# ---- design 1 ----
### Met3 routing, design 1

Bar = 20 um. Cells faint in the background.
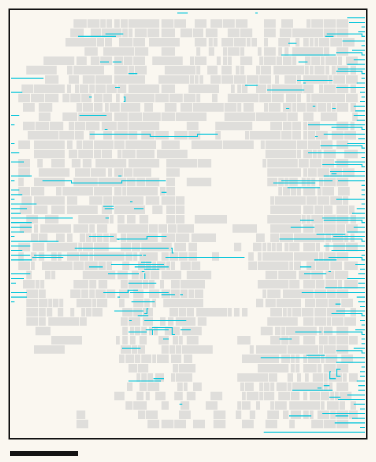
### M1 wires, design 1

Bar = 20 um. Cells faint in the background.
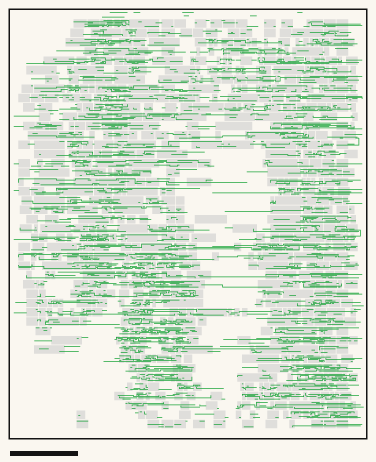
--- src/rtl/matrix_dma_master.sv ---
// Bus master that streams operands A and B from local memory into a matrix slave,
// waits for its interrupt, then copies the results back. Define DMA_TIMEOUT_EN to add a WAIT watchdog.
module matrix_dma_master #(
    parameter int TIMEOUT_CYCLES = 1024
) (
    input  logic        clk,
    input  logic        reset_n,
    input  logic        op_start,
    input  logic [7:0]  src_a_base,
    input  logic [7:0]  src_b_base,
    input  logic [7:0]  dst_base,
    input  logic [4:0]  word_cnt,
    output logic        busy,
    output logic        op_done,
    output logic        op_error,
    output logic        M_req,
    input  logic        M_grant,
    output logic        M_sel,
    output logic        M_wr,
    output logic [4:0]  M_address,
    output logic [31:0] M_dout,
    input  logic [31:0] M_din,
    input  logic        m_interrupt,
    output logic [7:0]  mem_addr,
    output logic        mem_rd,
    output logic        mem_wr,
    output logic [31:0] mem_wdata,
    input  logic [31:0] mem_rdata,
    output logic [3:0]  debug_state
);

`ifdef DMA_TIMEOUT_EN
    localparam bit TO_EN = 1'b1;
`else
    localparam bit TO_EN = 1'b0;
`endif

    typedef enum logic [3:0] {
        IDLE, REQ, IEN, LOAD_A, LOAD_B, START, WAIT, READ, STORE, CLEAR, DONE
    } state_t;

    state_t      state, state_n;
    logic        ph, ph_n;
    logic [4:0]  idx, idx_n, cnt;
    logic [31:0] wait_cnt, wait_n;
    logic        err_q, err_n;
    logic        pend_q;
    logic [31:0] data_q, rd_val;
    logic [7:0]  src_a, src_b, dst;
    logic        last;

    // Handshake: M_req is held from REQ through CLEAR; every bus or memory strobe
    // after REQ is qualified by M_grant in the same cycle, so a withdrawn grant freezes progress.
    assign last        = (idx == cnt - 5'd1);
    assign debug_state = state;
    // Read data is live the cycle after a read strobe, then held in data_q across stalls.
    assign rd_val      = pend_q ? ((state == STORE) ? M_din : mem_rdata) : data_q;

    always_ff @(posedge clk or negedge reset_n) begin
        if (!reset_n) state <= IDLE;
        else          state <= state_n;
    end

    always_ff @(posedge clk or negedge reset_n) begin
        if (!reset_n) begin
            ph       <= 1'b0;
            idx      <= '0;
            cnt      <= '0;
            wait_cnt <= '0;
            err_q    <= 1'b0;
            pend_q   <= 1'b0;
            data_q   <= '0;
            src_a    <= '0;
            src_b    <= '0;
            dst      <= '0;
        end else begin
            ph       <= ph_n;
            idx      <= idx_n;
            wait_cnt <= wait_n;
            err_q    <= err_n;
            pend_q   <= mem_rd | (M_sel & ~M_wr);
            data_q   <= rd_val;
            if (state == IDLE && op_start) begin
                src_a <= src_a_base;
                src_b <= src_b_base;
                dst   <= dst_base;
                cnt   <= (word_cnt == 5'd0 || word_cnt > 5'd16) ? 5'd16 : word_cnt;
            end
        end
    end

    always_comb begin
        state_n   = state;
        ph_n      = ph;
        idx_n     = idx;
        wait_n    = wait_cnt;
        err_n     = err_q;
        busy      = 1'b0;
        op_done   = 1'b0;
        op_error  = 1'b0;
        M_req     = 1'b0;
        M_sel     = 1'b0;
        M_wr      = 1'b0;
        M_address = '0;
        M_dout    = '0;
        mem_addr  = '0;
        mem_rd    = 1'b0;
        mem_wr    = 1'b0;
        mem_wdata = '0;
        if (state != IDLE && state != DONE) begin
            busy  = 1'b1;
            M_req = 1'b1;
        end
        case (state)
            IDLE: if (op_start) begin
                state_n = REQ;
                ph_n    = 1'b0;
                idx_n   = '0;
                err_n   = 1'b0;
            end
            REQ: if (M_grant) state_n = IEN;
            IEN: if (M_grant) begin
                M_sel     = 1'b1;
                M_wr      = 1'b1;
                M_address = 5'd2;
                M_dout    = 32'd1;
                state_n   = LOAD_A;
            end
            LOAD_A, LOAD_B: if (M_grant) begin
                if (!ph) begin
                    mem_rd   = 1'b1;
                    mem_addr = ((state == LOAD_A) ? src_a : src_b) + {3'b000, idx};
                    ph_n     = 1'b1;
                end else begin
                    M_sel     = 1'b1;
                    M_wr      = 1'b1;
                    M_address = (state == LOAD_A) ? 5'd0 : 5'd1;
                    M_dout    = rd_val;
                    ph_n      = 1'b0;
                    if (last) begin
                        idx_n   = '0;
                        state_n = (state == LOAD_A) ? LOAD_B : START;
                    end else begin
                        idx_n = idx + 5'd1;
                    end
                end
            end
            START: if (M_grant) begin
                M_sel     = 1'b1;
                M_wr      = 1'b1;
                M_address = 5'd3;
                M_dout    = 32'd1;
                wait_n    = '0;
                state_n   = WAIT;
            end
            WAIT: begin
                if (m_interrupt) begin
                    state_n = READ;
                end else if (TO_EN && wait_cnt == 32'(TIMEOUT_CYCLES - 1)) begin
                    state_n = CLEAR;
                    ph_n    = 1'b0;
                    err_n   = 1'b1;
                end else begin
                    wait_n = wait_cnt + 32'd1;
                end
            end
            READ: if (M_grant) begin
                M_sel     = 1'b1;
                M_address = {1'b1, idx[3:0]};
                state_n   = STORE;
            end
            STORE: if (M_grant) begin
                mem_wr    = 1'b1;
                mem_addr  = dst + {3'b000, idx};
                mem_wdata = rd_val;
                if (last) begin
                    idx_n   = '0;
                    ph_n    = 1'b0;
                    state_n = CLEAR;
                end else begin
                    idx_n   = idx + 5'd1;
                    state_n = READ;
                end
            end
            CLEAR: if (M_grant) begin
                M_sel     = 1'b1;
                M_wr      = 1'b1;
                M_address = ph ? 5'd3 : 5'd5;
                M_dout    = ph ? 32'd0 : 32'd1;
                ph_n      = ~ph;
                if (ph) state_n = DONE;
            end
            DONE: begin
                op_done  = 1'b1;
                op_error = TO_EN & err_q;
                state_n  = IDLE;
            end
            default: state_n = IDLE;
        endcase
    end

endmodule

--- config.mk ---
export PLATFORM = sky130hd
export DESIGN_NAME = matrix_dma_master
export DESIGN_NICKNAME = d
export VERILOG_FILES = /design/src/rtl/matrix_dma_master.sv
export SDC_FILE = /design/constraint.sdc
export NUM_CORES = 1
export LEC_CHECK = 0
export CAP_MARGIN = 10
export CORE_AREA = 2 2 102 123
export CTS_BUF_LIST = sky130_fd_sc_hd__clkbuf_2
export DETAILED_ROUTE_END_ITERATION = 7
export DIE_AREA = 0 0 104 125
export PLACE_DENSITY = 0.81
export SYNTH_ARGS = -nofsm -noshare
export SYNTH_HDL_FRONTEND = slang
export SYNTH_SLANG_ARGS = --single-unit
--- constraint.sdc ---
create_clock -name clk -period 2.9 [get_ports clk]
set_input_delay 0.29 -clock clk [delete_from_list [all_inputs] [get_ports clk]]
set_output_delay 0.29 -clock clk [all_outputs]
set_load 0.005 [all_outputs]
==> results_dict.tcl <==
# flow metrics
set metrics [dict create \
    outcome "finished with violations" \
    violations "setup timing" \
    dpl.hpwl_um 11000 \
    synth-edff-count 0 \
    clk_share 0.0171 \
    ios 187 \
    route.met3.wl_um 1240 \
    cts_buffers 9 \
    met1_length_um 6720 \
    ys_sh_adder 0.0428 \
    syn-num-nets 658 \
    setup_violations 26 \
    drt_iter0_markers 335 \
    layout_setup_ws_ns -0.426 \
    gp_congestion 0.918 \
    p_leak_uw 0.00363 \
    dr.pass1.iters 5 \
    yosysSeqAreaShare 0.380 \
    finalCritPeriodShare 1.15 \
    grt_remaining_overflow 0 \
    synthCells 545 \
    xor_share 0.0333 \
]
## Picture notes: 'Met3 routing' of design 1
180 nets have wire on it. The layer carries 1240 um of wire. The layer holds 7.0% of the routed length.

## Picture notes: 'M1 wires' of design 1
The layer holds 38% of the routed length. 826 nets have wire on it.
Vias: 5249
final wirelength: 17600 um
met1 usage: 0.309

-- registers in the layout, summed over array words and instances, names as in the netlist --
signal and count:
data_q 32, dst 8, src_a 8, src_b 8, cnt 5, idx 5
debug_state 4, pend_q 1, ph 1
-- worst max-delay path, delay by kind of cell (launching register included) --
family | cells | cell delay, ns
AOI/OAI and AO/OA | 3 | 0.57
adders and majority gates | 2 | 0.41
buffers and inverters | 3 | 0.36
DFF | 1 | 0.43
muxes | 1 | 0.32
and+or+nand+nor | 3 | 0.43
-- through the flow --
stage / power (uW) / worst slack, ns
CTS: 6330 / -0.417
finish: 6570 / -0.426
floorplan: 3510 / 0.00858
global placement: 4500 / -0.296
detailed placement: 4640 / -0.389
global route: 7020 / -0.541
-- power breakdown --
group	switching, uW	leakage (uW)	total (uW)	internal, uW
Sequential	378	0.000861	1830	1450
Combinational	1970	0.00269	4080	2110
Clock	380	0.0000746	664	285
-- cell families (layout without fill, tap and decap cells) --
kind of cell             after synthesis  count (layout)
flip-flops                            72              72
multiplexers                          67              67
XOR/XNOR                              18              18
buffers and inverters                 79             354
adder cells (fa/ha/maj)               15              15
other                                  1               1
AND/OR/NAND/NOR                      176             176
AND-OR/OR-AND                        117             117

# ---- design 2 ----
### M1 wires, design 2

Bar = 50 um. Cells faint in the background.
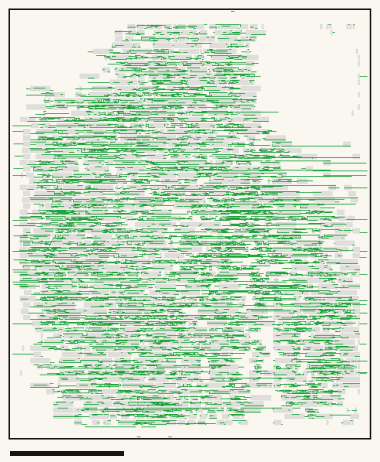
**src/rtl/dds_pkg.sv**
```systemverilog
// Shared constants and state encodings for the multi-channel DDS sequencer.
// DDS_PHASE_WORD_EN adds the CPOW0 state.
package dds_pkg;

    localparam logic [6:0] AddrCsr   = 7'h00;
    localparam logic [6:0] AddrFr1   = 7'h01;
    localparam logic [6:0] AddrCfr   = 7'h03;
    localparam logic [6:0] AddrCftw0 = 7'h04;
    localparam logic [6:0] AddrCpow0 = 7'h05;
    localparam logic [6:0] AddrAcr   = 7'h06;

    localparam logic [4:0] BytesCsr   = 5'd1;
    localparam logic [4:0] BytesFr1   = 5'd3;
    localparam logic [4:0] BytesCfr   = 5'd3;
    localparam logic [4:0] BytesCftw0 = 5'd4;
    localparam logic [4:0] BytesCpow0 = 5'd2;
    localparam logic [4:0] BytesAcr   = 5'd3;

    localparam int unsigned CsrLsbFirstBit = 0;
    localparam int unsigned CsrModeLsb     = 1;
    localparam int unsigned CsrChEnLsb     = 4;

    typedef enum logic [3:0] {
        StRst, StCsrAll, StFr1, StCfr, StIoupd, StIdle, StChCsr, StChFtw,
`ifdef DDS_PHASE_WORD_EN
        StChPow,
`endif
        StChAsf, StDone
    } dds_state_e;

    typedef enum logic [1:0] {TxIdle, TxTrig, TxSkip, TxWait} txn_state_e;

    function automatic logic [7:0] csr_word(input logic [3:0] en, input logic [1:0] mode);
        return (8'(en) << CsrChEnLsb) | (8'(mode) << CsrModeLsb) | (8'd1 << CsrLsbFirstBit);
    endfunction

endpackage

```
**src/rtl/dds_spi_txn.sv**
```systemverilog
// One SPI transfer: latch request, pulse trigger, wait out busy, strobe done.
// Busy is ignored on the cycle after trigger, since the engine may not have raised it yet.
module dds_spi_txn
    import dds_pkg::*;
(
    input  logic        clock,
    input  logic        reset,
    input  logic        req,
    input  logic [4:0]  req_bytes,
    input  logic [63:0] req_data,
    input  logic        busy,
    output logic        trigger,
    output logic [4:0]  packs_to_send,
    output logic [63:0] data_input,
    output logic        done
);

    txn_state_e state_q, state_d;

    always_ff @(posedge clock or posedge reset) begin
        if (reset) begin
            state_q       <= TxIdle;
            packs_to_send <= '0;
            data_input    <= '0;
        end else begin
            state_q <= state_d;
            if (state_q == TxIdle && req) begin
                packs_to_send <= req_bytes;
                data_input    <= req_data;
            end
        end
    end

    always_comb begin
        state_d = state_q;
        trigger = 1'b0;
        done    = 1'b0;
        unique case (state_q)
            TxIdle: if (req) state_d = TxTrig;
            TxTrig: begin
                trigger = 1'b1;
                state_d = TxSkip;
            end
            TxSkip: state_d = TxWait;
            TxWait: if (!busy) begin
                done    = 1'b1;
                state_d = TxIdle;
            end
            default: state_d = TxIdle;
        endcase
    end

endmodule

```
**src/rtl/dds_multi_channel_sequencer.sv**
```systemverilog
// AD995x sequencer: init, then per-channel writes of changed FTW/ASF words.
// Defining DDS_PHASE_WORD_EN adds a pow input and CPOW0 writes.
module dds_multi_channel_sequencer
    import dds_pkg::*;
#(
    parameter int unsigned NUM_CH       = 2,
    parameter logic [1:0]  IO_MODE      = 2'b11,
    parameter int unsigned RESET_CYCLES = 4,
    parameter int unsigned IOUPD_CYCLES = 2
) (
    input  logic                   clock,
    input  logic                   reset,
    input  logic [32*NUM_CH-1:0]   ftw,
    input  logic [24*NUM_CH-1:0]   asf,
`ifdef DDS_PHASE_WORD_EN
    input  logic [16*NUM_CH-1:0]   pow,
`endif
    input  logic                   vco_gain,
    input  logic [4:0]             clock_multiplier,
    input  logic [1:0]             dac_fscale,
    input  logic                   upd_valid,
    output logic                   upd_ready,
    output logic                   upd_done,
    input  logic                   busy,
    output logic                   trigger,
    output logic [4:0]             packs_to_send,
    output logic [63:0]            data_input,
    output logic                   master_reset,
    output logic                   io_update,
    output logic                   init_done
);

    dds_state_e state_q, state_d;
    logic [31:0] cnt_q, cnt_d;
    logic [1:0]  ch_q, ch_d;
    logic        phase_q, phase_d;  // 0: instruction byte, 1: register data
    logic        pend_q, pend_d;
    logic        force_all_q, force_all_d;
    logic        init_done_q, init_done_d;
    logic        master_reset_q, io_update_q;

    logic [32*NUM_CH-1:0] ftw_w_q, ftw_sh_q;
    logic [24*NUM_CH-1:0] asf_w_q, asf_sh_q;
    logic [NUM_CH-1:0]    dirty_f_q, dirty_a_q, dirty_p, new_f, new_a, new_p;

    logic        is_write, req, txn_done, wr_done, accept;
    logic [6:0]  addr;
    logic [4:0]  nbytes;
    logic [63:0] payload;
    logic [2:0]  first_sel, next_sel;

`ifdef DDS_PHASE_WORD_EN
    logic [16*NUM_CH-1:0] pow_w_q, pow_sh_q;
    logic [NUM_CH-1:0]    dirty_p_q;
    assign dirty_p = dirty_p_q;
`else
    assign dirty_p = '0;
    assign new_p   = '0;
`endif

    // Returns {found, index} of the lowest set bit at or above 'from'.
    function automatic logic [2:0] first_dirty(input logic [NUM_CH-1:0] d, input int from);
        logic [2:0] r;
        r = '0;
        for (int n = int'(NUM_CH) - 1; n >= 0; n--) begin
            if (d[n] && n >= from) r = {1'b1, 2'(n)};
        end
        return r;
    endfunction

    always_comb begin
        for (int n = 0; n < int'(NUM_CH); n++) begin
            new_f[n] = force_all_q | (ftw[32*n +: 32] != ftw_sh_q[32*n +: 32]);
            new_a[n] = force_all_q | (asf[24*n +: 24] != asf_sh_q[24*n +: 24]);
`ifdef DDS_PHASE_WORD_EN
            new_p[n] = force_all_q | (pow[16*n +: 16] != pow_sh_q[16*n +: 16]);
`endif
        end
    end

    assign first_sel = first_dirty(new_f | new_a | new_p, 0);
    assign next_sel  = first_dirty(dirty_f_q | dirty_a_q | dirty_p, int'(ch_q) + 1);
    assign upd_ready = (state_q == StIdle);
    assign accept    = upd_ready && upd_valid;

    always_comb begin
        is_write = 1'b1;
        addr     = AddrCsr;
        nbytes   = BytesCsr;
        payload  = '0;
        unique case (state_q)
            StCsrAll: payload = 64'(csr_word(4'((5'd1 << NUM_CH) - 5'd1), IO_MODE));
            StFr1: begin
                addr    = AddrFr1;
                nbytes  = BytesFr1;
                payload = 64'({vco_gain, clock_multiplier, 18'b0});
            end
            StCfr: begin
                addr    = AddrCfr;
                nbytes  = BytesCfr;
                payload = 64'({dac_fscale, 8'b0});
            end
            StChCsr: payload = 64'(csr_word(4'(5'd1 << ch_q), IO_MODE));
            StChFtw: begin
                addr    = AddrCftw0;
                nbytes  = BytesCftw0;
                payload = 64'(ftw_w_q[32*ch_q +: 32]);
            end
`ifdef DDS_PHASE_WORD_EN
            StChPow: begin
                addr    = AddrCpow0;
                nbytes  = BytesCpow0;
                payload = 64'(pow_w_q[16*ch_q +: 16]);
            end
`endif
            StChAsf: begin
                addr    = AddrAcr;
                nbytes  = BytesAcr;
                payload = 64'(asf_w_q[24*ch_q +: 24]);
            end
            default: is_write = 1'b0;
        endcase
    end

    assign req     = is_write && !pend_q;
    assign wr_done = is_write && txn_done && phase_q;

    dds_spi_txn u_txn (
        .clock         (clock),
        .reset         (reset),
        .req           (req),
        .req_bytes     (phase_q ? nbytes : 5'd1),
        .req_data      (phase_q ? payload : 64'(addr)),
        .busy          (busy),
        .trigger       (trigger),
        .packs_to_send (packs_to_send),
        .data_input    (data_input),
        .done          (txn_done)
    );

    always_comb begin
        state_d     = state_q;
        cnt_d       = cnt_q;
        ch_d        = ch_q;
        phase_d     = phase_q;
        pend_d      = pend_q;
        force_all_d = force_all_q;
        init_done_d = init_done_q;
        if (req) pend_d = 1'b1;
        if (is_write && txn_done) begin
            pend_d  = 1'b0;
            phase_d = ~phase_q;
        end
        unique case (state_q)
            StRst: begin
                cnt_d = cnt_q + 32'd1;
                if (cnt_q == RESET_CYCLES) state_d = StCsrAll;
            end
            StCsrAll: if (wr_done) state_d = StFr1;
            StFr1:    if (wr_done) state_d = StCfr;
            StCfr:    if (wr_done) state_d = StIoupd;
            StIoupd: begin
                cnt_d = cnt_q + 32'd1;
                if (cnt_q == IOUPD_CYCLES) begin
                    init_done_d = 1'b1;
                    state_d     = init_done_q ? StDone : StIdle;
                end
            end
            StIdle: if (accept) begin
                ch_d    = first_sel[1:0];
                state_d = first_sel[2] ? StChCsr : StDone;
            end
            StChCsr: if (wr_done) begin
                state_d = dirty_f_q[ch_q] ? StChFtw :
`ifdef DDS_PHASE_WORD_EN
                          dirty_p[ch_q] ? StChPow :
`endif
                          StChAsf;
            end
            StChFtw: if (wr_done) begin
                state_d = StChAsf;
`ifdef DDS_PHASE_WORD_EN
                if (dirty_p[ch_q]) state_d = StChPow;
                else
`endif
                if (!dirty_a_q[ch_q]) begin
                    ch_d    = next_sel[1:0];
                    state_d = next_sel[2] ? StChCsr : StIoupd;
                end
            end
`ifdef DDS_PHASE_WORD_EN
            StChPow: if (wr_done && !dirty_a_q[ch_q]) begin
                ch_d    = next_sel[1:0];
                state_d = next_sel[2] ? StChCsr : StIoupd;
            end else if (wr_done) begin
                state_d = StChAsf;
            end
`endif
            StChAsf: if (wr_done) begin
                ch_d    = next_sel[1:0];
                state_d = next_sel[2] ? StChCsr : StIoupd;
            end
            StDone: begin
                force_all_d = 1'b0;
                state_d     = StIdle;
            end
            default: state_d = StRst;
        endcase
        if (state_d != state_q) cnt_d = '0;
    end

    always_ff @(posedge clock or posedge reset) begin
        if (reset) begin
            state_q        <= StRst;
            cnt_q          <= '0;
            ch_q           <= '0;
            phase_q        <= 1'b0;
            pend_q         <= 1'b0;
            force_all_q    <= 1'b1;
            init_done_q    <= 1'b0;
            master_reset_q <= 1'b0;
            io_update_q    <= 1'b0;
            ftw_w_q        <= '0;
            ftw_sh_q       <= '0;
            asf_w_q        <= '0;
            asf_sh_q       <= '0;
            dirty_f_q      <= '0;
            dirty_a_q      <= '0;
`ifdef DDS_PHASE_WORD_EN
            pow_w_q        <= '0;
            pow_sh_q       <= '0;
            dirty_p_q      <= '0;
`endif
        end else begin
            state_q        <= state_d;
            cnt_q          <= cnt_d;
            ch_q           <= ch_d;
            phase_q        <= phase_d;
            pend_q         <= pend_d;
            force_all_q    <= force_all_d;
            init_done_q    <= init_done_d;
            master_reset_q <= (state_q == StRst) && (cnt_q < RESET_CYCLES);
            io_update_q    <= (state_q == StIoupd) && (cnt_q < IOUPD_CYCLES);
            if (accept) begin
                ftw_w_q   <= ftw;
                asf_w_q   <= asf;
                dirty_f_q <= new_f;
                dirty_a_q <= new_a;
`ifdef DDS_PHASE_WORD_EN
                pow_w_q   <= pow;
                dirty_p_q <= new_p;
`endif
            end
            if (wr_done && state_q == StChFtw) ftw_sh_q[32*ch_q +: 32] <= ftw_w_q[32*ch_q +: 32];
            if (wr_done && state_q == StChAsf) asf_sh_q[24*ch_q +: 24] <= asf_w_q[24*ch_q +: 24];
`ifdef DDS_PHASE_WORD_EN
            if (wr_done && state_q == StChPow) pow_sh_q[16*ch_q +: 16] <= pow_w_q[16*ch_q +: 16];
`endif
        end
    end

    assign upd_done     = (state_q == StDone);
    assign master_reset = master_reset_q;
    assign io_update    = io_update_q;
    assign init_done    = init_done_q;

endmodule

```
**config.mk**
```make
export PLATFORM = sky130hd
export DESIGN_NAME = dds_multi_channel_sequencer
export DESIGN_NICKNAME = d
export VERILOG_FILES = /design/src/rtl/dds_pkg.sv /design/src/rtl/dds_spi_txn.sv /design/src/rtl/dds_multi_channel_sequencer.sv
export SDC_FILE = /design/constraint.sdc
export NUM_CORES = 1
export LEC_CHECK = 0
export CORE_ASPECT_RATIO = 1.2
export CORE_MARGIN = 4
export CORE_UTILIZATION = 56
export DETAILED_ROUTE_END_ITERATION = 10
export PLACE_DENSITY = 0.89
export SYNTH_ARGS = -nofsm -noshare
export SYNTH_HDL_FRONTEND = slang
export SYNTH_SLANG_ARGS = --single-unit
```
**constraint.sdc**
```tcl
create_clock -name clock -period 12.34 [get_ports clock]
set_input_delay 2.468 -clock clock [delete_from_list [all_inputs] [get_ports clock]]
set_output_delay 2.468 -clock clock [all_outputs]
set_load 0.03 [all_outputs]
```
==> results_dict.tcl <==
# flow metrics
set metrics [dict create \
    rows 65 \
    synth-main-ff-cell "dfrtp_1" \
    htreeDepth 1 \
    hold_depth 2 \
    cpLargestDelayFamily "buffers and inverters" \
    outcome "finished, final reports clean" \
    first_global_vias 11900 \
    dpl_cell_area_mm2 0.0169 \
    drt-vias-per-instance 5.87 \
    synthSimpleGateAreaFrac 0.184 \
    cp-start-kind "flop" \
    cp.depth 2 \
    dr_wl_met2_um 20200 \
    postCtsSetupBuffers 0 \
    die_y_um 188 \
    synth.distinct_cells 67 \
    setup_violations 0 \
    top_regs "ftw_sh_q (64), ftw_w_q (64)" \
    slowest_delay_ns 0.80 \
    worst-r2r-cell-count 8 \
    top_area_frac 0.507 \
    p_leak_uw 0.00837 \
    stdcell_count 1958 \
    layout-drive-gt1-share 0.139 \
    ios 199 \
    ant_nets 0 \
    cp_data_required_time_ns 9.87 \
    grtUsageMet3 0.0395 \
    muxShareOfSynthArea 0.122 \
]
About 'M1 wires' of design 2:
The longest straight run is 50.1 um. The wires run mostly horizontal.

==> worst paths after layout <==
kind | slack [ns] | end | start
worst min-delay path | 0.48 | u_txn.data_input[22] | u_txn.data_input[22]
worst min register to register | 0.48 | u_txn.data_input[22] | u_txn.data_input[22]
max in group asynchronous | 8.35 | ch_q[0] | reset
worst max-delay path | 6.96 | upd_done | state_q[3]
min in group asynchronous | 2.40 | cnt_q[18] | reset
worst max register to register | 8.43 | cnt_q[10] | ch_q[0]
==> cell type report <==
cell class / count / area (um^2) / area share
well taps: 335 / 419 / 0.0234
clock inverters: 10 / 110 / 0.00615
multi-input cells: 1071 / 6950 / 0.388
flip-flops and latches: 308 / 7710 / 0.431
clock buffers: 45 / 898 / 0.0502
inverters: 12 / 52.6 / 0.00294
repair buffers: 177 / 1750 / 0.0979
==> synth_stat cells, drive strengths merged (3+ instances only) <==
master	n
clkbuf	45
dfrtp	307
nand2	405
nand4	23
xor2	101
nor3b	5
o22a	12
a32oi	3
nand2b	6
nor2	32
nand3b	4
o221ai	4
nor2b	4
mux2	117
xnor2	44
o31ai	7
a21oi	21
mux2i	53
ha	7
and3	9
nor4	26
or3	5
nor3	45
inv	12
nand3	18
buf	65
a31oi	4
o22ai	10
o21ai	41

# ---- design 3 ----
$ cat config.mk
export PLATFORM = sky130hd
export DESIGN_NAME = axi4s_packet_fifo_flat
export DESIGN_NICKNAME = d
export VERILOG_FILES = /design/src/rtl/axi4s_packet_fifo_if.sv /design/src/rtl/axi4s_packet_fifo.sv /design/src/flat_wrapper.sv
export SDC_FILE = /design/constraint.sdc
export NUM_CORES = 2
export LEC_CHECK = 0
export CAP_MARGIN = 20
export CORE_ASPECT_RATIO = 0.7
export CORE_MARGIN = 2
export CORE_UTILIZATION = 49
export DETAILED_ROUTE_END_ITERATION = 8
export PLACE_DENSITY_LB_ADDON = 0.15
export SKIP_LAST_GASP = 1
export SLEW_MARGIN = 20
export SYNTH_ARGS = -nofsm -noshare
export SYNTH_HDL_FRONTEND = slang
export SYNTH_MEMORY_MAX_BITS = 65536
export SYNTH_SLANG_ARGS = --single-unit
$ cat constraint.sdc
create_clock -name aclk -period 17.7 [get_ports aclk]
set_clock_uncertainty 0.1 [all_clocks]
set_input_delay 2.655 -clock aclk [delete_from_list [all_inputs] [get_ports aclk]]
set_output_delay 2.655 -clock aclk [all_outputs]
set_load 0.005 [all_outputs]
$ cat src/rtl/axi4s_packet_fifo_if.sv
// AXI4-Stream beat bundle for axi4s_packet_fifo.
// master drives the beat, slave returns tready.
interface axi4s_packet_fifo_if #(
  parameter int DATA_BYTES = 8
);
  logic [8*DATA_BYTES-1:0] tdata;
  logic [DATA_BYTES-1:0]   tkeep;
  logic                    tlast;
  logic                    tvalid;
  logic                    tready;

  modport master (
    output tdata, tkeep, tlast, tvalid,
    input  tready
  );

  modport slave (
    input  tdata, tkeep, tlast, tvalid,
    output tready
  );
endinterface

$ cat src/rtl/axi4s_packet_fifo.sv
// AXI4-Stream FIFO, store-and-forward or cut-through, packet counter.
// AXI4S_PKT_FIFO_DROP_EN: drop packets on overflow instead of backpressure.
module axi4s_packet_fifo #(
  parameter int DATA_BYTES  = 8,
  parameter int DEPTH       = 64,
  parameter int PACKET_MODE = 1,
  parameter int PKT_CNT_W   = 8
) (
  input  logic                   aclk,
  input  logic                   areset,
  axi4s_packet_fifo_if.slave     s_axis,
  axi4s_packet_fifo_if.master    m_axis,
  output logic [$clog2(DEPTH):0] fill_level,
  output logic [PKT_CNT_W-1:0]   pkt_count,
  output logic [PKT_CNT_W-1:0]   drop_count
);
  localparam int AW = $clog2(DEPTH);
  localparam int PW = AW + 1;
  localparam int DW = 8 * DATA_BYTES;
  localparam int EW = DW + DATA_BYTES + 1;

  logic [EW-1:0]          r_mem [DEPTH];
  logic [PW-1:0]          r_wr_ptr;
  logic [PW-1:0]          r_commit_ptr;
  logic [PW-1:0]          r_rd_ptr;
  logic                   r_ovs;
  logic [DW-1:0]          r_m_data;
  logic [DATA_BYTES-1:0]  r_m_keep;
  logic                   r_m_last;
  logic                   r_m_valid;
  logic [PKT_CNT_W-1:0]   r_pkt_cnt;

  logic [PW-1:0] w_used;
  logic [PW-1:0] w_rd_limit;
  logic [PW-1:0] w_rewind;
  logic          w_rewind_en;
  logic          w_full;
  logic          w_no_commit;
  logic          w_ovs;
  logic          w_wr;
  logic          w_rd_avail;
  logic          w_pop;
  logic          w_load;
  logic          w_inc;
  logic          w_dec;

  assign w_used      = r_wr_ptr - r_rd_ptr;
  assign w_full      = (w_used == PW'(DEPTH));
  assign w_no_commit = (r_commit_ptr == r_rd_ptr);

`ifdef AXI4S_PKT_FIFO_DROP_EN
  logic                 r_drop;
  logic [PKT_CNT_W-1:0] r_drop_cnt;
  logic [PW-1:0]        w_rc;
  logic [PW-1:0]        w_wc;
  logic                 w_accept;
  logic                 w_discard;
  logic                 w_drop_end;

  assign s_axis.tready = !areset;
  assign w_accept      = s_axis.tvalid & !areset;
  assign w_discard     = w_accept & (r_drop | w_full);
  assign w_wr          = w_accept & !w_discard;
  assign w_drop_end    = w_discard & s_axis.tlast;
  assign w_rewind_en   = w_discard & !r_drop;
  // Beats already read past commit cannot be recalled:
  // rewind no further back than the read pointer.
  assign w_rc          = r_rd_ptr - r_commit_ptr;
  assign w_wc          = r_wr_ptr - r_commit_ptr;
  assign w_rewind      = (w_rc != '0 && w_rc <= w_wc) ?
                         r_rd_ptr : r_commit_ptr;
  assign drop_count    = r_drop_cnt;

  // Discard state spans the overflowing packet up to its tlast.
  always_ff @(posedge aclk) begin
    if (areset) begin
      r_drop     <= 1'b0;
      r_drop_cnt <= '0;
    end else begin
      if (w_drop_end)
        r_drop <= 1'b0;
      else if (w_discard)
        r_drop <= 1'b1;
      if (w_drop_end && r_drop_cnt != '1)
        r_drop_cnt <= r_drop_cnt + PKT_CNT_W'(1);
    end
  end
`else
  assign s_axis.tready = !areset & !w_full;
  assign w_wr          = s_axis.tvalid & s_axis.tready;
  assign w_rewind_en   = 1'b0;
  assign w_rewind      = '0;
  assign drop_count    = '0;
`endif

  // Oversize packet: full with nothing committed reads uncommitted data.
  assign w_ovs      = r_ovs | (w_full & w_no_commit);
  assign w_rd_limit = w_rewind_en ? w_rewind :
                      (PACKET_MODE != 0 && !w_ovs) ?
                      r_commit_ptr : r_wr_ptr;
  assign w_rd_avail = (r_rd_ptr != w_rd_limit);
  assign w_pop      = r_m_valid & m_axis.tready;
  assign w_load     = w_rd_avail & (!r_m_valid | m_axis.tready);
  assign w_inc      = w_wr & s_axis.tlast;
  assign w_dec      = w_pop & r_m_last;

  // Storage array, no reset needed: pointers qualify every entry.
  always_ff @(posedge aclk) begin
    if (w_wr)
      r_mem[r_wr_ptr[AW-1:0]] <=
        {s_axis.tlast, s_axis.tkeep, s_axis.tdata};
  end

  // Write, commit and read pointers plus oversize flag.
  always_ff @(posedge aclk) begin
    if (areset) begin
      r_wr_ptr     <= '0;
      r_commit_ptr <= '0;
      r_rd_ptr     <= '0;
      r_ovs        <= 1'b0;
    end else begin
      if (w_rewind_en) begin
        r_wr_ptr     <= w_rewind;
        r_commit_ptr <= w_rewind;
        r_ovs        <= 1'b0;
      end else begin
        if (w_wr)
          r_wr_ptr <= r_wr_ptr + PW'(1);
        if (w_inc) begin
          r_commit_ptr <= r_wr_ptr + PW'(1);
          r_ovs        <= 1'b0;
        end else if (w_full && w_no_commit) begin
          r_ovs <= 1'b1;
        end
      end
      if (w_load)
        r_rd_ptr <= r_rd_ptr + PW'(1);
    end
  end

  // One-entry output register, refilled on the popping edge.
  always_ff @(posedge aclk) begin
    if (areset) begin
      r_m_data  <= '0;
      r_m_keep  <= '0;
      r_m_last  <= 1'b0;
      r_m_valid <= 1'b0;
    end else if (w_load) begin
      {r_m_last, r_m_keep, r_m_data} <= r_mem[r_rd_ptr[AW-1:0]];
      r_m_valid <= 1'b1;
    end else if (w_pop) begin
      r_m_valid <= 1'b0;
    end
  end

  // Complete packets held, saturating in both directions.
  always_ff @(posedge aclk) begin
    if (areset) begin
      r_pkt_cnt <= '0;
    end else begin
      unique case ({w_inc, w_dec})
        2'b10: if (r_pkt_cnt != '1)
                 r_pkt_cnt <= r_pkt_cnt + PKT_CNT_W'(1);
        2'b01: if (r_pkt_cnt != '0)
                 r_pkt_cnt <= r_pkt_cnt - PKT_CNT_W'(1);
        default: r_pkt_cnt <= r_pkt_cnt;
      endcase
    end
  end

  assign m_axis.tdata  = r_m_data;
  assign m_axis.tkeep  = r_m_keep;
  assign m_axis.tlast  = r_m_last;
  assign m_axis.tvalid = r_m_valid;
  assign fill_level    = w_used;
  assign pkt_count     = r_pkt_cnt;
endmodule

$ cat src/flat_wrapper.sv
// flat-port wrapper written by rule: the top's interface ports become plain ports
module axi4s_packet_fifo_flat 
#(
  parameter int DATA_BYTES  = 8,
  parameter int DEPTH       = 64,
  parameter int PACKET_MODE = 1,
  parameter int PKT_CNT_W   = 8
)
  (aclk, areset, fill_level, pkt_count, drop_count, s_axis_tdata, s_axis_tkeep, s_axis_tlast, s_axis_tvalid, s_axis_tready, m_axis_tdata, m_axis_tkeep, m_axis_tlast, m_axis_tvalid, m_axis_tready);
  axi4s_packet_fifo_if #(.DATA_BYTES(DATA_BYTES)) s_axis_i ();
  axi4s_packet_fifo_if #(.DATA_BYTES(DATA_BYTES)) m_axis_i ();
  input  logic aclk;
  input  logic areset;
  output logic [$clog2(DEPTH):0] fill_level;
  output logic [PKT_CNT_W-1:0] pkt_count;
  output logic [PKT_CNT_W-1:0] drop_count;
  input wire logic [$bits(s_axis_i.tdata)-1:0] s_axis_tdata;
  input wire logic [$bits(s_axis_i.tkeep)-1:0] s_axis_tkeep;
  input wire logic [$bits(s_axis_i.tlast)-1:0] s_axis_tlast;
  input wire logic [$bits(s_axis_i.tvalid)-1:0] s_axis_tvalid;
  output wire logic [$bits(s_axis_i.tready)-1:0] s_axis_tready;
  output wire logic [$bits(m_axis_i.tdata)-1:0] m_axis_tdata;
  output wire logic [$bits(m_axis_i.tkeep)-1:0] m_axis_tkeep;
  output wire logic [$bits(m_axis_i.tlast)-1:0] m_axis_tlast;
  output wire logic [$bits(m_axis_i.tvalid)-1:0] m_axis_tvalid;
  input wire logic [$bits(m_axis_i.tready)-1:0] m_axis_tready;
  assign s_axis_i.tdata = s_axis_tdata;
  assign s_axis_i.tkeep = s_axis_tkeep;
  assign s_axis_i.tlast = s_axis_tlast;
  assign s_axis_i.tvalid = s_axis_tvalid;
  assign s_axis_tready = s_axis_i.tready;
  assign m_axis_tdata = m_axis_i.tdata;
  assign m_axis_tkeep = m_axis_i.tkeep;
  assign m_axis_tlast = m_axis_i.tlast;
  assign m_axis_tvalid = m_axis_i.tvalid;
  assign m_axis_i.tready = m_axis_tready;
  axi4s_packet_fifo #(.DATA_BYTES(DATA_BYTES), .DEPTH(DEPTH), .PACKET_MODE(PACKET_MODE), .PKT_CNT_W(PKT_CNT_W)) u_core (.aclk(aclk), .areset(areset), .s_axis(s_axis_i), .m_axis(m_axis_i), .fill_level(fill_level), .pkt_count(pkt_count), .drop_count(drop_count));
endmodule
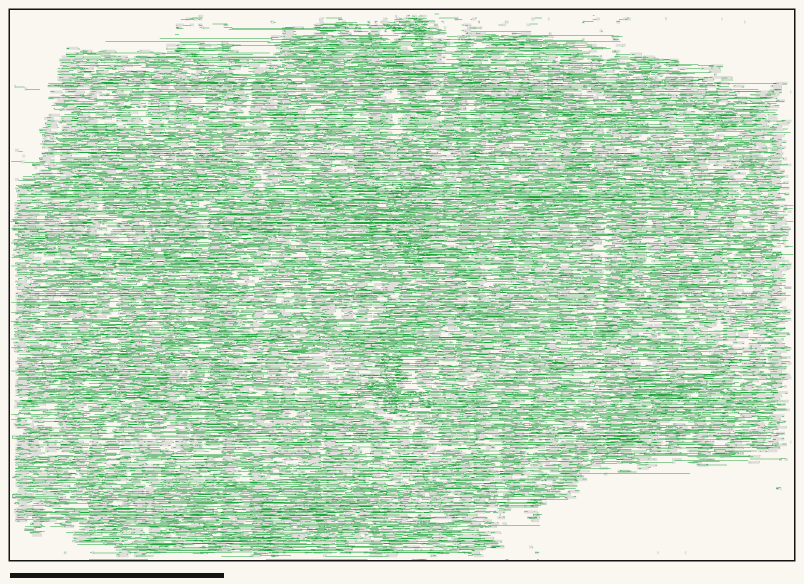
*M1 wires, design 3*
Bar = 200 um. Cells faint in the background.
The layer carries 209 mm of wire. The wires run mostly horizontal. The layer holds 43% of the routed length. 7513 nets have wire on it. The longest straight run is 171 um.
met1 usage: 0.406
Vias: 83800

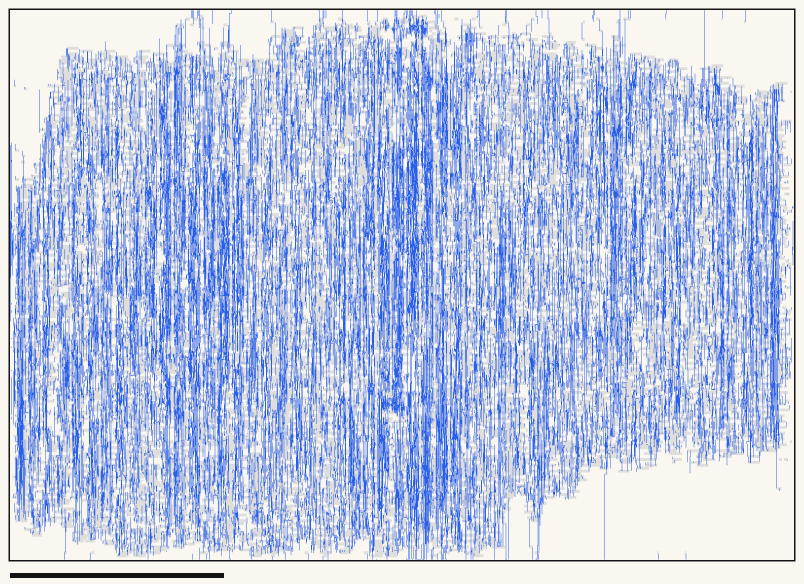
*Signal wires on met2, design 3*
Bar = 200 um. Cells faint in the background.
The wires run mostly vertical. The layer holds 45% of the routed length. The layer carries 218 mm of wire. The longest straight run is 175 um.

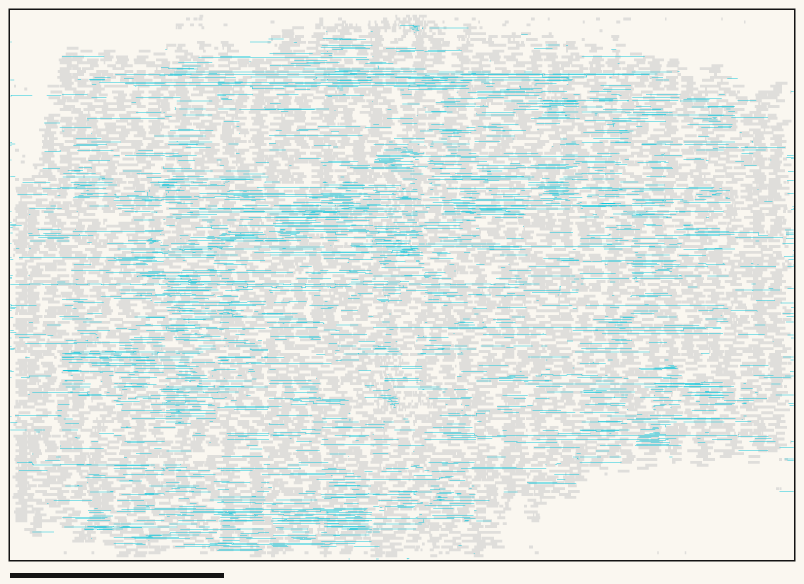
*Met3 routing, design 3*
Bar = 200 um. Cells faint in the background.
The wires run mostly horizontal. The longest straight run is 345 um. The layer carries 45.4 mm of wire. 820 nets have wire on it.
grt met3 use: 0.0488
final wirelength: 482000 um

==> results_dict.tcl <==
# flow metrics
set metrics [dict create \
    grt_pass1_wl_um 667000 \
    dpl_cell_area_mm2 0.190 \
    routedWlPerCell_um 37.4 \
    clkPwrFrac 0.337 \
    synth.largest_area_cell "edfxtp_1" \
    dpl.hpwl_um 256000 \
    tool_warnings 42 \
    cts_tree "built" \
    startpoint "u_core.r_rd_ptr[5]" \
    seq-power_uw 12700 \
    layout-drive-gt1-share 0.316 \
    cts_buffers 450 \
    stdcell_area_mm2 0.204 \
    outcome "finished, final reports clean" \
    muxShareOfSynthArea 0.195 \
    path_buffers 2 \
    crit_fanout 46 \
    die_y_um 513 \
    gr-usage-all-layers 0.256 \
    grt_setup_unrepaired "no" \
    final_cell_mix "4672 x edfxtp_1, 1533 x mux4_2, 455 x clkbuf_16" \
    dr.pass1.iters 6 \
]
[per-layer routing]
| layer | up-vias | routed length, um | part of all wire |
|---|---|---|---|
| li1 | 32100 | - | - |
| met1 | 46900 | 209000 | 0.43 |
| met2 | 4266 | 218000 | 0.45 |
| met3 | 540 | 45400 | 0.094 |
| met4 | 14 | 9490 | 0.020 |
| met5 | - | 84 | 0.00017 |
[flip-flops by register name, summed over array words and instances (netlist names)]
signal,cells
u_core.r_ovs,1
u_core.r_mem,4672
u_core.m_axis.tvalid,1
u_core.r_commit_ptr,7
u_core.r_rd_ptr,7
u_core.pkt_count,8
u_core.m_axis.tlast,1
u_core.m_axis.tkeep,8
u_core.m_axis.tdata,64
u_core.r_wr_ptr,7
[layout make-up]
class / instances / area (um^2) / share of cell area
Antenna cell: 18 / 45.0 / 0.000220
Clock inverter: 253 / 2360 / 0.0116
Inverter: 13 / 63.8 / 0.000312
Multi-Input combinational cell: 1965 / 37700 / 0.185
Clock buffer: 573 / 12000 / 0.0587
Sequential cell: 4776 / 142000 / 0.697
Timing Repair Buffer: 401 / 3680 / 0.0180
Tap cell: 4888 / 6120 / 0.0299

# ---- design 4 ----
### M1 wires, design 4

Bar = 20 um. Cells faint in the background.
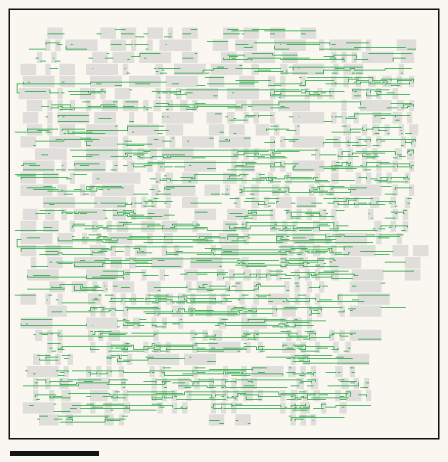
File: src/rtl/vga_rx_if.sv
// rtl/vga_rx_if.sv - incoming VGA video and captured-pixel signal bundle for vga_rx
// master drives the video side, slave is the receiver that produces pix_*.
interface vga_rx_if #(
  parameter int C_SIZE = 10
);
  logic              h_sync;
  logic              v_sync;
  logic [2:0]        red;
  logic [2:0]        green;
  logic [1:0]        blue;

  logic              pix_valid;
  logic [C_SIZE-1:0] pix_x;
  logic [C_SIZE-1:0] pix_y;
  logic [2:0]        pix_red;
  logic [2:0]        pix_green;
  logic [1:0]        pix_blue;

  modport master (
    output h_sync, v_sync, red, green, blue,
    input  pix_valid, pix_x, pix_y, pix_red, pix_green, pix_blue
  );

  modport slave (
    input  h_sync, v_sync, red, green, blue,
    output pix_valid, pix_x, pix_y, pix_red, pix_green, pix_blue
  );
endinterface

File: src/rtl/vga_rx.sv
// rtl/vga_rx.sv - VGA timing receiver: sync lock tracking, pixel coordinates and colour capture
// Define VGA_RX_MEASURE_EN to add the h_total/v_total measurement outputs.
module vga_rx #(
  parameter int THADDR = 640,
  parameter int THFP   = 16,
  parameter int THS    = 96,
  parameter int THBP   = 48,
  parameter int TVADDR = 480,
  parameter int TVFP   = 10,
  parameter int TVS    = 2,
  parameter int TVBP   = 33,
  parameter int H_POL  = 0,
  parameter int V_POL  = 0,
  parameter int C_SIZE = 10
) (
  input  logic    pixel_clock,
  input  logic    reset,
  vga_rx_if.slave vid,
  output logic    locked,
  output logic    frame_start,
  output logic    timing_err
`ifdef VGA_RX_MEASURE_EN
  ,
  output logic [C_SIZE-1:0] h_total,
  output logic [C_SIZE-1:0] v_total
`endif
);

  localparam int HT      = THADDR + THFP + THS + THBP;
  localparam int VT      = TVADDR + TVFP + TVS + TVBP;
  localparam int H_START = THS + THBP;
  localparam int H_END   = H_START + THADDR;
  localparam int V_START = TVS + TVBP;
  localparam int V_END   = V_START + TVADDR;

  localparam logic [C_SIZE:0]   HT_W    = HT[C_SIZE:0];
  localparam logic [C_SIZE:0]   VT_W    = VT[C_SIZE:0];
  localparam logic [C_SIZE-1:0] H_ST_W  = H_START[C_SIZE-1:0];
  localparam logic [C_SIZE-1:0] H_END_W = H_END[C_SIZE-1:0];
  localparam logic [C_SIZE-1:0] V_ST_W  = V_START[C_SIZE-1:0];
  localparam logic [C_SIZE-1:0] V_END_W = V_END[C_SIZE-1:0];
  localparam logic [C_SIZE-1:0] CNT_MAX = '1;

  localparam logic HS_ACT = (H_POL != 0);
  localparam logic VS_ACT = (V_POL != 0);

  typedef enum logic [1:0] {
    SEARCH = 2'd0,
    TRACK  = 2'd1,
    LOCKED = 2'd2
  } state_t;

  // Input stage S1 plus the previous S1 sync sample for edge detection
  logic        r_hs1;
  logic        r_vs1;
  logic        r_hs1_q;
  logic        r_vs1_q;
  logic [2:0]  r_red1;
  logic [2:0]  r_green1;
  logic [1:0]  r_blue1;

  logic [C_SIZE-1:0] r_h_cnt;
  logic [C_SIZE-1:0] r_v_cnt;
  logic              r_vs_pend;

  state_t      r_state;
  logic        r_trk_err;
  logic        r_locked;
  logic        r_frame_start;
  logic        r_timing_err;

  logic              r_pix_valid;
  logic [C_SIZE-1:0] r_pix_x;
  logic [C_SIZE-1:0] r_pix_y;
  logic [2:0]        r_pix_red;
  logic [2:0]        r_pix_green;
  logic [1:0]        r_pix_blue;

  logic              w_hs_start;
  logic              w_vs_start;
  logic [C_SIZE:0]   w_h_inc;
  logic [C_SIZE-1:0] w_h_sat;
  logic [C_SIZE-1:0] w_h_cur;
  logic [C_SIZE:0]   w_v_inc;
  logic [C_SIZE-1:0] w_v_sat;
  logic [C_SIZE-1:0] w_v_cur;
  logic              w_new_frame;
  logic              w_line_err;
  logic              w_frame_err;
  logic              w_mismatch;
  logic              w_lock_next;
  logic              w_active;

  always_ff @(posedge pixel_clock) begin
    if (reset) begin
      r_hs1    <= ~HS_ACT;
      r_vs1    <= ~VS_ACT;
      r_hs1_q  <= ~HS_ACT;
      r_vs1_q  <= ~VS_ACT;
      r_red1   <= 3'd0;
      r_green1 <= 3'd0;
      r_blue1  <= 2'd0;
    end else begin
      r_hs1    <= vid.h_sync;
      r_vs1    <= vid.v_sync;
      r_hs1_q  <= r_hs1;
      r_vs1_q  <= r_vs1;
      r_red1   <= vid.red;
      r_green1 <= vid.green;
      r_blue1  <= vid.blue;
    end
  end

  assign w_hs_start = (r_hs1 == HS_ACT) && (r_hs1_q != HS_ACT);
  assign w_vs_start = (r_vs1 == VS_ACT) && (r_vs1_q != VS_ACT);

  // w_h_cur / w_v_cur are the coordinates of the sample currently in S1
  assign w_h_inc = {1'b0, r_h_cnt} + 1'b1;
  assign w_h_sat = (r_h_cnt == CNT_MAX) ? CNT_MAX : w_h_inc[C_SIZE-1:0];
  assign w_h_cur = w_hs_start ? '0 : w_h_sat;

  assign w_v_inc     = {1'b0, r_v_cnt} + 1'b1;
  assign w_v_sat     = (r_v_cnt == CNT_MAX) ? CNT_MAX : w_v_inc[C_SIZE-1:0];
  assign w_new_frame = w_vs_start || r_vs_pend;
  assign w_v_cur     = w_hs_start ? (w_new_frame ? '0 : w_v_sat) : r_v_cnt;

  // A coincident hsync is counted into the ending frame, hence r_v_cnt + 1
  assign w_line_err  = w_hs_start ? (w_h_inc != HT_W) : ({1'b0, w_h_cur} == HT_W);
  assign w_frame_err = (w_v_inc != VT_W);
  assign w_mismatch  = w_line_err || (w_vs_start && w_frame_err);

  assign w_lock_next = ((r_state == LOCKED) && !w_mismatch) ||
                       ((r_state == TRACK) && w_vs_start && !w_mismatch && !r_trk_err);

  assign w_active = (w_h_cur >= H_ST_W) && (w_h_cur < H_END_W) &&
                    (w_v_cur >= V_ST_W) && (w_v_cur < V_END_W);

  always_ff @(posedge pixel_clock) begin
    if (reset) begin
      r_h_cnt   <= '0;
      r_v_cnt   <= '0;
      r_vs_pend <= 1'b0;
    end else begin
      r_h_cnt <= w_h_cur;
      r_v_cnt <= w_v_cur;
      if (w_hs_start) begin
        r_vs_pend <= 1'b0;
      end else if (w_vs_start) begin
        r_vs_pend <= 1'b1;
      end
    end
  end

  always_ff @(posedge pixel_clock) begin
    if (reset) begin
      r_state       <= SEARCH;
      r_trk_err     <= 1'b0;
      r_locked      <= 1'b0;
      r_frame_start <= 1'b0;
      r_timing_err  <= 1'b0;
    end else begin
      r_locked      <= w_lock_next;
      r_frame_start <= w_vs_start && w_lock_next;
      r_timing_err  <= w_mismatch && (r_state != SEARCH);
      case (r_state)
        SEARCH: begin
          if (w_vs_start) begin
            r_state   <= TRACK;
            r_trk_err <= 1'b0;
          end
        end
        TRACK: begin
          if (w_vs_start) begin
            if (w_lock_next) begin
              r_state <= LOCKED;
            end
            r_trk_err <= 1'b0;
          end else if (w_mismatch) begin
            r_trk_err <= 1'b1;
          end
        end
        LOCKED: begin
          if (w_mismatch) begin
            r_state <= SEARCH;
          end
        end
        default: begin
          r_state <= SEARCH;
        end
      endcase
    end
  end

  // pix_* are zero outside valid pixels so stale colour never leaks
  always_ff @(posedge pixel_clock) begin
    if (reset) begin
      r_pix_valid <= 1'b0;
      r_pix_x     <= '0;
      r_pix_y     <= '0;
      r_pix_red   <= 3'd0;
      r_pix_green <= 3'd0;
      r_pix_blue  <= 2'd0;
    end else if (w_active && w_lock_next) begin
      r_pix_valid <= 1'b1;
      r_pix_x     <= w_h_cur - H_ST_W;
      r_pix_y     <= w_v_cur - V_ST_W;
      r_pix_red   <= r_red1;
      r_pix_green <= r_green1;
      r_pix_blue  <= r_blue1;
    end else begin
      r_pix_valid <= 1'b0;
      r_pix_x     <= '0;
      r_pix_y     <= '0;
      r_pix_red   <= 3'd0;
      r_pix_green <= 3'd0;
      r_pix_blue  <= 2'd0;
    end
  end

`ifdef VGA_RX_MEASURE_EN
  logic [C_SIZE-1:0] r_h_total;
  logic [C_SIZE-1:0] r_v_total;

  always_ff @(posedge pixel_clock) begin
    if (reset) begin
      r_h_total <= '0;
      r_v_total <= '0;
    end else begin
      if (w_hs_start) begin
        r_h_total <= w_h_sat;
      end
      if (w_vs_start) begin
        r_v_total <= w_v_sat;
      end
    end
  end

  assign h_total = r_h_total;
  assign v_total = r_v_total;
`endif

  assign vid.pix_valid = r_pix_valid;
  assign vid.pix_x     = r_pix_x;
  assign vid.pix_y     = r_pix_y;
  assign vid.pix_red   = r_pix_red;
  assign vid.pix_green = r_pix_green;
  assign vid.pix_blue  = r_pix_blue;

  assign locked      = r_locked;
  assign frame_start = r_frame_start;
  assign timing_err  = r_timing_err;

endmodule
File: src/flat_wrapper.sv
// flat-port wrapper written by rule: the top's interface ports become plain ports
module vga_rx_flat 
#(
  parameter int THADDR = 640,
  parameter int THFP   = 16,
  parameter int THS    = 96,
  parameter int THBP   = 48,
  parameter int TVADDR = 480,
  parameter int TVFP   = 10,
  parameter int TVS    = 2,
  parameter int TVBP   = 33,
  parameter int H_POL  = 0,
  parameter int V_POL  = 0,
  parameter int C_SIZE = 10
)
  (pixel_clock, reset, locked, frame_start, timing_err, vid_h_sync, vid_v_sync, vid_red, vid_green, vid_blue, vid_pix_valid, vid_pix_x, vid_pix_y, vid_pix_red, vid_pix_green, vid_pix_blue);
  vga_rx_if #(.C_SIZE(C_SIZE)) vid_i ();
  input  logic pixel_clock;
  input  logic reset;
  output logic locked;
  output logic frame_start;
  output logic timing_err;
  input wire logic [$bits(vid_i.h_sync)-1:0] vid_h_sync;
  input wire logic [$bits(vid_i.v_sync)-1:0] vid_v_sync;
  input wire logic [$bits(vid_i.red)-1:0] vid_red;
  input wire logic [$bits(vid_i.green)-1:0] vid_green;
  input wire logic [$bits(vid_i.blue)-1:0] vid_blue;
  output wire logic [$bits(vid_i.pix_valid)-1:0] vid_pix_valid;
  output wire logic [$bits(vid_i.pix_x)-1:0] vid_pix_x;
  output wire logic [$bits(vid_i.pix_y)-1:0] vid_pix_y;
  output wire logic [$bits(vid_i.pix_red)-1:0] vid_pix_red;
  output wire logic [$bits(vid_i.pix_green)-1:0] vid_pix_green;
  output wire logic [$bits(vid_i.pix_blue)-1:0] vid_pix_blue;
  assign vid_i.h_sync = vid_h_sync;
  assign vid_i.v_sync = vid_v_sync;
  assign vid_i.red = vid_red;
  assign vid_i.green = vid_green;
  assign vid_i.blue = vid_blue;
  assign vid_pix_valid = vid_i.pix_valid;
  assign vid_pix_x = vid_i.pix_x;
  assign vid_pix_y = vid_i.pix_y;
  assign vid_pix_red = vid_i.pix_red;
  assign vid_pix_green = vid_i.pix_green;
  assign vid_pix_blue = vid_i.pix_blue;
  vga_rx #(.THADDR(THADDR), .THFP(THFP), .THS(THS), .THBP(THBP), .TVADDR(TVADDR), .TVFP(TVFP), .TVS(TVS), .TVBP(TVBP), .H_POL(H_POL), .V_POL(V_POL), .C_SIZE(C_SIZE)) u_core (.pixel_clock(pixel_clock), .reset(reset), .vid(vid_i), .locked(locked), .frame_start(frame_start), .timing_err(timing_err));
endmodule
File: config.mk
export PLATFORM = sky130hd
export DESIGN_NAME = vga_rx_flat
export DESIGN_NICKNAME = d
export VERILOG_FILES = /design/src/rtl/vga_rx_if.sv /design/src/rtl/vga_rx.sv /design/src/flat_wrapper.sv
export SDC_FILE = /design/constraint.sdc
export NUM_CORES = 1
export LEC_CHECK = 0
export ABC_AREA = 1
export CAP_MARGIN = 5
export CELL_PAD_IN_SITES_DETAIL_PLACEMENT = 1
export CELL_PAD_IN_SITES_GLOBAL_PLACEMENT = 1
export CORE_MARGIN = 1.5
export CORE_UTILIZATION = 39
export DETAILED_ROUTE_END_ITERATION = 12
export GPL_ROUTABILITY_DRIVEN = 0
export GPL_TIMING_DRIVEN = 0
export HOLD_SLACK_MARGIN = 0.05
export PLACE_DENSITY = 0.75
export SLEW_MARGIN = 30
export SYNTH_ARGS = -nofsm -noshare
export SYNTH_HDL_FRONTEND = slang
export SYNTH_SLANG_ARGS = --single-unit
File: constraint.sdc
create_clock -name pixel_clock -period 3.5 [get_ports pixel_clock]
set_clock_uncertainty 0.05 [all_clocks]
set_input_delay 0.35 -clock pixel_clock [delete_from_list [all_inputs] [get_ports pixel_clock]]
set_output_delay 0.35 -clock pixel_clock [all_outputs]
set_load 0.02 [all_outputs]
==> results_dict.tcl <==
# flow metrics
set metrics [dict create \
    outcome "finished, final reports clean" \
    root_buffer "clkbuf_8" \
    grt.met2_usage 0.357 \
    r2r_start "u_core.r_v_cnt[0]" \
    stdcell_count 657 \
    yosys_area_mm2 0.00340 \
    worst-r2r-cell-count 16 \
    whs_ns 0.333 \
    ir_drop_uv 228 \
    synth.largest_area_cell "dfxtp_1" \
    p_switching_uw 405 \
    insertedDiodeCount 0 \
    rows 33 \
    grt_remaining_overflow 0 \
    p_total_uw 1560 \
]
Notes on 'M1 wires' of design 4 above:
The layer holds 49% of the routed length. The layer carries 4450 um of wire. The longest straight run is 46.0 um. The wires run mostly horizontal.
met1 usage: 0.281
Vias: 3152

critical path: cells and delay by family, from the launching register on:
family / cells / cell delay [ns]
AND/OR/NAND/NOR: 11 / 1.56
adder cells (fa/ha/maj): 2 / 0.48
buffers and inverters: 2 / 0.31
AND-OR/OR-AND: 1 / 0.13
flip-flops: 1 / 0.36
layout make-up:
| type | instances | area (um^2) | area share |
|---|---|---|---|
| buffer | 12 | 85.1 | 0.0205 |
| clock buffer | 9 | 124 | 0.0298 |
| clock inverter | 7 | 80.1 | 0.0193 |
| inverter | 84 | 315 | 0.0759 |
| multi-input combinational | 330 | 1640 | 0.394 |
| sequential | 68 | 1360 | 0.328 |
| tap | 105 | 131 | 0.0316 |
| timing repair buffer | 42 | 420 | 0.101 |
how the worst max path moves through the flow:
| stage | start | endpoint |
|---|---|---|
| global placement | u_core.r_v_cnt[0] | u_core.vid.pix_y[8] |
| detailed placement | u_core.r_v_cnt[0] | u_core.vid.pix_y[8] |
| global route | u_core.r_v_cnt[0] | u_core.vid.pix_y[8] |
| floorplan | u_core.r_v_cnt[0] | u_core.vid.pix_green[0] |
| CTS | u_core.r_v_cnt[0] | u_core.vid.pix_y[8] |
| finish | u_core.r_v_cnt[0] | u_core.vid.pix_y[8] |

# ---- design 5 ----
### M1 wires, design 5

Bar = 50 um. Cells faint in the background.
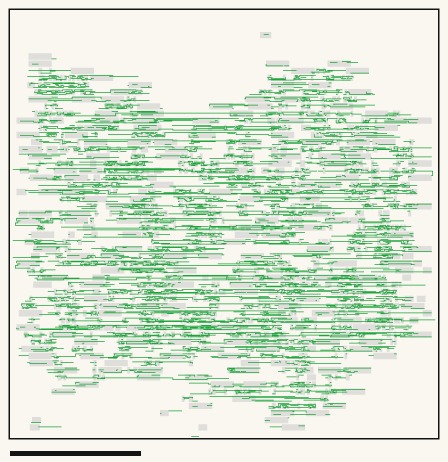
### Signal wires on met2, design 5

Bar = 50 um. Cells faint in the background.
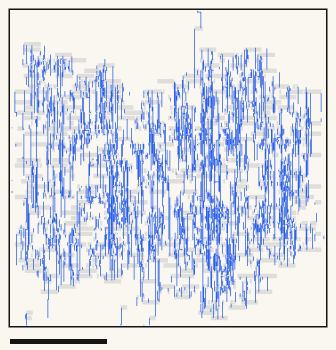
<file path="src/rtl/logic_cluster_v2_pkg.sv">
// Shared sizing helpers for the grain-flex logic cluster: clog2 and config-field widths.
package logic_cluster_v2_pkg;

  localparam int unsigned BEL_INPUT_WIDTH_DEF     = 4;
  localparam int unsigned BELS_DEF                = 4;
  localparam int unsigned CLUSTER_INPUT_WIDTH_DEF = 8;

  function automatic int unsigned clog2(input int unsigned v);
    int unsigned r;
    r = 0;
    for (int i = 0; i < 32; i++) begin
      if ((32'd1 << i) < v) r = 32'(i + 1);
    end
    return r;
  endfunction

  // Select field width: enough codes for every cluster input plus every BEL feedback.
  function automatic int unsigned sel_width(input int unsigned ciw, input int unsigned bels);
    return clog2(ciw + bels);
  endfunction

  // Per-BEL config: truth table, K select fields, ff_bypass, ff_init.
  function automatic int unsigned bel_cfg_width(input int unsigned k, input int unsigned sel_w);
    return (32'd1 << k) + k * sel_w + 2;
  endfunction

endpackage

</file>
<file path="src/rtl/logic_cluster_v2_if.sv">
// Config scan and fabric data signals of one logic cluster.
interface logic_cluster_v2_if #(
  parameter int unsigned BELS = 4,
  parameter int unsigned CIW  = 8
) ();
  logic            prog_en;
  logic            prog_in;
  logic            prog_out;
  logic            cfg_valid;
  logic [CIW-1:0]  cluster_in;
  logic [BELS-1:0] cluster_out;

  modport master (
    output prog_en, prog_in, cluster_in,
    input  prog_out, cfg_valid, cluster_out
  );

  modport slave (
    input  prog_en, prog_in, cluster_in,
    output prog_out, cfg_valid, cluster_out
  );
endinterface

</file>
<file path="src/rtl/logic_cluster_v2_lut_bel.sv">
// One BEL: K input select muxes, a 2^K-entry LUT, an output FF and the bypass mux.
module logic_cluster_v2_lut_bel
  import logic_cluster_v2_pkg::*;
#(
  parameter int unsigned K     = 4,
  parameter int unsigned SEL_W = 4,
  parameter int unsigned SRC_W = 12,
  parameter int unsigned CFG_W = 34
) (
  input  logic             clk,
  input  logic             rst_n,
  input  logic [CFG_W-1:0] cfg_i,
  input  logic [SRC_W-1:0] src_i,
  input  logic             hold_i,
  input  logic             load_init_i,
  output logic             ff_q_o,
  output logic             out_o
);

  localparam int unsigned LUT_BITS = 32'd1 << K;
  localparam int unsigned SEL_OFS  = LUT_BITS;
  localparam int unsigned BYP_BIT  = LUT_BITS + K * SEL_W;
  localparam int unsigned INIT_BIT = BYP_BIT + 1;
  localparam int unsigned PAD_W    = 32'd1 << SEL_W;

  logic [PAD_W-1:0]    src_pad;
  logic [K-1:0]        lut_idx;
  logic [LUT_BITS-1:0] truth;
  logic                lut_out;
  logic                ff_d;
  logic                ff_q;

  // Select codes past the last feedback source land in the zero padding.
  assign src_pad = PAD_W'(src_i);
  assign truth   = cfg_i[LUT_BITS-1:0];

  for (genvar k = 0; k < K; k++) begin : g_sel
    assign lut_idx[k] = src_pad[cfg_i[SEL_OFS + k*SEL_W +: SEL_W]];
  end

  assign lut_out = truth[lut_idx];

  always_comb begin
    ff_d = ff_q;
    if (load_init_i)  ff_d = cfg_i[INIT_BIT];
    else if (!hold_i) ff_d = lut_out;
  end

  always_ff @(posedge clk or negedge rst_n) begin
    if (!rst_n) ff_q <= 1'b0;
    else        ff_q <= ff_d;
  end

  assign ff_q_o = ff_q;
  assign out_o  = cfg_i[BYP_BIT] ? lut_out : ff_q;

endmodule

</file>
<file path="src/rtl/logic_cluster_v2.sv">
// Logic cluster top: config scan chain with length check, BEL array and output gating.
module logic_cluster_v2
  import logic_cluster_v2_pkg::*;
#(
  parameter int unsigned BEL_INPUT_WIDTH     = BEL_INPUT_WIDTH_DEF,
  parameter int unsigned BELS                = BELS_DEF,
  parameter int unsigned CLUSTER_INPUT_WIDTH = CLUSTER_INPUT_WIDTH_DEF
) (
  input logic               clk,
  input logic               rst_n,
  logic_cluster_v2_if.slave bus
);

  localparam int unsigned CIW       = CLUSTER_INPUT_WIDTH;
  localparam int unsigned SEL_W     = sel_width(CIW, BELS);
  localparam int unsigned BEL_CFG_W = bel_cfg_width(BEL_INPUT_WIDTH, SEL_W);
  localparam int unsigned CFG_BITS  = BELS * BEL_CFG_W;
  localparam int unsigned CNT_W     = clog2(CFG_BITS + 2);

  logic [CFG_BITS-1:0] chain_q, chain_d;
  logic [CNT_W-1:0]    cnt_q, cnt_d;
  logic                prog_en_q;
  logic                cfg_valid_q, cfg_valid_d;
  logic                exit_c;
  logic [BELS-1:0]     ff_vec;
  logic [BELS-1:0]     bel_out;

  assign exit_c = prog_en_q & ~bus.prog_en;

  // Shift, count (saturating one past full so overruns stay visible) and judge length on exit.
  always_comb begin
    chain_d     = chain_q;
    cnt_d       = cnt_q;
    cfg_valid_d = cfg_valid_q;
    if (bus.prog_en) begin
      chain_d     = {chain_q[CFG_BITS-2:0], bus.prog_in};
      cfg_valid_d = 1'b0;
      if (!prog_en_q)                          cnt_d = CNT_W'(1);
      else if (cnt_q != CNT_W'(CFG_BITS + 1)) cnt_d = cnt_q + CNT_W'(1);
    end else if (exit_c) begin
      cfg_valid_d = (cnt_q == CNT_W'(CFG_BITS));
    end
  end

  always_ff @(posedge clk or negedge rst_n) begin
    if (!rst_n) begin
      chain_q     <= '0;
      cnt_q       <= '0;
      prog_en_q   <= 1'b0;
      cfg_valid_q <= 1'b0;
    end else begin
      chain_q     <= chain_d;
      cnt_q       <= cnt_d;
      prog_en_q   <= bus.prog_en;
      cfg_valid_q <= cfg_valid_d;
    end
  end

  for (genvar b = 0; b < BELS; b++) begin : g_bel
    logic_cluster_v2_lut_bel #(
      .K     (BEL_INPUT_WIDTH),
      .SEL_W (SEL_W),
      .SRC_W (CIW + BELS),
      .CFG_W (BEL_CFG_W)
    ) u_bel (
      .clk         (clk),
      .rst_n       (rst_n),
      .cfg_i       (chain_q[b*BEL_CFG_W +: BEL_CFG_W]),
      .src_i       ({ff_vec, bus.cluster_in}),
      .hold_i      (bus.prog_en),
      .load_init_i (exit_c),
      .ff_q_o      (ff_vec[b]),
      .out_o       (bel_out[b])
    );
  end

  // The chain content is meaningless mid-shift, so fabric outputs are silenced.
  assign bus.cluster_out = bus.prog_en ? '0 : bel_out;
  assign bus.prog_out    = chain_q[CFG_BITS-1];
  assign bus.cfg_valid   = cfg_valid_q & ~bus.prog_en;

endmodule

</file>
<file path="src/flat_wrapper.sv">
// flat-port wrapper written by rule: the top's interface ports become plain ports
module logic_cluster_v2_flat import logic_cluster_v2_pkg::*;
#(
  parameter int unsigned BEL_INPUT_WIDTH     = BEL_INPUT_WIDTH_DEF,
  parameter int unsigned BELS                = BELS_DEF,
  parameter int unsigned CLUSTER_INPUT_WIDTH = CLUSTER_INPUT_WIDTH_DEF
)
  (clk, rst_n, bus_prog_en, bus_prog_in, bus_cluster_in, bus_prog_out, bus_cfg_valid, bus_cluster_out);
  logic_cluster_v2_if #(.BELS(BELS), .CIW(8)) bus_i ();
  input logic clk;
  input logic rst_n;
  input wire logic [$bits(bus_i.prog_en)-1:0] bus_prog_en;
  input wire logic [$bits(bus_i.prog_in)-1:0] bus_prog_in;
  input wire logic [$bits(bus_i.cluster_in)-1:0] bus_cluster_in;
  output wire logic [$bits(bus_i.prog_out)-1:0] bus_prog_out;
  output wire logic [$bits(bus_i.cfg_valid)-1:0] bus_cfg_valid;
  output wire logic [$bits(bus_i.cluster_out)-1:0] bus_cluster_out;
  assign bus_i.prog_en = bus_prog_en;
  assign bus_i.prog_in = bus_prog_in;
  assign bus_i.cluster_in = bus_cluster_in;
  assign bus_prog_out = bus_i.prog_out;
  assign bus_cfg_valid = bus_i.cfg_valid;
  assign bus_cluster_out = bus_i.cluster_out;
  logic_cluster_v2 #(.BEL_INPUT_WIDTH(BEL_INPUT_WIDTH), .BELS(BELS), .CLUSTER_INPUT_WIDTH(CLUSTER_INPUT_WIDTH)) u_core (.clk(clk), .rst_n(rst_n), .bus(bus_i));
endmodule
</file>
<file path="config.mk">
export PLATFORM = sky130hd
export DESIGN_NAME = logic_cluster_v2_flat
export DESIGN_NICKNAME = d
export VERILOG_FILES = /design/src/rtl/logic_cluster_v2_pkg.sv /design/src/rtl/logic_cluster_v2_if.sv /design/src/rtl/logic_cluster_v2_lut_bel.sv /design/src/rtl/logic_cluster_v2.sv /design/src/flat_wrapper.sv
export SDC_FILE = /design/constraint.sdc
export NUM_CORES = 1
export LEC_CHECK = 0
export ABC_AREA = 1
export CORE_MARGIN = 2
export CORE_UTILIZATION = 35
export CTS_CLUSTER_DIAMETER = 120
export DETAILED_ROUTE_END_ITERATION = 6
export PLACE_DENSITY = 0.55
export SLEW_MARGIN = 0
export SYNTH_ARGS = -nofsm -noshare
export SYNTH_HDL_FRONTEND = slang
export SYNTH_SLANG_ARGS = --single-unit
export TNS_END_PERCENT = 5
</file>
<file path="constraint.sdc">
create_clock -name clk -period 3 [get_ports clk]
set_input_delay 0.3 -clock clk [delete_from_list [all_inputs] [get_ports clk]]
set_output_delay 0.3 -clock clk [all_outputs]
set_load 0.005 [all_outputs]
</file>
==> results_dict.tcl <==
# flow metrics
set metrics [dict create \
    outcome "finished, final reports clean" \
    top_cells_by_area "dfrtp_1 42%, nand2_1 13%, nand3_1 10%" \
    final_common_cell "nand2_1" \
    grt.met2_usage 0.283 \
    yosys_area_mm2 0.00888 \
    fp_util 0.355 \
    layout-drive-gt1-share 0.118 \
    path_class "reg2out" \
    hp-class "in2reg" \
    cpLargestDelayFamily "simple AND/OR/NAND/NOR gates" \
    dr_wl_met2_um 10400 \
    gr-usage-met1 0.268 \
    cp.depth 14 \
    stdcell_area_mm2 0.00990 \
    crit_fanout 9 \
    ant_nets 0 \
    hold_end "u_core.prog_en_q" \
    p_leak_uw 0.00444 \
    cts_tree "built" \
    postCtsSetupBuffers 0 \
]
About 'M1 wires' of design 5:
1135 nets have wire on it. The layer carries 12000 um of wire. The wires run mostly horizontal. The longest straight run is 61.2 um. The layer holds 50% of the routed length.

About 'Signal wires on met2' of design 5:
The wires run mostly vertical. The longest straight run is 54.4 um.

## final cells by class
type	instances	share of cell area
multi-input combinational	858	0.425
timing repair inverter	1	0.000632
clock buffer	18	0.0443
clock inverter	14	0.0116
inverter	134	0.0531
timing repair buffer	44	0.0437
tap	330	0.0417
sequential	150	0.380
## worst max-delay path by stage
stage,from,end,slack [ns]
4_1_cts,u_core.chain_q[50],bus_cluster_out[1],0.03
3_5_place_dp,bus_cluster_in[2],bus_cluster_out[0],0.12
6_report,u_core.g_bel[2].u_bel.ff_q_o,bus_cluster_out[2],0.09
3_3_place_gp,bus_cluster_in[1],bus_cluster_out[3],0.12
5_1_grt,u_core.chain_q[88],bus_cluster_out[2],-0.07
2_1_floorplan,u_core.chain_q[84],bus_cluster_out[2],1.32
## timing repair
item | in CTS | in global routing
resized | 3 | 11
hold buffers | 1 | 0
endpoints found under the hold margin | 68 | 0
setup endpoints to repair | 3 | 4
cloned | 0 | 1
## metrics by stage
stage / TNS [ns] / total power, uW / setup slack (ns)
after floorplan: 0 / 4350 / 1.32
after detailed placement: 0 / 4950 / 0.122
after global placement: 0 / 4920 / 0.122
after global routing: -0.130 / 7520 / -0.0669
final: 0 / 7030 / 0.0941
after CTS: 0 / 7060 / 0.0261

# ---- design 6 ----
==> src/rtl/bit4_down_timer.sv <==
// Loadable down-counter/timer with terminal-count pulse; runs one-shot or periodic.
// Meant to sit beside the 4-bit up counter in the same clock domain.
module bit4_down_timer #(
  parameter int WIDTH = 4
) (
  input  logic             clk,
  input  logic             reset,
  input  logic             load,
  input  logic [WIDTH-1:0] load_val,
  input  logic             en,
  input  logic             auto_reload,
  output logic [WIDTH-1:0] count,
  output logic             tc,
  output logic             busy,
  output logic             done
);

  typedef enum logic [1:0] {
    IDLE = 2'b00,
    RUN  = 2'b01,
    DONE = 2'b10
  } state_t;

  state_t           state_reg;
  logic [WIDTH-1:0] count_reg;
  logic [WIDTH-1:0] reload_reg;
  logic             tc_reg;

  always_ff @(posedge clk or posedge reset) begin
    if (reset) begin
      state_reg  <= IDLE;
      count_reg  <= '0;
      reload_reg <= '0;
      tc_reg     <= 1'b0;
    end else if (load) begin
      // A load restarts the run from any state and masks a coincident terminal event.
      reload_reg <= load_val;
      count_reg  <= load_val;
      state_reg  <= RUN;
      tc_reg     <= 1'b0;
    end else begin
      case (state_reg)
        IDLE: begin
          tc_reg <= 1'b0;
        end
        RUN: begin
          if (!en) begin
            tc_reg <= 1'b0;
          end else if (count_reg == WIDTH'(1)) begin
            tc_reg <= 1'b1;
            if (auto_reload) begin
              count_reg <= reload_reg;
            end else begin
              count_reg <= '0;
              state_reg <= DONE;
            end
          end else begin
            // Wraps 0 -> all-ones, so a load value of 0 gives a full 2^WIDTH run.
            count_reg <= count_reg - WIDTH'(1);
            tc_reg    <= 1'b0;
          end
        end
        DONE: begin
          count_reg <= '0;
          tc_reg    <= 1'b0;
        end
        default: begin
          state_reg <= IDLE;
          count_reg <= '0;
          tc_reg    <= 1'b0;
        end
      endcase
    end
  end

  assign count = count_reg;
  assign tc    = tc_reg;
  assign busy  = (state_reg == RUN);
  assign done  = (state_reg == DONE);

endmodule

==> config.mk <==
export PLATFORM = sky130hd
export DESIGN_NAME = bit4_down_timer
export DESIGN_NICKNAME = d
export VERILOG_FILES = /design/src/rtl/bit4_down_timer.sv
export SDC_FILE = /design/constraint.sdc
export NUM_CORES = 1
export LEC_CHECK = 0
export CORE_MARGIN = 1.5
export CORE_UTILIZATION = 35
export DETAILED_ROUTE_END_ITERATION = 7
export GPL_ROUTABILITY_DRIVEN = 0
export PLACE_DENSITY = 0.69
export SYNTH_ARGS = -nofsm -noshare
export SYNTH_HDL_FRONTEND = slang
export SYNTH_SLANG_ARGS = --single-unit
==> constraint.sdc <==
create_clock -name clk -period 1.3 [get_ports clk]
set_input_delay 0.325 -clock clk [delete_from_list [all_inputs] [get_ports clk]]
set_output_delay 0.325 -clock clk [all_outputs]
set_load 0.02 [all_outputs]
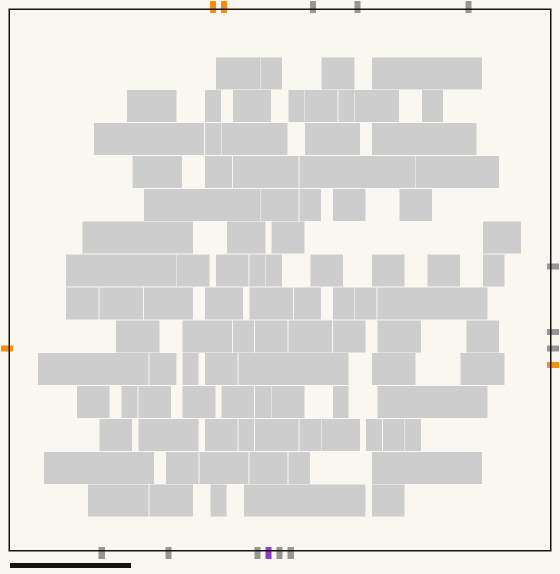
*Ports around the boundary, design 6*
Bar = 10 um. Pins as bars across the die edge, other pins in gray.
Purple stands for done, pins 1, direction output, edge bottom. Orange stands for load_val, pins 4, direction input, edge 2 top, 1 right, 1 left.
All pins by edge: 6 bottom, 5 top, 4 right, 1 left.

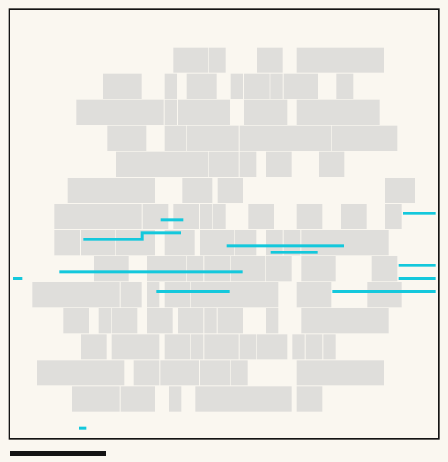
*Met3 routing, design 6*
Bar = 10 um. Cells faint in the background.
The wires run mostly horizontal. The longest straight run is 18.9 um. 9 nets have wire on it.
Vias: 593
final wirelength: 1580 um
grt met3 use: 0.0531

==> results_dict.tcl <==
# flow metrics
set metrics [dict create \
    finalSetupTns_ns -0.120 \
    p_total_uw 991 \
    setup_violations 3 \
    coreArea_mm2 0.00156 \
    reg2reg_to "count[1]" \
    grt_max_degree 12 \
    synth.distinct_cells 26 \
    violations "setup timing" \
    path_class "reg2reg" \
    layout_setup_ws_ns -0.0663 \
    ys_sh_adder 0.0412 \
    yosys_cells 56 \
    r2r_start "count[1]" \
    async_flop_share 1.00 \
    muxShareOfSynthArea 0.0926 \
    crit_end "count[1]" \
    seq-power_uw 401 \
    outcome "finished with violations" \
    power_density_mw_per_mm2 999 \
    die_w_um 44.7 \
    antenna_found_initial 0 \
    seqPwrFrac 0.404 \
    gr-usage-all-layers 0.193 \
    stdcell_area_um2 992 \
    fin_nets 106 \
    dp_slack_ns -0.303 \
    first_global_vias 601 \
]
[worst register-to-register path, stage by stage, from the launching register on]
cell and delay [ns]:
dfrtp_2 0.42, inv_2 0.08, ha_4 0.13, nor3b_4 0.23, mux2_4 0.33, o21ai_2 0.11
[per-layer routing]
layer,global-route usage,part of all wire,vias up
li1,-,-,285
met1,0.227,0.40,288
met2,0.322,0.53,16
met3,0.0531,0.049,4
met4,0.0909,0.016,0
met5,0,0,-
[repair_timing]
item,in CTS,in global routing
resized,22,10
setup endpoints to repair,13,11
hold buffers,0,0
endpoints found under the hold margin,0,0
setup buffers,1,2
pin swaps,1,3
[synthesized netlist by cell type, types with 2 or more instances]
master   count  area, um^2
nand2_1      5        18.8
o21ai_1      3        15.0
nand3_1      2        10.0
mux2_2       4        45.0
nor2b_1      2        12.5
ha_1         2        25.0
nor2_1       3        11.3
inv_1        5        18.8
dfrtp_1     11         275
a32oi_1      3        26.3
[final cells by class]
class / count / area, um^2 / share of cell area
Tap cell: 16 / 20.0 / 0.0202
Clock buffer: 4 / 26.3 / 0.0265
Inverter: 5 / 18.8 / 0.0189
Timing Repair Buffer: 35 / 287 / 0.289
Sequential cell: 11 / 278 / 0.280
Multi-Input combinational cell: 39 / 363 / 0.366

# ---- design 7 ----
### M1 wires, design 7

Bar = 50 um. Cells faint in the background.
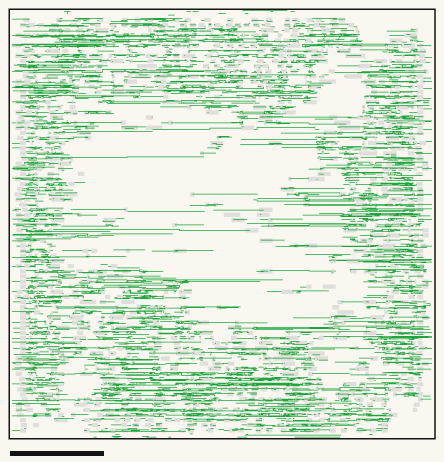
### Signal wires on met2, design 7

Bar = 50 um. Cells faint in the background.
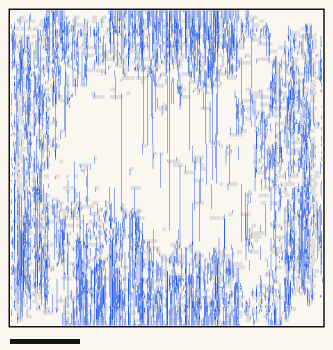
<file path="config.mk">
export PLATFORM = sky130hd
export DESIGN_NAME = dma_chan_sched_flat
export DESIGN_NICKNAME = d
export VERILOG_FILES = /design/src/rtl/dma_chan_sched_pkg.sv /design/src/rtl/dma_chan_sched_if.sv /design/src/rtl/dma_rr_arbiter.sv /design/src/rtl/dma_chan_sched.sv /design/src/flat_wrapper.sv
export SDC_FILE = /design/constraint.sdc
export NUM_CORES = 1
export LEC_CHECK = 0
export CAP_MARGIN = 20
export CELL_PAD_IN_SITES_DETAIL_PLACEMENT = 1
export CELL_PAD_IN_SITES_GLOBAL_PLACEMENT = 1
export CORE_AREA = 2 2 223 225
export CTS_CLUSTER_DIAMETER = 120
export DETAILED_ROUTE_END_ITERATION = 6
export DIE_AREA = 0 0 225 227
export MAX_ROUTING_LAYER = met4
export PLACE_DENSITY = 0.7
export SYNTH_ARGS = -nofsm -noshare
export SYNTH_HDL_FRONTEND = slang
export SYNTH_SLANG_ARGS = --single-unit
</file>
<file path="constraint.sdc">
create_clock -name clk -period 3.02 [get_ports clk]
set_input_delay 0.302 -clock clk [delete_from_list [all_inputs] [get_ports clk]]
set_output_delay 0.302 -clock clk [all_outputs]
set_load 0.05 [all_outputs]
</file>
<file path="src/rtl/dma_chan_sched_pkg.sv">
// Shared types for the multi-channel DMA front-end scheduler.
// Descriptor/status/error structs plus scheduler FSM and completion codes.
package dma_chan_sched_pkg;

   typedef struct packed {
      logic [31:0] src_addr;
      logic [31:0] dst_addr;
      logic [31:0] num_bytes;
   } s_dma_desc_t;

   typedef struct packed {
      logic active;
      logic done;
      logic error;
   } s_dma_status_t;

   typedef struct packed {
      logic        src;
      logic [31:0] addr;
   } s_dma_error_t;

   typedef enum logic [1:0] {
      ST_IDLE,
      ST_ISSUE,
      ST_BUSY,
      ST_CPL
   } e_dma_sched_state_t;

   typedef enum logic [1:0] {
      CPL_OK      = 2'b00,
      CPL_DMA_ERR = 2'b01,
      CPL_REJECT  = 2'b10,
      CPL_TIMEOUT = 2'b11
   } e_dma_cpl_status_t;

   localparam int unsigned BEAT_LSB = 6;

   // Engine moves whole 64-byte beats only.
   function automatic logic desc_reject(input s_dma_desc_t d);
      return (d.num_bytes == '0) ||
             (d.num_bytes[BEAT_LSB-1:0] != '0);
   endfunction

endpackage

</file>
<file path="src/rtl/dma_chan_sched_if.sv">
// Requester-side bundle: per-channel descriptor handshake and completions.
// master = requesters / command layer, slave = dma_chan_sched.
interface dma_chan_sched_if
   import dma_chan_sched_pkg::*;
#(
   parameter int NUM_CH = 4
) ();

   logic              [NUM_CH-1:0] req_valid_i;
   s_dma_desc_t       [NUM_CH-1:0] req_desc_i;
   logic              [NUM_CH-1:0] req_ready_o;
   logic              [NUM_CH-1:0] cpl_valid_o;
   e_dma_cpl_status_t              cpl_status_o;
   s_dma_error_t                   cpl_err_src_o;

   modport master (
      output req_valid_i,
      output req_desc_i,
      input  req_ready_o,
      input  cpl_valid_o,
      input  cpl_status_o,
      input  cpl_err_src_o
   );

   modport slave (
      input  req_valid_i,
      input  req_desc_i,
      output req_ready_o,
      output cpl_valid_o,
      output cpl_status_o,
      output cpl_err_src_o
   );

endinterface

</file>
<file path="src/rtl/dma_rr_arbiter.sv">
// Round-robin arbiter: searches upward from the last winner, one-hot grant.
// Pointer moves to the winner only on an accept strobe.
module dma_rr_arbiter #(
   parameter int NUM_CH = 4
) (
   input  logic                      clk,
   input  logic                      rst,
   input  logic                      i_en,
   input  logic [NUM_CH-1:0]         i_req,
   input  logic                      i_accept,
   output logic [NUM_CH-1:0]         o_grant,
   output logic [$clog2(NUM_CH)-1:0] o_idx
);

   localparam int CHW = $clog2(NUM_CH);

   logic [CHW-1:0] r_last;
   logic [CHW-1:0] w_idx;
   logic           w_found;
   int             w_k;

   always_comb begin
      w_found = 1'b0;
      w_idx   = '0;
      w_k     = 0;
      for (int i = 1; i <= NUM_CH; i++) begin
         w_k = (int'(r_last) + i) % NUM_CH;
         if (!w_found && i_req[CHW'(w_k)]) begin
            w_found = 1'b1;
            w_idx   = CHW'(w_k);
         end
      end
   end

   always_comb begin
      o_grant = '0;
      if (i_en && w_found) begin
         o_grant[w_idx] = 1'b1;
      end
   end

   assign o_idx = w_idx;

   // Reset to the top channel so channel 0 wins first.
   always_ff @(posedge clk) begin
      if (rst) begin
         r_last <= CHW'(NUM_CH - 1);
      end else if (i_accept) begin
         r_last <= w_idx;
      end
   end

endmodule

</file>
<file path="src/rtl/dma_chan_sched.sv">
// Multi-channel scheduler in front of the single DMA engine.
// Optional watchdog: define DMA_SCHED_TIMEOUT_EN.
module dma_chan_sched
   import dma_chan_sched_pkg::*;
#(
   parameter int NUM_CH = 4
`ifdef DMA_SCHED_TIMEOUT_EN
   ,
   parameter logic [31:0] TIMEOUT_CYC = 32'd1_000_000
`endif
) (
   input  logic                      clk,
   input  logic                      rst,
   dma_chan_sched_if.slave           bus,
   output logic                      dma_go_o,
   output s_dma_desc_t               dma_desc_o,
   input  s_dma_status_t             dma_stats_i,
   input  s_dma_error_t              dma_error_i,
   output logic                      busy_o,
   output logic [$clog2(NUM_CH)-1:0] cur_ch_o
);

   localparam int CHW = $clog2(NUM_CH);

   e_dma_sched_state_t r_state;
   e_dma_sched_state_t w_state_nx;
   e_dma_cpl_status_t  r_status;
   e_dma_cpl_status_t  w_status_nx;
   s_dma_error_t       r_err_src;
   s_dma_error_t       w_err_nx;
   s_dma_desc_t        r_desc;
   s_dma_desc_t        w_sel_desc;
   logic [CHW-1:0]     r_cur_ch;
   logic [CHW-1:0]     w_idx;
   logic [NUM_CH-1:0]  w_grant;
   logic               w_hs;
   logic               w_rej;
   logic               w_tmo;

   dma_rr_arbiter #(
      .NUM_CH (NUM_CH)
   ) u_arb (
      .clk      (clk),
      .rst      (rst),
      .i_en     (r_state == ST_IDLE),
      .i_req    (bus.req_valid_i),
      .i_accept (w_hs),
      .o_grant  (w_grant),
      .o_idx    (w_idx)
   );

   assign w_hs       = |w_grant;
   assign w_sel_desc = bus.req_desc_i[w_idx];
   assign w_rej      = desc_reject(w_sel_desc);

`ifdef DMA_SCHED_TIMEOUT_EN
   logic [31:0] r_wdog;

   always_ff @(posedge clk) begin
      if (rst) begin
         r_wdog <= '0;
      end else if (w_hs) begin
         r_wdog <= '0;
      end else if (r_state == ST_ISSUE ||
                   r_state == ST_BUSY) begin
         r_wdog <= r_wdog + 32'd1;
      end
   end

   // Leaves on the cycle the count would reach the limit.
   assign w_tmo = (r_state == ST_ISSUE ||
                   r_state == ST_BUSY) &&
                  (r_wdog == TIMEOUT_CYC - 32'd1);
`else
   assign w_tmo = 1'b0;
`endif

   always_comb begin
      w_state_nx  = r_state;
      w_status_nx = r_status;
      w_err_nx    = r_err_src;
      unique case (r_state)
         ST_IDLE: begin
            if (w_hs) begin
               w_err_nx = '0;
               if (w_rej) begin
                  w_state_nx  = ST_CPL;
                  w_status_nx = CPL_REJECT;
               end else begin
                  w_state_nx  = ST_ISSUE;
                  w_status_nx = CPL_OK;
               end
            end
         end
         ST_ISSUE: begin
            if (dma_stats_i.active) begin
               w_state_nx = ST_BUSY;
            end else if (w_tmo) begin
               w_state_nx  = ST_CPL;
               w_status_nx = CPL_TIMEOUT;
            end
         end
         ST_BUSY: begin
            if (dma_stats_i.error) begin
               w_state_nx  = ST_CPL;
               w_status_nx = CPL_DMA_ERR;
               w_err_nx    = dma_error_i;
            end else if (dma_stats_i.done) begin
               w_state_nx  = ST_CPL;
               w_status_nx = CPL_OK;
            end else if (w_tmo) begin
               w_state_nx  = ST_CPL;
               w_status_nx = CPL_TIMEOUT;
            end
         end
         ST_CPL: begin
            w_state_nx = ST_IDLE;
         end
         default: begin
            w_state_nx = ST_IDLE;
         end
      endcase
   end

   always_ff @(posedge clk) begin
      if (rst) begin
         r_state   <= ST_IDLE;
         r_status  <= CPL_OK;
         r_err_src <= '0;
         r_desc    <= '0;
         r_cur_ch  <= '0;
      end else begin
         r_state   <= w_state_nx;
         r_status  <= w_status_nx;
         r_err_src <= w_err_nx;
         if (w_hs) begin
            r_desc   <= w_sel_desc;
            r_cur_ch <= w_idx;
         end
      end
   end

   always_comb begin
      bus.cpl_valid_o   = '0;
      bus.cpl_status_o  = CPL_OK;
      bus.cpl_err_src_o = '0;
      if (r_state == ST_CPL) begin
         bus.cpl_valid_o[r_cur_ch] = 1'b1;
         bus.cpl_status_o          = r_status;
         bus.cpl_err_src_o         = r_err_src;
      end
   end

   assign bus.req_ready_o = w_grant;
   assign dma_go_o   = (r_state == ST_ISSUE);
   assign dma_desc_o = (r_state == ST_ISSUE) ? r_desc : '0;
   assign busy_o     = (r_state != ST_IDLE);
   assign cur_ch_o   = r_cur_ch;

endmodule

</file>
<file path="src/flat_wrapper.sv">
// flat-port wrapper written by rule: the top's interface ports become plain ports
module dma_chan_sched_flat import dma_chan_sched_pkg::*;
#(
   parameter int NUM_CH = 4

)
  (clk, rst, dma_go_o, dma_desc_o, dma_stats_i, dma_error_i, busy_o, cur_ch_o, bus_req_valid_i, bus_req_desc_i, bus_req_ready_o, bus_cpl_valid_o, bus_cpl_status_o, bus_cpl_err_src_o);
  dma_chan_sched_if #(.NUM_CH(NUM_CH)) bus_i ();
  input  logic clk;
  input  logic rst;
  output logic dma_go_o;
  output s_dma_desc_t dma_desc_o;
  input  s_dma_status_t dma_stats_i;
  input  s_dma_error_t dma_error_i;
  output logic busy_o;
  output logic [$clog2(NUM_CH)-1:0] cur_ch_o;
  input wire logic [$bits(bus_i.req_valid_i)-1:0] bus_req_valid_i;
  input wire logic [$bits(bus_i.req_desc_i)-1:0] bus_req_desc_i;
  output wire logic [$bits(bus_i.req_ready_o)-1:0] bus_req_ready_o;
  output wire logic [$bits(bus_i.cpl_valid_o)-1:0] bus_cpl_valid_o;
  output wire logic [$bits(bus_i.cpl_status_o)-1:0] bus_cpl_status_o;
  output wire logic [$bits(bus_i.cpl_err_src_o)-1:0] bus_cpl_err_src_o;
  assign bus_i.req_valid_i = bus_req_valid_i;
  assign bus_i.req_desc_i = bus_req_desc_i;
  assign bus_req_ready_o = bus_i.req_ready_o;
  assign bus_cpl_valid_o = bus_i.cpl_valid_o;
  assign bus_cpl_status_o = bus_i.cpl_status_o;
  assign bus_cpl_err_src_o = bus_i.cpl_err_src_o;
  dma_chan_sched #(.NUM_CH(NUM_CH)) u_core (.clk(clk), .rst(rst), .bus(bus_i), .dma_go_o(dma_go_o), .dma_desc_o(dma_desc_o), .dma_stats_i(dma_stats_i), .dma_error_i(dma_error_i), .busy_o(busy_o), .cur_ch_o(cur_ch_o));
endmodule
</file>
==> results_dict.tcl <==
# flow metrics
set metrics [dict create \
    clkbuf_count 18 \
    top_cells_by_area "dfxtp_1 31%, and2_1 15%, nand2_1 9.8%" \
    outcome "finished, final reports clean" \
    whs_ns 0.356 \
    drt-vias-per-instance 4.66 \
    ys_sh_adder 0.00697 \
    ir_drop_uv 419 \
    gr-usage-all-layers 0.189 \
    top_cell "nand2_1" \
    finalClockSkew_ns 0.0125 \
    utilization 0.333 \
    max_freq_mhz 349 \
    crit_end "bus_cpl_err_src_o[22]" \
    cp-start-kind "flop" \
    slowest_stage "clkdlybuf4s50_1" \
    clockBufferDepth 2 \
    common_cells "234 x nand2_1, 220 x and2_1, 137 x dfxtp_1" \
    cpLargestDelayFamily "buffers and inverters" \
    synth.largest_area_cell "dfxtp_1" \
    yosys_warnings 0 \
    route.met3.wl_um 3330 \
    dp_slack_ns -0.155 \
    avgSynthCellArea_um2 7.10 \
    antenna_found_initial 11 \
    hold_depth 2 \
    power_density_mw_per_mm2 774 \
    cts_buffers 17 \
    synth_area_mm2 0.00897 \
    pwr-share-comb 0.587 \
    numPortBuffers 568 \
]
About 'M1 wires' of design 7:
The wires run mostly horizontal. The layer holds 41% of the routed length. The layer carries 19900 um of wire. 1941 nets have wire on it. The longest straight run is 72.7 um.

About 'Signal wires on met2' of design 7:
The layer carries 24.0 mm of wire. 1936 nets have wire on it. The wires run mostly vertical.
met2 Use GR: 0.332
Vias: 11200
final wirelength: 48500 um

[power groups by stage]
stage	combinational (uW)	clock [uW]	sequential, uW
floorplan	4610	0	2710
detailed placement	7480	0	2820
global placement	7260	0	2790
CTS	7500	2490	2780
global route	8060	2570	2860
finish	7350	2390	2780
[cells by family after synthesis]
logic type / after synthesis
AOI/OAI and AO/OA: 324
DFF: 137
muxes: 35
buffers and inverters: 129
adders and majority gates: 5
and+or+nand+nor: 633
[layout by cell type (no fill, tap or decap), types with 5 or more instances in the layout]
cell type,instances
clkdlybuf4s50_1,522
nand2_1,233
and2_1,220
dfxtp_1,137
a21oi_1,132
nor2_1,99
a211oi_1,87
a311oi_1,85
nand3_1,36
mux2i_1,34
buf_4,33
dlymetal6s2s_1,25
clkbuf_16,17
buf_12,17
nor4_1,16
diode_2,11
nor3_1,9
o21ai_0,8
inv_1,6
dlygate4sd2_1,5
[registers in the layout, summed over array words and instances, names as in the netlist]
| register | cells |
|---|---|
| u_core.r_err_src | 33 |
| u_core.r_desc | 96 |
| u_core.u_arb.r_last | 2 |
| u_core.r_status | 2 |
| u_core.cur_ch_o | 2 |
| u_core.r_state | 2 |

# ---- design 8 ----
### M1 wires, design 8

Bar = 100 um. Cells faint in the background.
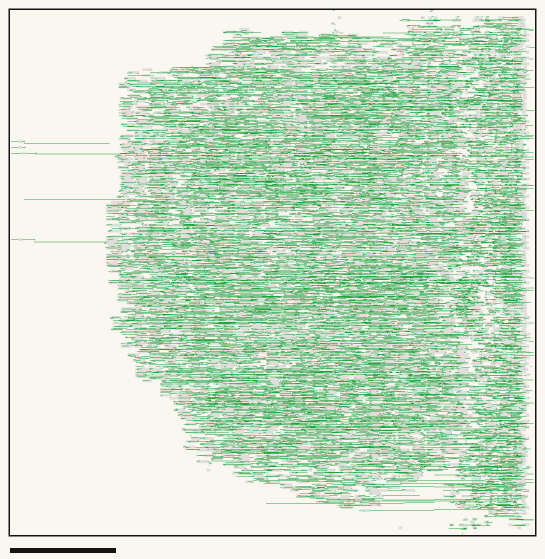
### Signal wires on met2, design 8

Bar = 100 um. Cells faint in the background.
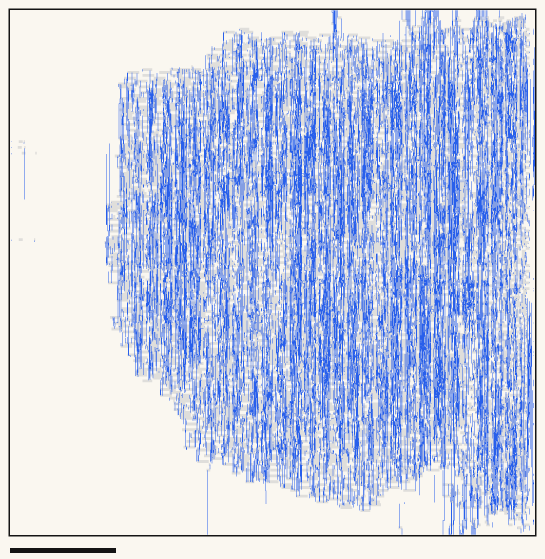
## src/rtl/renkon_conv_window.sv

```systemverilog
`default_nettype none
// ============================================================================
// Module   : renkon_conv_window
// Brief    : 5x5 sliding-window generator (4 line buffers + 25 window regs)
//            feeding the convolution adder tree. Define
//            RENKON_WINDOW_STRIDE2_EN for stride-2 window output.
// Revision : 1.0 - initial release
// ============================================================================
module renkon_conv_window #(
  parameter int DWIDTH = 16,
  parameter int MAXW   = 32,
  parameter int SWIDTH = 6,
  parameter int FSIZE  = 5
) (
  input  logic                     clk,
  input  logic                     xrst,
  input  logic                     _start,
  input  logic [SWIDTH-1:0]        _img_size,
  input  logic signed [DWIDTH-1:0] pixel,
  input  logic                     pixel_valid,
  output logic                     ready,
  output logic signed [DWIDTH-1:0] window [FSIZE*FSIZE],
  output logic                     out_valid,
  output logic                     frame_done
);

  localparam int                c_AW   = $clog2(MAXW);
  localparam int                c_NWIN = FSIZE * FSIZE;
  localparam logic [SWIDTH-1:0] c_MIN  = SWIDTH'(FSIZE);
  localparam logic [SWIDTH-1:0] c_MAX  = SWIDTH'(MAXW);
  localparam logic [SWIDTH-1:0] c_EDGE = SWIDTH'(FSIZE - 1);
  localparam logic [SWIDTH-1:0] c_ONE  = SWIDTH'(1);

  localparam logic [0:0] S_IDLE   = 1'b0;
  localparam logic [0:0] S_STREAM = 1'b1;

  logic [0:0]               r_state;
  logic [0:0]               w_state_nxt;
  logic [SWIDTH-1:0]        r_size;
  logic [SWIDTH-1:0]        r_row;
  logic [SWIDTH-1:0]        r_col;
  logic signed [DWIDTH-1:0] r_win [c_NWIN];
  logic signed [DWIDTH-1:0] r_lb  [FSIZE-1][MAXW];
  logic signed [DWIDTH-1:0] w_col_new [FSIZE];
  logic                     r_out_valid;
  logic                     r_frame_done;
  logic                     w_size_ok;
  logic                     w_accept;
  logic                     w_last;
  logic                     w_in_window;
  logic                     w_stride_ok;
  logic [c_AW-1:0]          w_addr;

  assign w_size_ok   = (_img_size >= c_MIN) && (_img_size <= c_MAX);
  // A start pulse always takes priority over a pixel offered in the same cycle.
  assign w_accept    = pixel_valid && ready && !_start;
  assign w_last      = w_accept && (r_row == r_size - c_ONE) && (r_col == r_size - c_ONE);
  assign w_in_window = (r_row >= c_EDGE) && (r_col >= c_EDGE) && w_stride_ok;
  assign w_addr      = r_col[c_AW-1:0];

`ifdef RENKON_WINDOW_STRIDE2_EN
  // (row-4) and (col-4) even is the same as row and col even.
  assign w_stride_ok = ~r_row[0] & ~r_col[0];
`else
  assign w_stride_ok = 1'b1;
`endif

  always_ff @(posedge clk or negedge xrst) begin
    if (!xrst) begin
      r_state <= S_IDLE;
    end else begin
      r_state <= w_state_nxt;
    end
  end

  always_comb begin
    w_state_nxt = r_state;
    case (r_state)
      S_IDLE: begin
        if (_start && w_size_ok) w_state_nxt = S_STREAM;
      end
      S_STREAM: begin
        if (_start)      w_state_nxt = w_size_ok ? S_STREAM : S_IDLE;
        else if (w_last) w_state_nxt = S_IDLE;
      end
      default: w_state_nxt = S_IDLE;
    endcase
  end

  always_comb begin
    ready = (r_state == S_STREAM);
  end

  // Column entering the window: four buffered rows above, newest pixel below.
  always_comb begin
    for (int k = 0; k < FSIZE - 1; k++) begin
      w_col_new[k] = r_lb[k][w_addr];
    end
    w_col_new[FSIZE-1] = pixel;
  end

  always_ff @(posedge clk) begin
    if (w_accept) begin
      for (int k = 0; k < FSIZE - 2; k++) begin
        r_lb[k][w_addr] <= r_lb[k+1][w_addr];
      end
      r_lb[FSIZE-2][w_addr] <= pixel;
    end
  end

  always_ff @(posedge clk or negedge xrst) begin
    if (!xrst) begin
      r_size       <= '0;
      r_row        <= '0;
      r_col        <= '0;
      r_out_valid  <= 1'b0;
      r_frame_done <= 1'b0;
      for (int i = 0; i < c_NWIN; i++) begin
        r_win[i] <= '0;
      end
    end else begin
      r_out_valid  <= w_accept && w_in_window;
      r_frame_done <= w_last;
      if (_start && (w_size_ok || ready)) begin
        r_row <= '0;
        r_col <= '0;
        if (w_size_ok) r_size <= _img_size;
      end else if (w_accept) begin
        if (r_col == r_size - c_ONE) begin
          r_col <= '0;
          r_row <= r_row + c_ONE;
        end else begin
          r_col <= r_col + c_ONE;
        end
        for (int r = 0; r < FSIZE; r++) begin
          for (int c = 0; c < FSIZE - 1; c++) begin
            r_win[r*FSIZE+c] <= r_win[r*FSIZE+c+1];
          end
          r_win[r*FSIZE+FSIZE-1] <= w_col_new[r];
        end
      end
    end
  end

  assign out_valid  = r_out_valid;
  assign frame_done = r_frame_done;

  for (genvar i = 0; i < c_NWIN; i++) begin : g_win
    assign window[i] = r_win[i];
  end

endmodule
`default_nettype wire

```

## config.mk

```make
export PLATFORM = sky130hd
export DESIGN_NAME = renkon_conv_window
export DESIGN_NICKNAME = d
export VERILOG_FILES = /design/src/rtl/renkon_conv_window.sv
export SDC_FILE = /design/constraint.sdc
export NUM_CORES = 2
export LEC_CHECK = 0
export ABC_AREA = 0
export CORE_MARGIN = 5
export CORE_UTILIZATION = 40
export DETAILED_ROUTE_END_ITERATION = 10
export MAX_ROUTING_LAYER = met4
export PLACE_DENSITY = 0.65
export RECOVER_POWER = 100
export SYNTH_ARGS = -nofsm -noshare
export SYNTH_HDL_FRONTEND = slang
export SYNTH_SLANG_ARGS = --single-unit
```

## constraint.sdc

```tcl
create_clock -name clk -period 8.1 [get_ports clk]
set_input_delay 2.43 -clock clk [delete_from_list [all_inputs] [get_ports clk]]
set_output_delay 2.43 -clock clk [all_outputs]
set_load 0.02 [all_outputs]
```

==> results_dict.tcl <==
# flow metrics
set metrics [dict create \
    finalCritPeriodShare 0.821 \
    swShare 0.302 \
    hold_violations 0 \
    gr-usage-all-layers 0.221 \
    yosys_warnings 0 \
    crit_fanout 47 \
    xor_share 0.00196 \
    gp_congestion 0.870 \
    synth-main-ff-cell "edfxtp_1" \
    antenna_found_initial 18 \
    final_max_slew_viol_count 2327 \
    whs_ns 0.465 \
    outcome "finished with violations" \
    cp_data_required_time_ns 8.48 \
    max_cap_viol_count 67 \
    violations "capacitance limit, slew limit" \
    path_buffers 2 \
    area_growth_pct 16.8 \
]
Notes on 'M1 wires' of design 8 above:
The layer holds 40% of the routed length. The layer carries 106 mm of wire.
Vias: 52100
final wirelength: 268000 um
met1 usage: 0.297

Notes on 'Signal wires on met2' of design 8 above:
The longest straight run is 187 um. 4993 nets have wire on it. The layer holds 48% of the routed length.
met2 Use GR: 0.349

## through the flow
stage / instance area, um^2 / setup slack (ns) / utilization / total power, uW
floorplan: 94300 / 1.28 / - / 20100
global placement: 103000 / 2.34 / 0.438 / 24300
detailed placement: 103000 / 2.27 / 0.438 / 24400
CTS: 111000 / 3.10 / 0.470 / 35100
global route: 110000 / 1.47 / 0.469 / 35800
finish: 110000 / 1.45 / 0.469 / 34600
## synth_stat cells (all sizes together) (17+ instances only)
cell	n	area (um^2)
mux2i	312	3120
dfrtp	421	10500
mux4	362	8190
a311oi	17	149
o21ai	26	130
nand2	1140	4280
o22ai	87	551
nor3	43	215
edfxtp	2048	61500
a22oi	128	961
buf	146	1000
mux2	71	800
clkbuf	140	526
a21oi	73	365
nand3	35	180
nor2	49	186
## registers in the layout, indices dropped and copies added, names as in the netlist
name,flops
r_row,6
frame_done,1
r_lb,2048
out_valid,1
r_col,6
ready,1
window,400
r_size,6
## layout make-up
class / instances / area [um^2]
diodes: 7 / 17.5
clock inverters: 125 / 1200
repair buffers: 577 / 5480
well taps: 3150 / 3940
fillers: 19700 / 125000
inverters: 11 / 43.8
multi-input cells: 2538 / 21000
flip-flops and latches: 2469 / 72000
clock buffers: 306 / 6390

# ---- design 9 ----
## src/rtl/cursor_ctrl.sv

```systemverilog
`default_nettype none
// ============================================================================
// Module   : cursor_ctrl
// Purpose  : Input stage of the VGA paint design. Synchronises the raw
//            direction buttons, draw switch and colour switches, moves a
//            cursor over the framebuffer with a press / hold-repeat state
//            machine and issues single-cycle VRAM pixel write requests.
// Ports    : clk    - system clock
//            rst    - asynchronous, active-high reset
//            dir    - raw buttons [0] up, [1] down, [2] left, [3] right
//            draw   - raw draw switch
//            rgb    - raw 12-bit colour switches
//            cur_x  - cursor X position
//            cur_y  - cursor Y position
//            we     - VRAM write strobe (one clock per write)
//            waddr  - VRAM write address {cur_y, cur_x}
//            wdata  - VRAM write colour
// Options  : CURSOR_WRAP_EN - when defined the cursor wraps around the
//            framebuffer edges instead of saturating.
// Revision : 1.0 - initial release
// ============================================================================
module cursor_ctrl #(
   parameter int XW         = 8,
   parameter int YW         = 8,
   parameter int X_MAX      = 255,
   parameter int Y_MAX      = 255,
   parameter int X_RST      = 0,
   parameter int Y_RST      = 0,
   parameter int REPEAT_DLY = 8,
   parameter int STEP_DIV   = 4
) (
   input  logic             clk,
   input  logic             rst,
   input  logic [3:0]       dir,
   input  logic             draw,
   input  logic [11:0]      rgb,
   output logic [XW-1:0]    cur_x,
   output logic [YW-1:0]    cur_y,
   output logic             we,
   output logic [XW+YW-1:0] waddr,
   output logic [11:0]      wdata
);

   // One counter serves both the initial delay and the repeat interval,
   // so it is sized for the larger of the two.
   localparam int            CNT_MAX    = (REPEAT_DLY > STEP_DIV) ? REPEAT_DLY : STEP_DIV;
   localparam int            CW         = (CNT_MAX > 2) ? $clog2(CNT_MAX) : 1;
   localparam logic [CW-1:0] C_DLY_LAST = CW'(REPEAT_DLY - 1);
   localparam logic [CW-1:0] C_DIV_LAST = CW'(STEP_DIV - 1);
   localparam logic [XW-1:0] C_X_MAX    = XW'(X_MAX);
   localparam logic [YW-1:0] C_Y_MAX    = YW'(Y_MAX);
   localparam logic [XW-1:0] C_X_RST    = XW'(X_RST);
   localparam logic [YW-1:0] C_Y_RST    = YW'(Y_RST);

`ifdef CURSOR_WRAP_EN
   localparam bit C_WRAP = 1'b1;
`else
   localparam bit C_WRAP = 1'b0;
`endif

   typedef enum logic [1:0] {
      S_IDLE   = 2'd0,
      S_DELAY  = 2'd1,
      S_REPEAT = 2'd2
   } state_t;

   // ------------------------------------------------------------------------
   // Registers
   // ------------------------------------------------------------------------
   logic [3:0]       dir_m_q,  dir_m_d;
   logic [3:0]       dir_s_q,  dir_s_d;
   logic [3:0]       dir_prev_q, dir_prev_d;
   logic             draw_m_q, draw_m_d;
   logic             draw_s_q, draw_s_d;
   logic             draw_prev_q, draw_prev_d;
   logic [11:0]      rgb_m_q,  rgb_m_d;
   logic [11:0]      rgb_s_q,  rgb_s_d;
   state_t           state_q,  state_d;
   logic [CW-1:0]    cnt_q,    cnt_d;
   logic [XW-1:0]    cur_x_q,  cur_x_d;
   logic [YW-1:0]    cur_y_q,  cur_y_d;
   logic             we_q,     we_d;
   logic [XW+YW-1:0] waddr_q,  waddr_d;
   logic [11:0]      wdata_q,  wdata_d;

   logic             step;

   // ------------------------------------------------------------------------
   // Axis update: dec/inc together cancel; edges saturate or wrap.
   // ------------------------------------------------------------------------
   function automatic logic [XW-1:0] next_x(input logic [XW-1:0] v,
                                            input logic          dec,
                                            input logic          inc);
      logic [XW-1:0] r;
      r = v;
      if (dec && !inc) begin
         if (v == '0) r = C_WRAP ? C_X_MAX : v;
         else         r = v - 1'b1;
      end else if (inc && !dec) begin
         if (v >= C_X_MAX) r = C_WRAP ? '0 : C_X_MAX;
         else              r = v + 1'b1;
      end
      return r;
   endfunction

   function automatic logic [YW-1:0] next_y(input logic [YW-1:0] v,
                                            input logic          dec,
                                            input logic          inc);
      logic [YW-1:0] r;
      r = v;
      if (dec && !inc) begin
         if (v == '0) r = C_WRAP ? C_Y_MAX : v;
         else         r = v - 1'b1;
      end else if (inc && !dec) begin
         if (v >= C_Y_MAX) r = C_WRAP ? '0 : C_Y_MAX;
         else              r = v + 1'b1;
      end
      return r;
   endfunction

   // ------------------------------------------------------------------------
   // Next-state logic
   // ------------------------------------------------------------------------
   always_comb begin
      // Two-flop synchronisers; everything downstream uses the *_s values.
      dir_m_d     = dir;
      dir_s_d     = dir_m_q;
      draw_m_d    = draw;
      draw_s_d    = draw_m_q;
      rgb_m_d     = rgb;
      rgb_s_d     = rgb_m_q;

      // Previous synchronised values, for press-change and rising-edge detect.
      dir_prev_d  = dir_s_q;
      draw_prev_d = draw_s_q;

      state_d     = state_q;
      cnt_d       = cnt_q;
      step        = 1'b0;

      case (state_q)
         S_IDLE: begin
            if (dir_s_q != 4'd0) begin
               step    = 1'b1;
               state_d = S_DELAY;
               cnt_d   = '0;
            end
         end
         S_DELAY, S_REPEAT: begin
            if (dir_s_q == 4'd0) begin
               state_d = S_IDLE;
               cnt_d   = '0;
            end else if (dir_s_q != dir_prev_q) begin
               // A different button combination restarts the press timing.
               step    = 1'b1;
               state_d = S_DELAY;
               cnt_d   = '0;
            end else if (state_q == S_DELAY) begin
               if (cnt_q == C_DLY_LAST) begin
                  step    = 1'b1;
                  state_d = S_REPEAT;
                  cnt_d   = '0;
               end else begin
                  cnt_d   = cnt_q + 1'b1;
               end
            end else begin
               if (cnt_q == C_DIV_LAST) begin
                  step    = 1'b1;
                  cnt_d   = '0;
               end else begin
                  cnt_d   = cnt_q + 1'b1;
               end
            end
         end
         default: begin
            state_d = S_IDLE;
            cnt_d   = '0;
         end
      endcase

      cur_x_d = cur_x_q;
      cur_y_d = cur_y_q;
      if (step) begin
         cur_x_d = next_x(cur_x_q, dir_s_q[2], dir_s_q[3]);
         cur_y_d = next_y(cur_y_q, dir_s_q[0], dir_s_q[1]);
      end

      // A step while drawing (even a clamped one) or a draw rising edge
      // produces a single write; both in the same cycle still give one.
      we_d    = draw_s_q & (step | ~draw_prev_q);
      waddr_d = we_d ? {cur_y_d, cur_x_d} : waddr_q;
      wdata_d = we_d ? rgb_s_q : wdata_q;
   end

   // ------------------------------------------------------------------------
   // State registers
   // ------------------------------------------------------------------------
   always_ff @(posedge clk or posedge rst) begin
      if (rst) begin
         dir_m_q     <= '0;
         dir_s_q     <= '0;
         dir_prev_q  <= '0;
         draw_m_q    <= 1'b0;
         draw_s_q    <= 1'b0;
         draw_prev_q <= 1'b0;
         rgb_m_q     <= '0;
         rgb_s_q     <= '0;
         state_q     <= S_IDLE;
         cnt_q       <= '0;
         cur_x_q     <= C_X_RST;
         cur_y_q     <= C_Y_RST;
         we_q        <= 1'b0;
         waddr_q     <= {C_Y_RST, C_X_RST};
         wdata_q     <= '0;
      end else begin
         dir_m_q     <= dir_m_d;
         dir_s_q     <= dir_s_d;
         dir_prev_q  <= dir_prev_d;
         draw_m_q    <= draw_m_d;
         draw_s_q    <= draw_s_d;
         draw_prev_q <= draw_prev_d;
         rgb_m_q     <= rgb_m_d;
         rgb_s_q     <= rgb_s_d;
         state_q     <= state_d;
         cnt_q       <= cnt_d;
         cur_x_q     <= cur_x_d;
         cur_y_q     <= cur_y_d;
         we_q        <= we_d;
         waddr_q     <= waddr_d;
         wdata_q     <= wdata_d;
      end
   end

   assign cur_x = cur_x_q;
   assign cur_y = cur_y_q;
   assign we    = we_q;
   assign waddr = waddr_q;
   assign wdata = wdata_q;

endmodule
`default_nettype wire

```

## config.mk

```make
export PLATFORM = sky130hd
export DESIGN_NAME = cursor_ctrl
export DESIGN_NICKNAME = d
export VERILOG_FILES = /design/src/rtl/cursor_ctrl.sv
export SDC_FILE = /design/constraint.sdc
export NUM_CORES = 1
export LEC_CHECK = 0
export ABC_AREA = 1
export CAP_MARGIN = 10
export CELL_PAD_IN_SITES_DETAIL_PLACEMENT = 1
export CELL_PAD_IN_SITES_GLOBAL_PLACEMENT = 1
export CORE_MARGIN = 10
export CORE_UTILIZATION = 30
export DETAILED_ROUTE_END_ITERATION = 10
export GPL_TIMING_DRIVEN = 0
export PLACE_DENSITY_LB_ADDON = 0.1
export SLEW_MARGIN = 20
export SYNTH_ARGS = -nofsm -noshare
export SYNTH_HDL_FRONTEND = slang
export SYNTH_SLANG_ARGS = --single-unit
```

## constraint.sdc

```tcl
create_clock -name clk -period 6 [get_ports clk]
set_clock_uncertainty 0.05 [all_clocks]
set_input_delay 0.9 -clock clk [delete_from_list [all_inputs] [get_ports clk]]
set_output_delay 0.9 -clock clk [all_outputs]
set_load 0.01 [all_outputs]
```

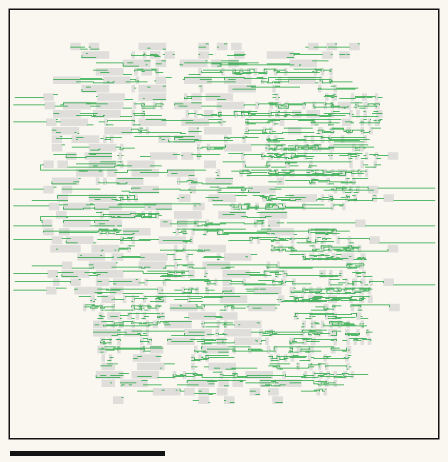
*M1 wires, design 9*
Bar = 50 um. Cells faint in the background.
574 nets have wire on it. The wires run mostly horizontal.
Vias: 3499
met1 usage: 0.149
final wirelength: 11200 um

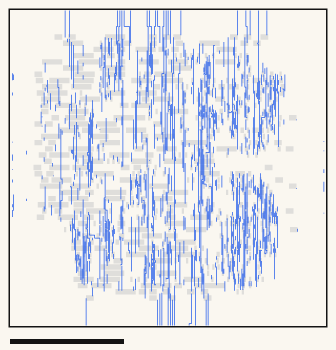
*Signal wires on met2, design 9*
Bar = 50 um. Cells faint in the background.
The layer carries 5310 um of wire. 497 nets have wire on it.
met2 Use GR: 0.190

==> results_dict.tcl <==
# flow metrics
set metrics [dict create \
    setup_violations 0 \
    insertedDiodeCount 0 \
    reg2reg_to "waddr[12]" \
    die_area_mm2 0.0191 \
    startpoint "cur_y[2]" \
    ys_sh_adder 0.0417 \
    muxShareOfSynthArea 0 \
    synthSimpleGateAreaFrac 0.312 \
    ir_drop_uv 160 \
    die_y_um 138 \
    cts_resized 0 \
    worstPathCellList "clkdlybuf4s50_1" \
    stdcell_count 782 \
    cp-start-kind "flop" \
    outcome "finished, final reports clean" \
    grt_max_degree 48 \
    drc 0 \
    slowest_stage "clkdlybuf4s50_1" \
    gr-usage-all-layers 0.117 \
    finalCritPeriodShare 0.398 \
    path_buffers 1 \
    finalSetupTns_ns 0 \
    stdcell_area_mm2 0.00539 \
    hold_violations 0 \
]
## Yosys cell counts
master       n  area [um^2]
nor3_1       1         5.00
nand3_1     39          195
a21oi_1      6         30.0
buf_2        2         10.0
nand2_2      2         12.5
a21oi_2      2         17.5
clkinv_1     1         3.75
ha_1        14          175
o21ai_0     20          100
nor2_2       3         18.8
o211ai_1     1         7.51
nand2_4      3         33.8
buf_4        1         7.51
o2111ai_1    1         8.76
inv_1       48          180
xor2_1       6         52.6
o31ai_1      1         7.51
nor2_1      30          113
nand4_1      4         25.0
nand3_2      1         10.0
buf_6        4         45.0
dfrtp_1     89         2230
inv_2        4         15.0
nand2_1    239          897
## metal layers
metal / track usage / vias up / routed length [um]
met2: 0.190 / 39 / 5310
met5: 0 / - / 0
met3: 0.0305 / 7 / 371
met4: 0.0366 / 0 / 105
met1: 0.149 / 1685 / 5400
li1: - / 1768 / -
## where the power goes
group,total [uW],switching [uW],internal [uW]
sequential,879,140,739
combinational,1050,606,443
clock,562,264,297
total,2490,1010,1480
## cell type report
class	instances	area (um^2)
clock buffers	9	225
multi-input cells	373	1710
repair buffers	64	658
clock inverters	7	81.3
inverters	53	201
flip-flops and latches	89	2230
well taps	180	225
plain buffers	7	62.6
fillers	1706	8380

# ---- design 10 ----
### M1 wires, design 10

Bar = 50 um. Cells faint in the background.
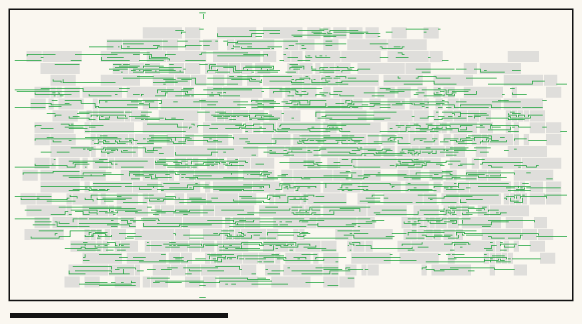
### Signal wires on met2, design 10

Bar = 50 um. Cells faint in the background.
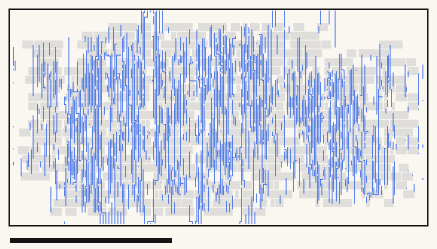
===== config.mk =====
export PLATFORM = sky130hd
export DESIGN_NAME = imem_loader_flat
export DESIGN_NICKNAME = d
export VERILOG_FILES = /design/src/rtl/imem_loader_pkg.sv /design/src/rtl/imem_loader_if.sv /design/src/rtl/imem_word_assembler.sv /design/src/rtl/imem_loader.sv /design/src/flat_wrapper.sv
export SDC_FILE = /design/constraint.sdc
export NUM_CORES = 1
export LEC_CHECK = 0
export CORE_ASPECT_RATIO = 0.5
export CORE_MARGIN = 2
export CORE_UTILIZATION = 48
export CTS_CLUSTER_DIAMETER = 60
export DETAILED_ROUTE_END_ITERATION = 8
export PLACE_DENSITY = 0.74
export SETUP_SLACK_MARGIN = 0.5
export SKIP_LAST_GASP = 1
export SYNTH_ARGS = -nofsm -noshare
export SYNTH_HDL_FRONTEND = slang
export SYNTH_HIERARCHICAL = 1
export SYNTH_SLANG_ARGS = --single-unit

===== constraint.sdc =====
create_clock -name clk -period 2.2 [get_ports clk]
set_input_delay 0.33 -clock clk [delete_from_list [all_inputs] [get_ports clk]]
set_output_delay 0.33 -clock clk [all_outputs]
set_load 0.01 [all_outputs]

===== src/rtl/imem_loader_pkg.sv =====
// Shared types and constants for the instruction-memory loader.
// IMEM_LOADER_HALT_APPEND_EN adds the HALT state used to append a halt instruction.
package imem_loader_pkg;

    localparam logic [7:0]  SYNC_BYTE_DEF = 8'hA5;
    localparam logic [31:0] HALT_INSN     = 32'h0000_007F;

    typedef logic [1:0] lane_t;

    typedef enum logic [2:0] {
        S_IDLE,
        S_LEN,
        S_DATA,
        S_CHK,
`ifdef IMEM_LOADER_HALT_APPEND_EN
        S_HALT,
`endif
        S_DONE,
        S_ERR
    } state_t;

endpackage


===== src/rtl/imem_loader_if.sv =====
// Byte-stream input and IMEM write-port bundle; master is the loader side.
interface imem_loader_if #(
    parameter int ADDR_W = 8
);
    logic [7:0]        rx_data;
    logic              rx_valid;
    logic              we;
    logic [ADDR_W-1:0] waddr;
    logic [31:0]       wdata;

    modport master (input rx_data, rx_valid, output we, waddr, wdata);
    modport slave  (output rx_data, rx_valid, input we, waddr, wdata);
endinterface


===== src/rtl/imem_word_assembler.sv =====
// Packs incoming bytes little-endian into 32-bit words, keeps the running XOR
// checksum and pulses word_valid the cycle after the fourth byte of each word.
module imem_word_assembler
    import imem_loader_pkg::*;
(
    input  logic        clk,
    input  logic        rst,
    input  logic        clear,
    input  logic        byte_en,
    input  logic [7:0]  byte_in,
    output lane_t       lane,
    output logic [31:0] word,
    output logic        word_valid,
    output logic [7:0]  checksum
);

    always_ff @(posedge clk or posedge rst) begin
        if (rst) begin
            lane       <= '0;
            word       <= '0;
            word_valid <= 1'b0;
            checksum   <= '0;
        end else begin
            word_valid <= 1'b0;
            if (clear) begin
                lane     <= '0;
                checksum <= '0;
            end else if (byte_en) begin
                word[{lane, 3'b000} +: 8] <= byte_in;
                lane                      <= lane + 2'd1;
                checksum                  <= checksum ^ byte_in;
                word_valid                <= (lane == 2'd3);
            end
        end
    end

endmodule


===== src/rtl/imem_loader.sv =====
// Frame parser that loads a checksum-verified image into IMEM and releases the core.
// Define IMEM_LOADER_HALT_APPEND_EN to reserve one slot and append a halt word after the image.
module imem_loader
    import imem_loader_pkg::*;
#(
    parameter int         ADDR_W    = 8,
    parameter int         DEPTH     = 32,
    parameter logic [7:0] SYNC_BYTE = SYNC_BYTE_DEF
) (
    input  logic              clk,
    input  logic              rst,
    imem_loader_if.master     bus,
    output logic              cpu_rst_hold,
    output logic              done,
    output logic              err,
    output logic [ADDR_W-1:0] word_cnt
);

`ifdef IMEM_LOADER_HALT_APPEND_EN
    localparam int MAX_N = DEPTH - 1;
`else
    localparam int MAX_N = DEPTH;
`endif

    state_t            state, state_next;
    logic [7:0]        n;
    logic [ADDR_W-1:0] waddr_q;
    logic              accept_sync, byte_en, last_byte, frame_full;
    lane_t             lane;
    logic [31:0]       word;
    logic              word_valid;
    logic [7:0]        checksum;

    assign accept_sync = bus.rx_valid && (bus.rx_data == SYNC_BYTE) &&
                         (state == S_IDLE || state == S_DONE || state == S_ERR);
    assign byte_en     = bus.rx_valid && (state == S_DATA);
    assign last_byte   = byte_en && (lane == 2'd3);
    // word_cnt still holds the pre-increment count while the last byte is sampled
    assign frame_full  = (32'(word_cnt) + 32'd1) == 32'(n);

    imem_word_assembler u_asm (
        .clk        (clk),
        .rst        (rst),
        .clear      (accept_sync),
        .byte_en    (byte_en),
        .byte_in    (bus.rx_data),
        .lane       (lane),
        .word       (word),
        .word_valid (word_valid),
        .checksum   (checksum)
    );

    always_ff @(posedge clk or posedge rst) begin
        if (rst) state <= S_IDLE;
        else     state <= state_next;
    end

    always_comb begin
        state_next = state;
        case (state)
            S_IDLE, S_DONE, S_ERR: begin
                if (accept_sync) state_next = S_LEN;
            end
            S_LEN: begin
                if (bus.rx_valid) begin
                    if (bus.rx_data == 8'd0)              state_next = S_CHK;
                    else if (int'(bus.rx_data) > MAX_N)   state_next = S_ERR;
                    else                                  state_next = S_DATA;
                end
            end
            S_DATA: begin
                if (last_byte && frame_full) state_next = S_CHK;
            end
            S_CHK: begin
                if (bus.rx_valid) begin
`ifdef IMEM_LOADER_HALT_APPEND_EN
                    state_next = (bus.rx_data == checksum) ? S_HALT : S_ERR;
`else
                    state_next = (bus.rx_data == checksum) ? S_DONE : S_ERR;
`endif
                end
            end
`ifdef IMEM_LOADER_HALT_APPEND_EN
            S_HALT:  state_next = S_DONE;
`endif
            default: state_next = S_IDLE;
        endcase
    end

    always_ff @(posedge clk or posedge rst) begin
        if (rst) begin
            n            <= '0;
            word_cnt     <= '0;
            waddr_q      <= '0;
            done         <= 1'b0;
            err          <= 1'b0;
            cpu_rst_hold <= 1'b1;
        end else begin
            if (accept_sync) begin
                word_cnt <= '0;
            end else if (last_byte) begin
                waddr_q  <= word_cnt;
                word_cnt <= word_cnt + ADDR_W'(1);
            end
            if (state == S_LEN && bus.rx_valid) n <= bus.rx_data;
            done         <= (state_next == S_DONE);
            err          <= (state_next == S_ERR);
            cpu_rst_hold <= (state_next != S_DONE);
        end
    end

    always_comb begin
        bus.we    = word_valid;
        bus.waddr = waddr_q;
        bus.wdata = word;
`ifdef IMEM_LOADER_HALT_APPEND_EN
        if (state == S_HALT) begin
            bus.we    = 1'b1;
            bus.waddr = ADDR_W'(n);
            bus.wdata = HALT_INSN;
        end
`endif
    end

endmodule


===== src/flat_wrapper.sv =====
// flat-port wrapper written by rule: the top's interface ports become plain ports
module imem_loader_flat import imem_loader_pkg::*;
#(
    parameter int         ADDR_W    = 8,
    parameter int         DEPTH     = 32,
    parameter logic [7:0] SYNC_BYTE = SYNC_BYTE_DEF
)
  (clk, rst, cpu_rst_hold, done, err, word_cnt, bus_rx_data, bus_rx_valid, bus_we, bus_waddr, bus_wdata);
  imem_loader_if #(.ADDR_W(ADDR_W)) bus_i ();
  input  logic clk;
  input  logic rst;
  output logic cpu_rst_hold;
  output logic done;
  output logic err;
  output logic [ADDR_W-1:0] word_cnt;
  input wire logic [$bits(bus_i.rx_data)-1:0] bus_rx_data;
  input wire logic [$bits(bus_i.rx_valid)-1:0] bus_rx_valid;
  output wire logic [$bits(bus_i.we)-1:0] bus_we;
  output wire logic [$bits(bus_i.waddr)-1:0] bus_waddr;
  output wire logic [$bits(bus_i.wdata)-1:0] bus_wdata;
  assign bus_i.rx_data = bus_rx_data;
  assign bus_i.rx_valid = bus_rx_valid;
  assign bus_we = bus_i.we;
  assign bus_waddr = bus_i.waddr;
  assign bus_wdata = bus_i.wdata;
  imem_loader #(.ADDR_W(ADDR_W), .DEPTH(DEPTH), .SYNC_BYTE(SYNC_BYTE)) u_core (.clk(clk), .rst(rst), .bus(bus_i), .cpu_rst_hold(cpu_rst_hold), .done(done), .err(err), .word_cnt(word_cnt));
endmodule

==> results_dict.tcl <==
# flow metrics
set metrics [dict create \
    grt_max_degree 44 \
    clkTransAtPathRegs_ns 0.06 \
    whs_ns 0.397 \
    fp_util 0.504 \
    numPortBuffers 62 \
    p_total_uw 3220 \
    cp-end-kind "flop" \
    route.met3.wl_um 651 \
    synth.distinct_cells 50 \
    startpoint "u_core/word_cnt[1]" \
    htreeDepth 3 \
    max_cap_viol_count 0 \
    outcome "finished, final reports clean" \
    layout-drive-gt1-share 0.358 \
    dp.cells 533 \
    seqCellArea_mm2 0.00184 \
    clockBufferDepth 2 \
    first_global_vias 3283 \
    cp_data_required_time_ns 2.47 \
    yosys_warnings 6 \
    synthSimpleGateAreaFrac 0.170 \
    vias 3313 \
    yosys_area_mm2 0.00374 \
    path_class "reg2reg" \
    max_freq_mhz 568 \
    final_cell_mix "61 x nand2_1, 61 x dfrtp_1, 48 x clkdlybuf4s50_1" \
    tool_warnings 34 \
    layout_setup_ws_ns 0.440 \
]
## Picture notes: 'M1 wires' of design 10
The wires run mostly horizontal. The layer holds 43% of the routed length. The layer carries 4670 um of wire.

## Picture notes: 'Signal wires on met2' of design 10
The longest straight run is 43.2 um. The wires run mostly vertical. The layer carries 5410 um of wire. The layer holds 49% of the routed length. 445 nets have wire on it.

report_power, final:
part	total [uW]	internal [uW]	leakage [uW]	switching, uW
sequential	1390	1370	0.000864	18.1
clock	1600	1030	0.000159	572
combinational	232	101	0.00153	131
worst reg2reg max path, stage by stage, from the launching register on:
cell	delay, ns
dfrtp_1	0.39
buf_4	0.15
nand3_1	0.25
a211oi_1	0.30
a21oi_1	0.10
nor4_1	0.32
a211o_1	0.19
cell usage after synthesis, types with 2 or more instances:
cell / instances
xor2_1: 3
nor2_1: 14
nand3_1: 12
and3_1: 2
and3b_1: 3
a21bo_2: 8
a32o_1: 8
nor4bb_1: 2
mux2i_1: 2
o31ai_1: 3
nand2b_1: 3
mux2_2: 8
o32ai_2: 8
o32ai_1: 16
nand3b_1: 10
o21ai_0: 11
o41ai_1: 2
a21oi_1: 10
ha_1: 7
xnor2_1: 16
buf_2: 5
nand4bb_1: 2
clkbuf_1: 18
dfrtp_1: 72
and2_1: 2
nand2_1: 61
nor3_1: 2
inv_1: 32
nor4_1: 3
metal layers:
layer / track usage / up-vias
li1: - / 1501
met5: 0 / -
met2: 0.444 / 117
met4: 0.106 / 0
met3: 0.0680 / 23
met1: 0.337 / 1672


## Gallery

Signal wires on met2.
picture 1
Bar = 20 um. Cells faint in the background.
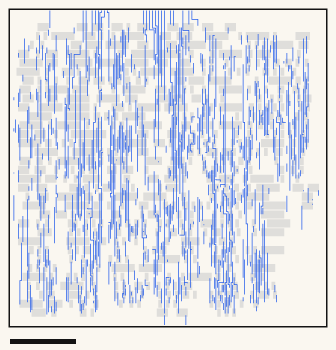
picture 2
Bar = 50 um. Cells faint in the background.
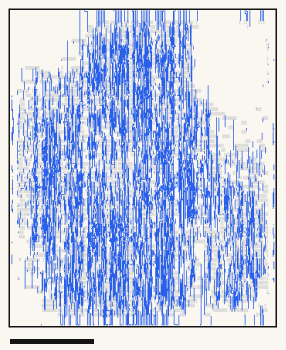
picture 3
Bar = 20 um. Cells faint in the background.
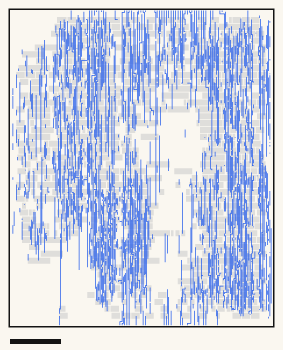
picture 4
Bar = 10 um. Cells faint in the background.
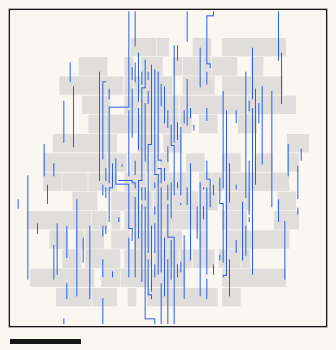
The one with the smallest die is picture 4.
The one with the largest die is picture 2.
For design 4, see picture 1.
For design 6, see picture 4.
For design 1, see picture 3.
For design 2, see picture 2.


## Gallery

Signal wires on met4.
panel A
Bar = 200 um.
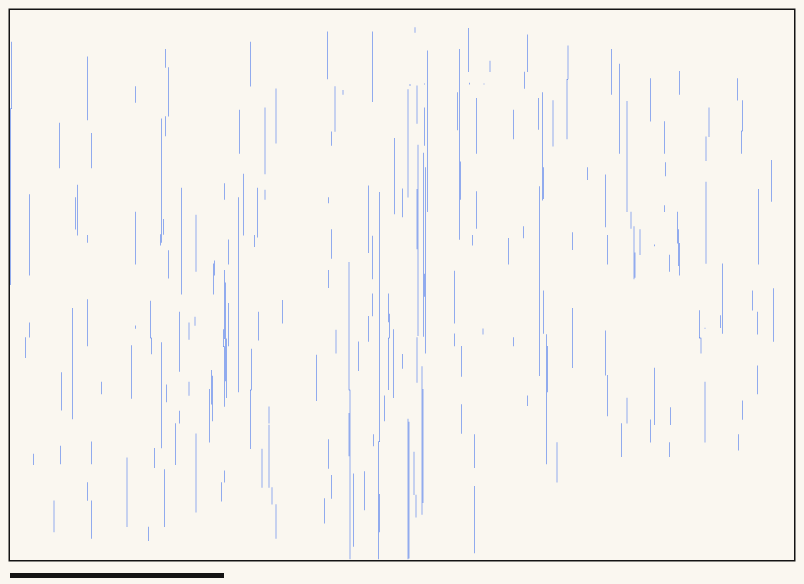
panel B
Bar = 50 um.
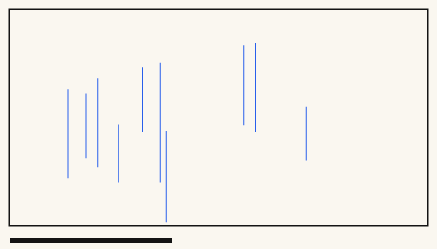
panel C
Bar = 20 um.
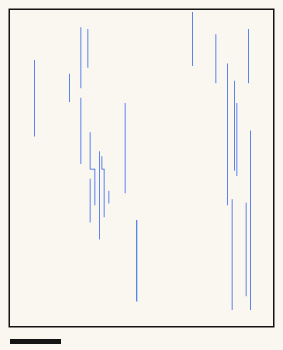
panel D
Bar = 100 um.
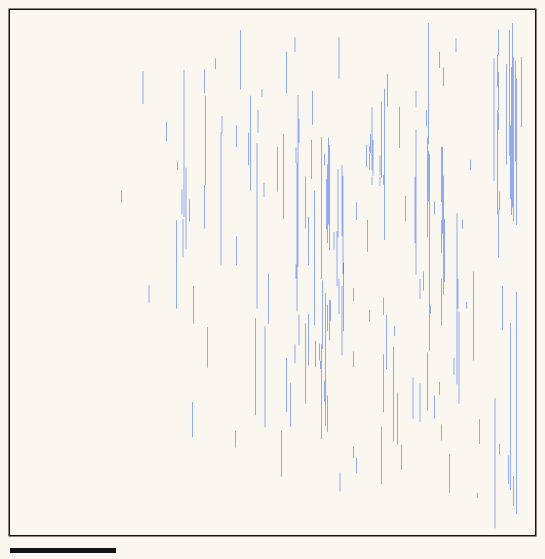
panel E
Bar = 50 um.
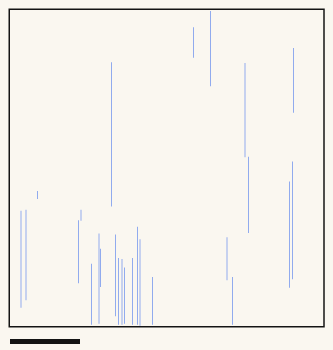
panel F
Bar = 50 um.
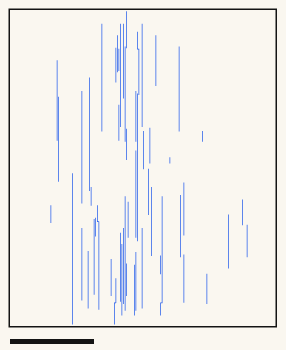
design 8 -> panel D
design 10 -> panel B
design 1 -> panel C
design 2 -> panel F
design 3 -> panel A
design 7 -> panel E
Of these, smallest die: panel B
Of these, largest die: panel A

Power is estimated from default activity; no workload was simulated.
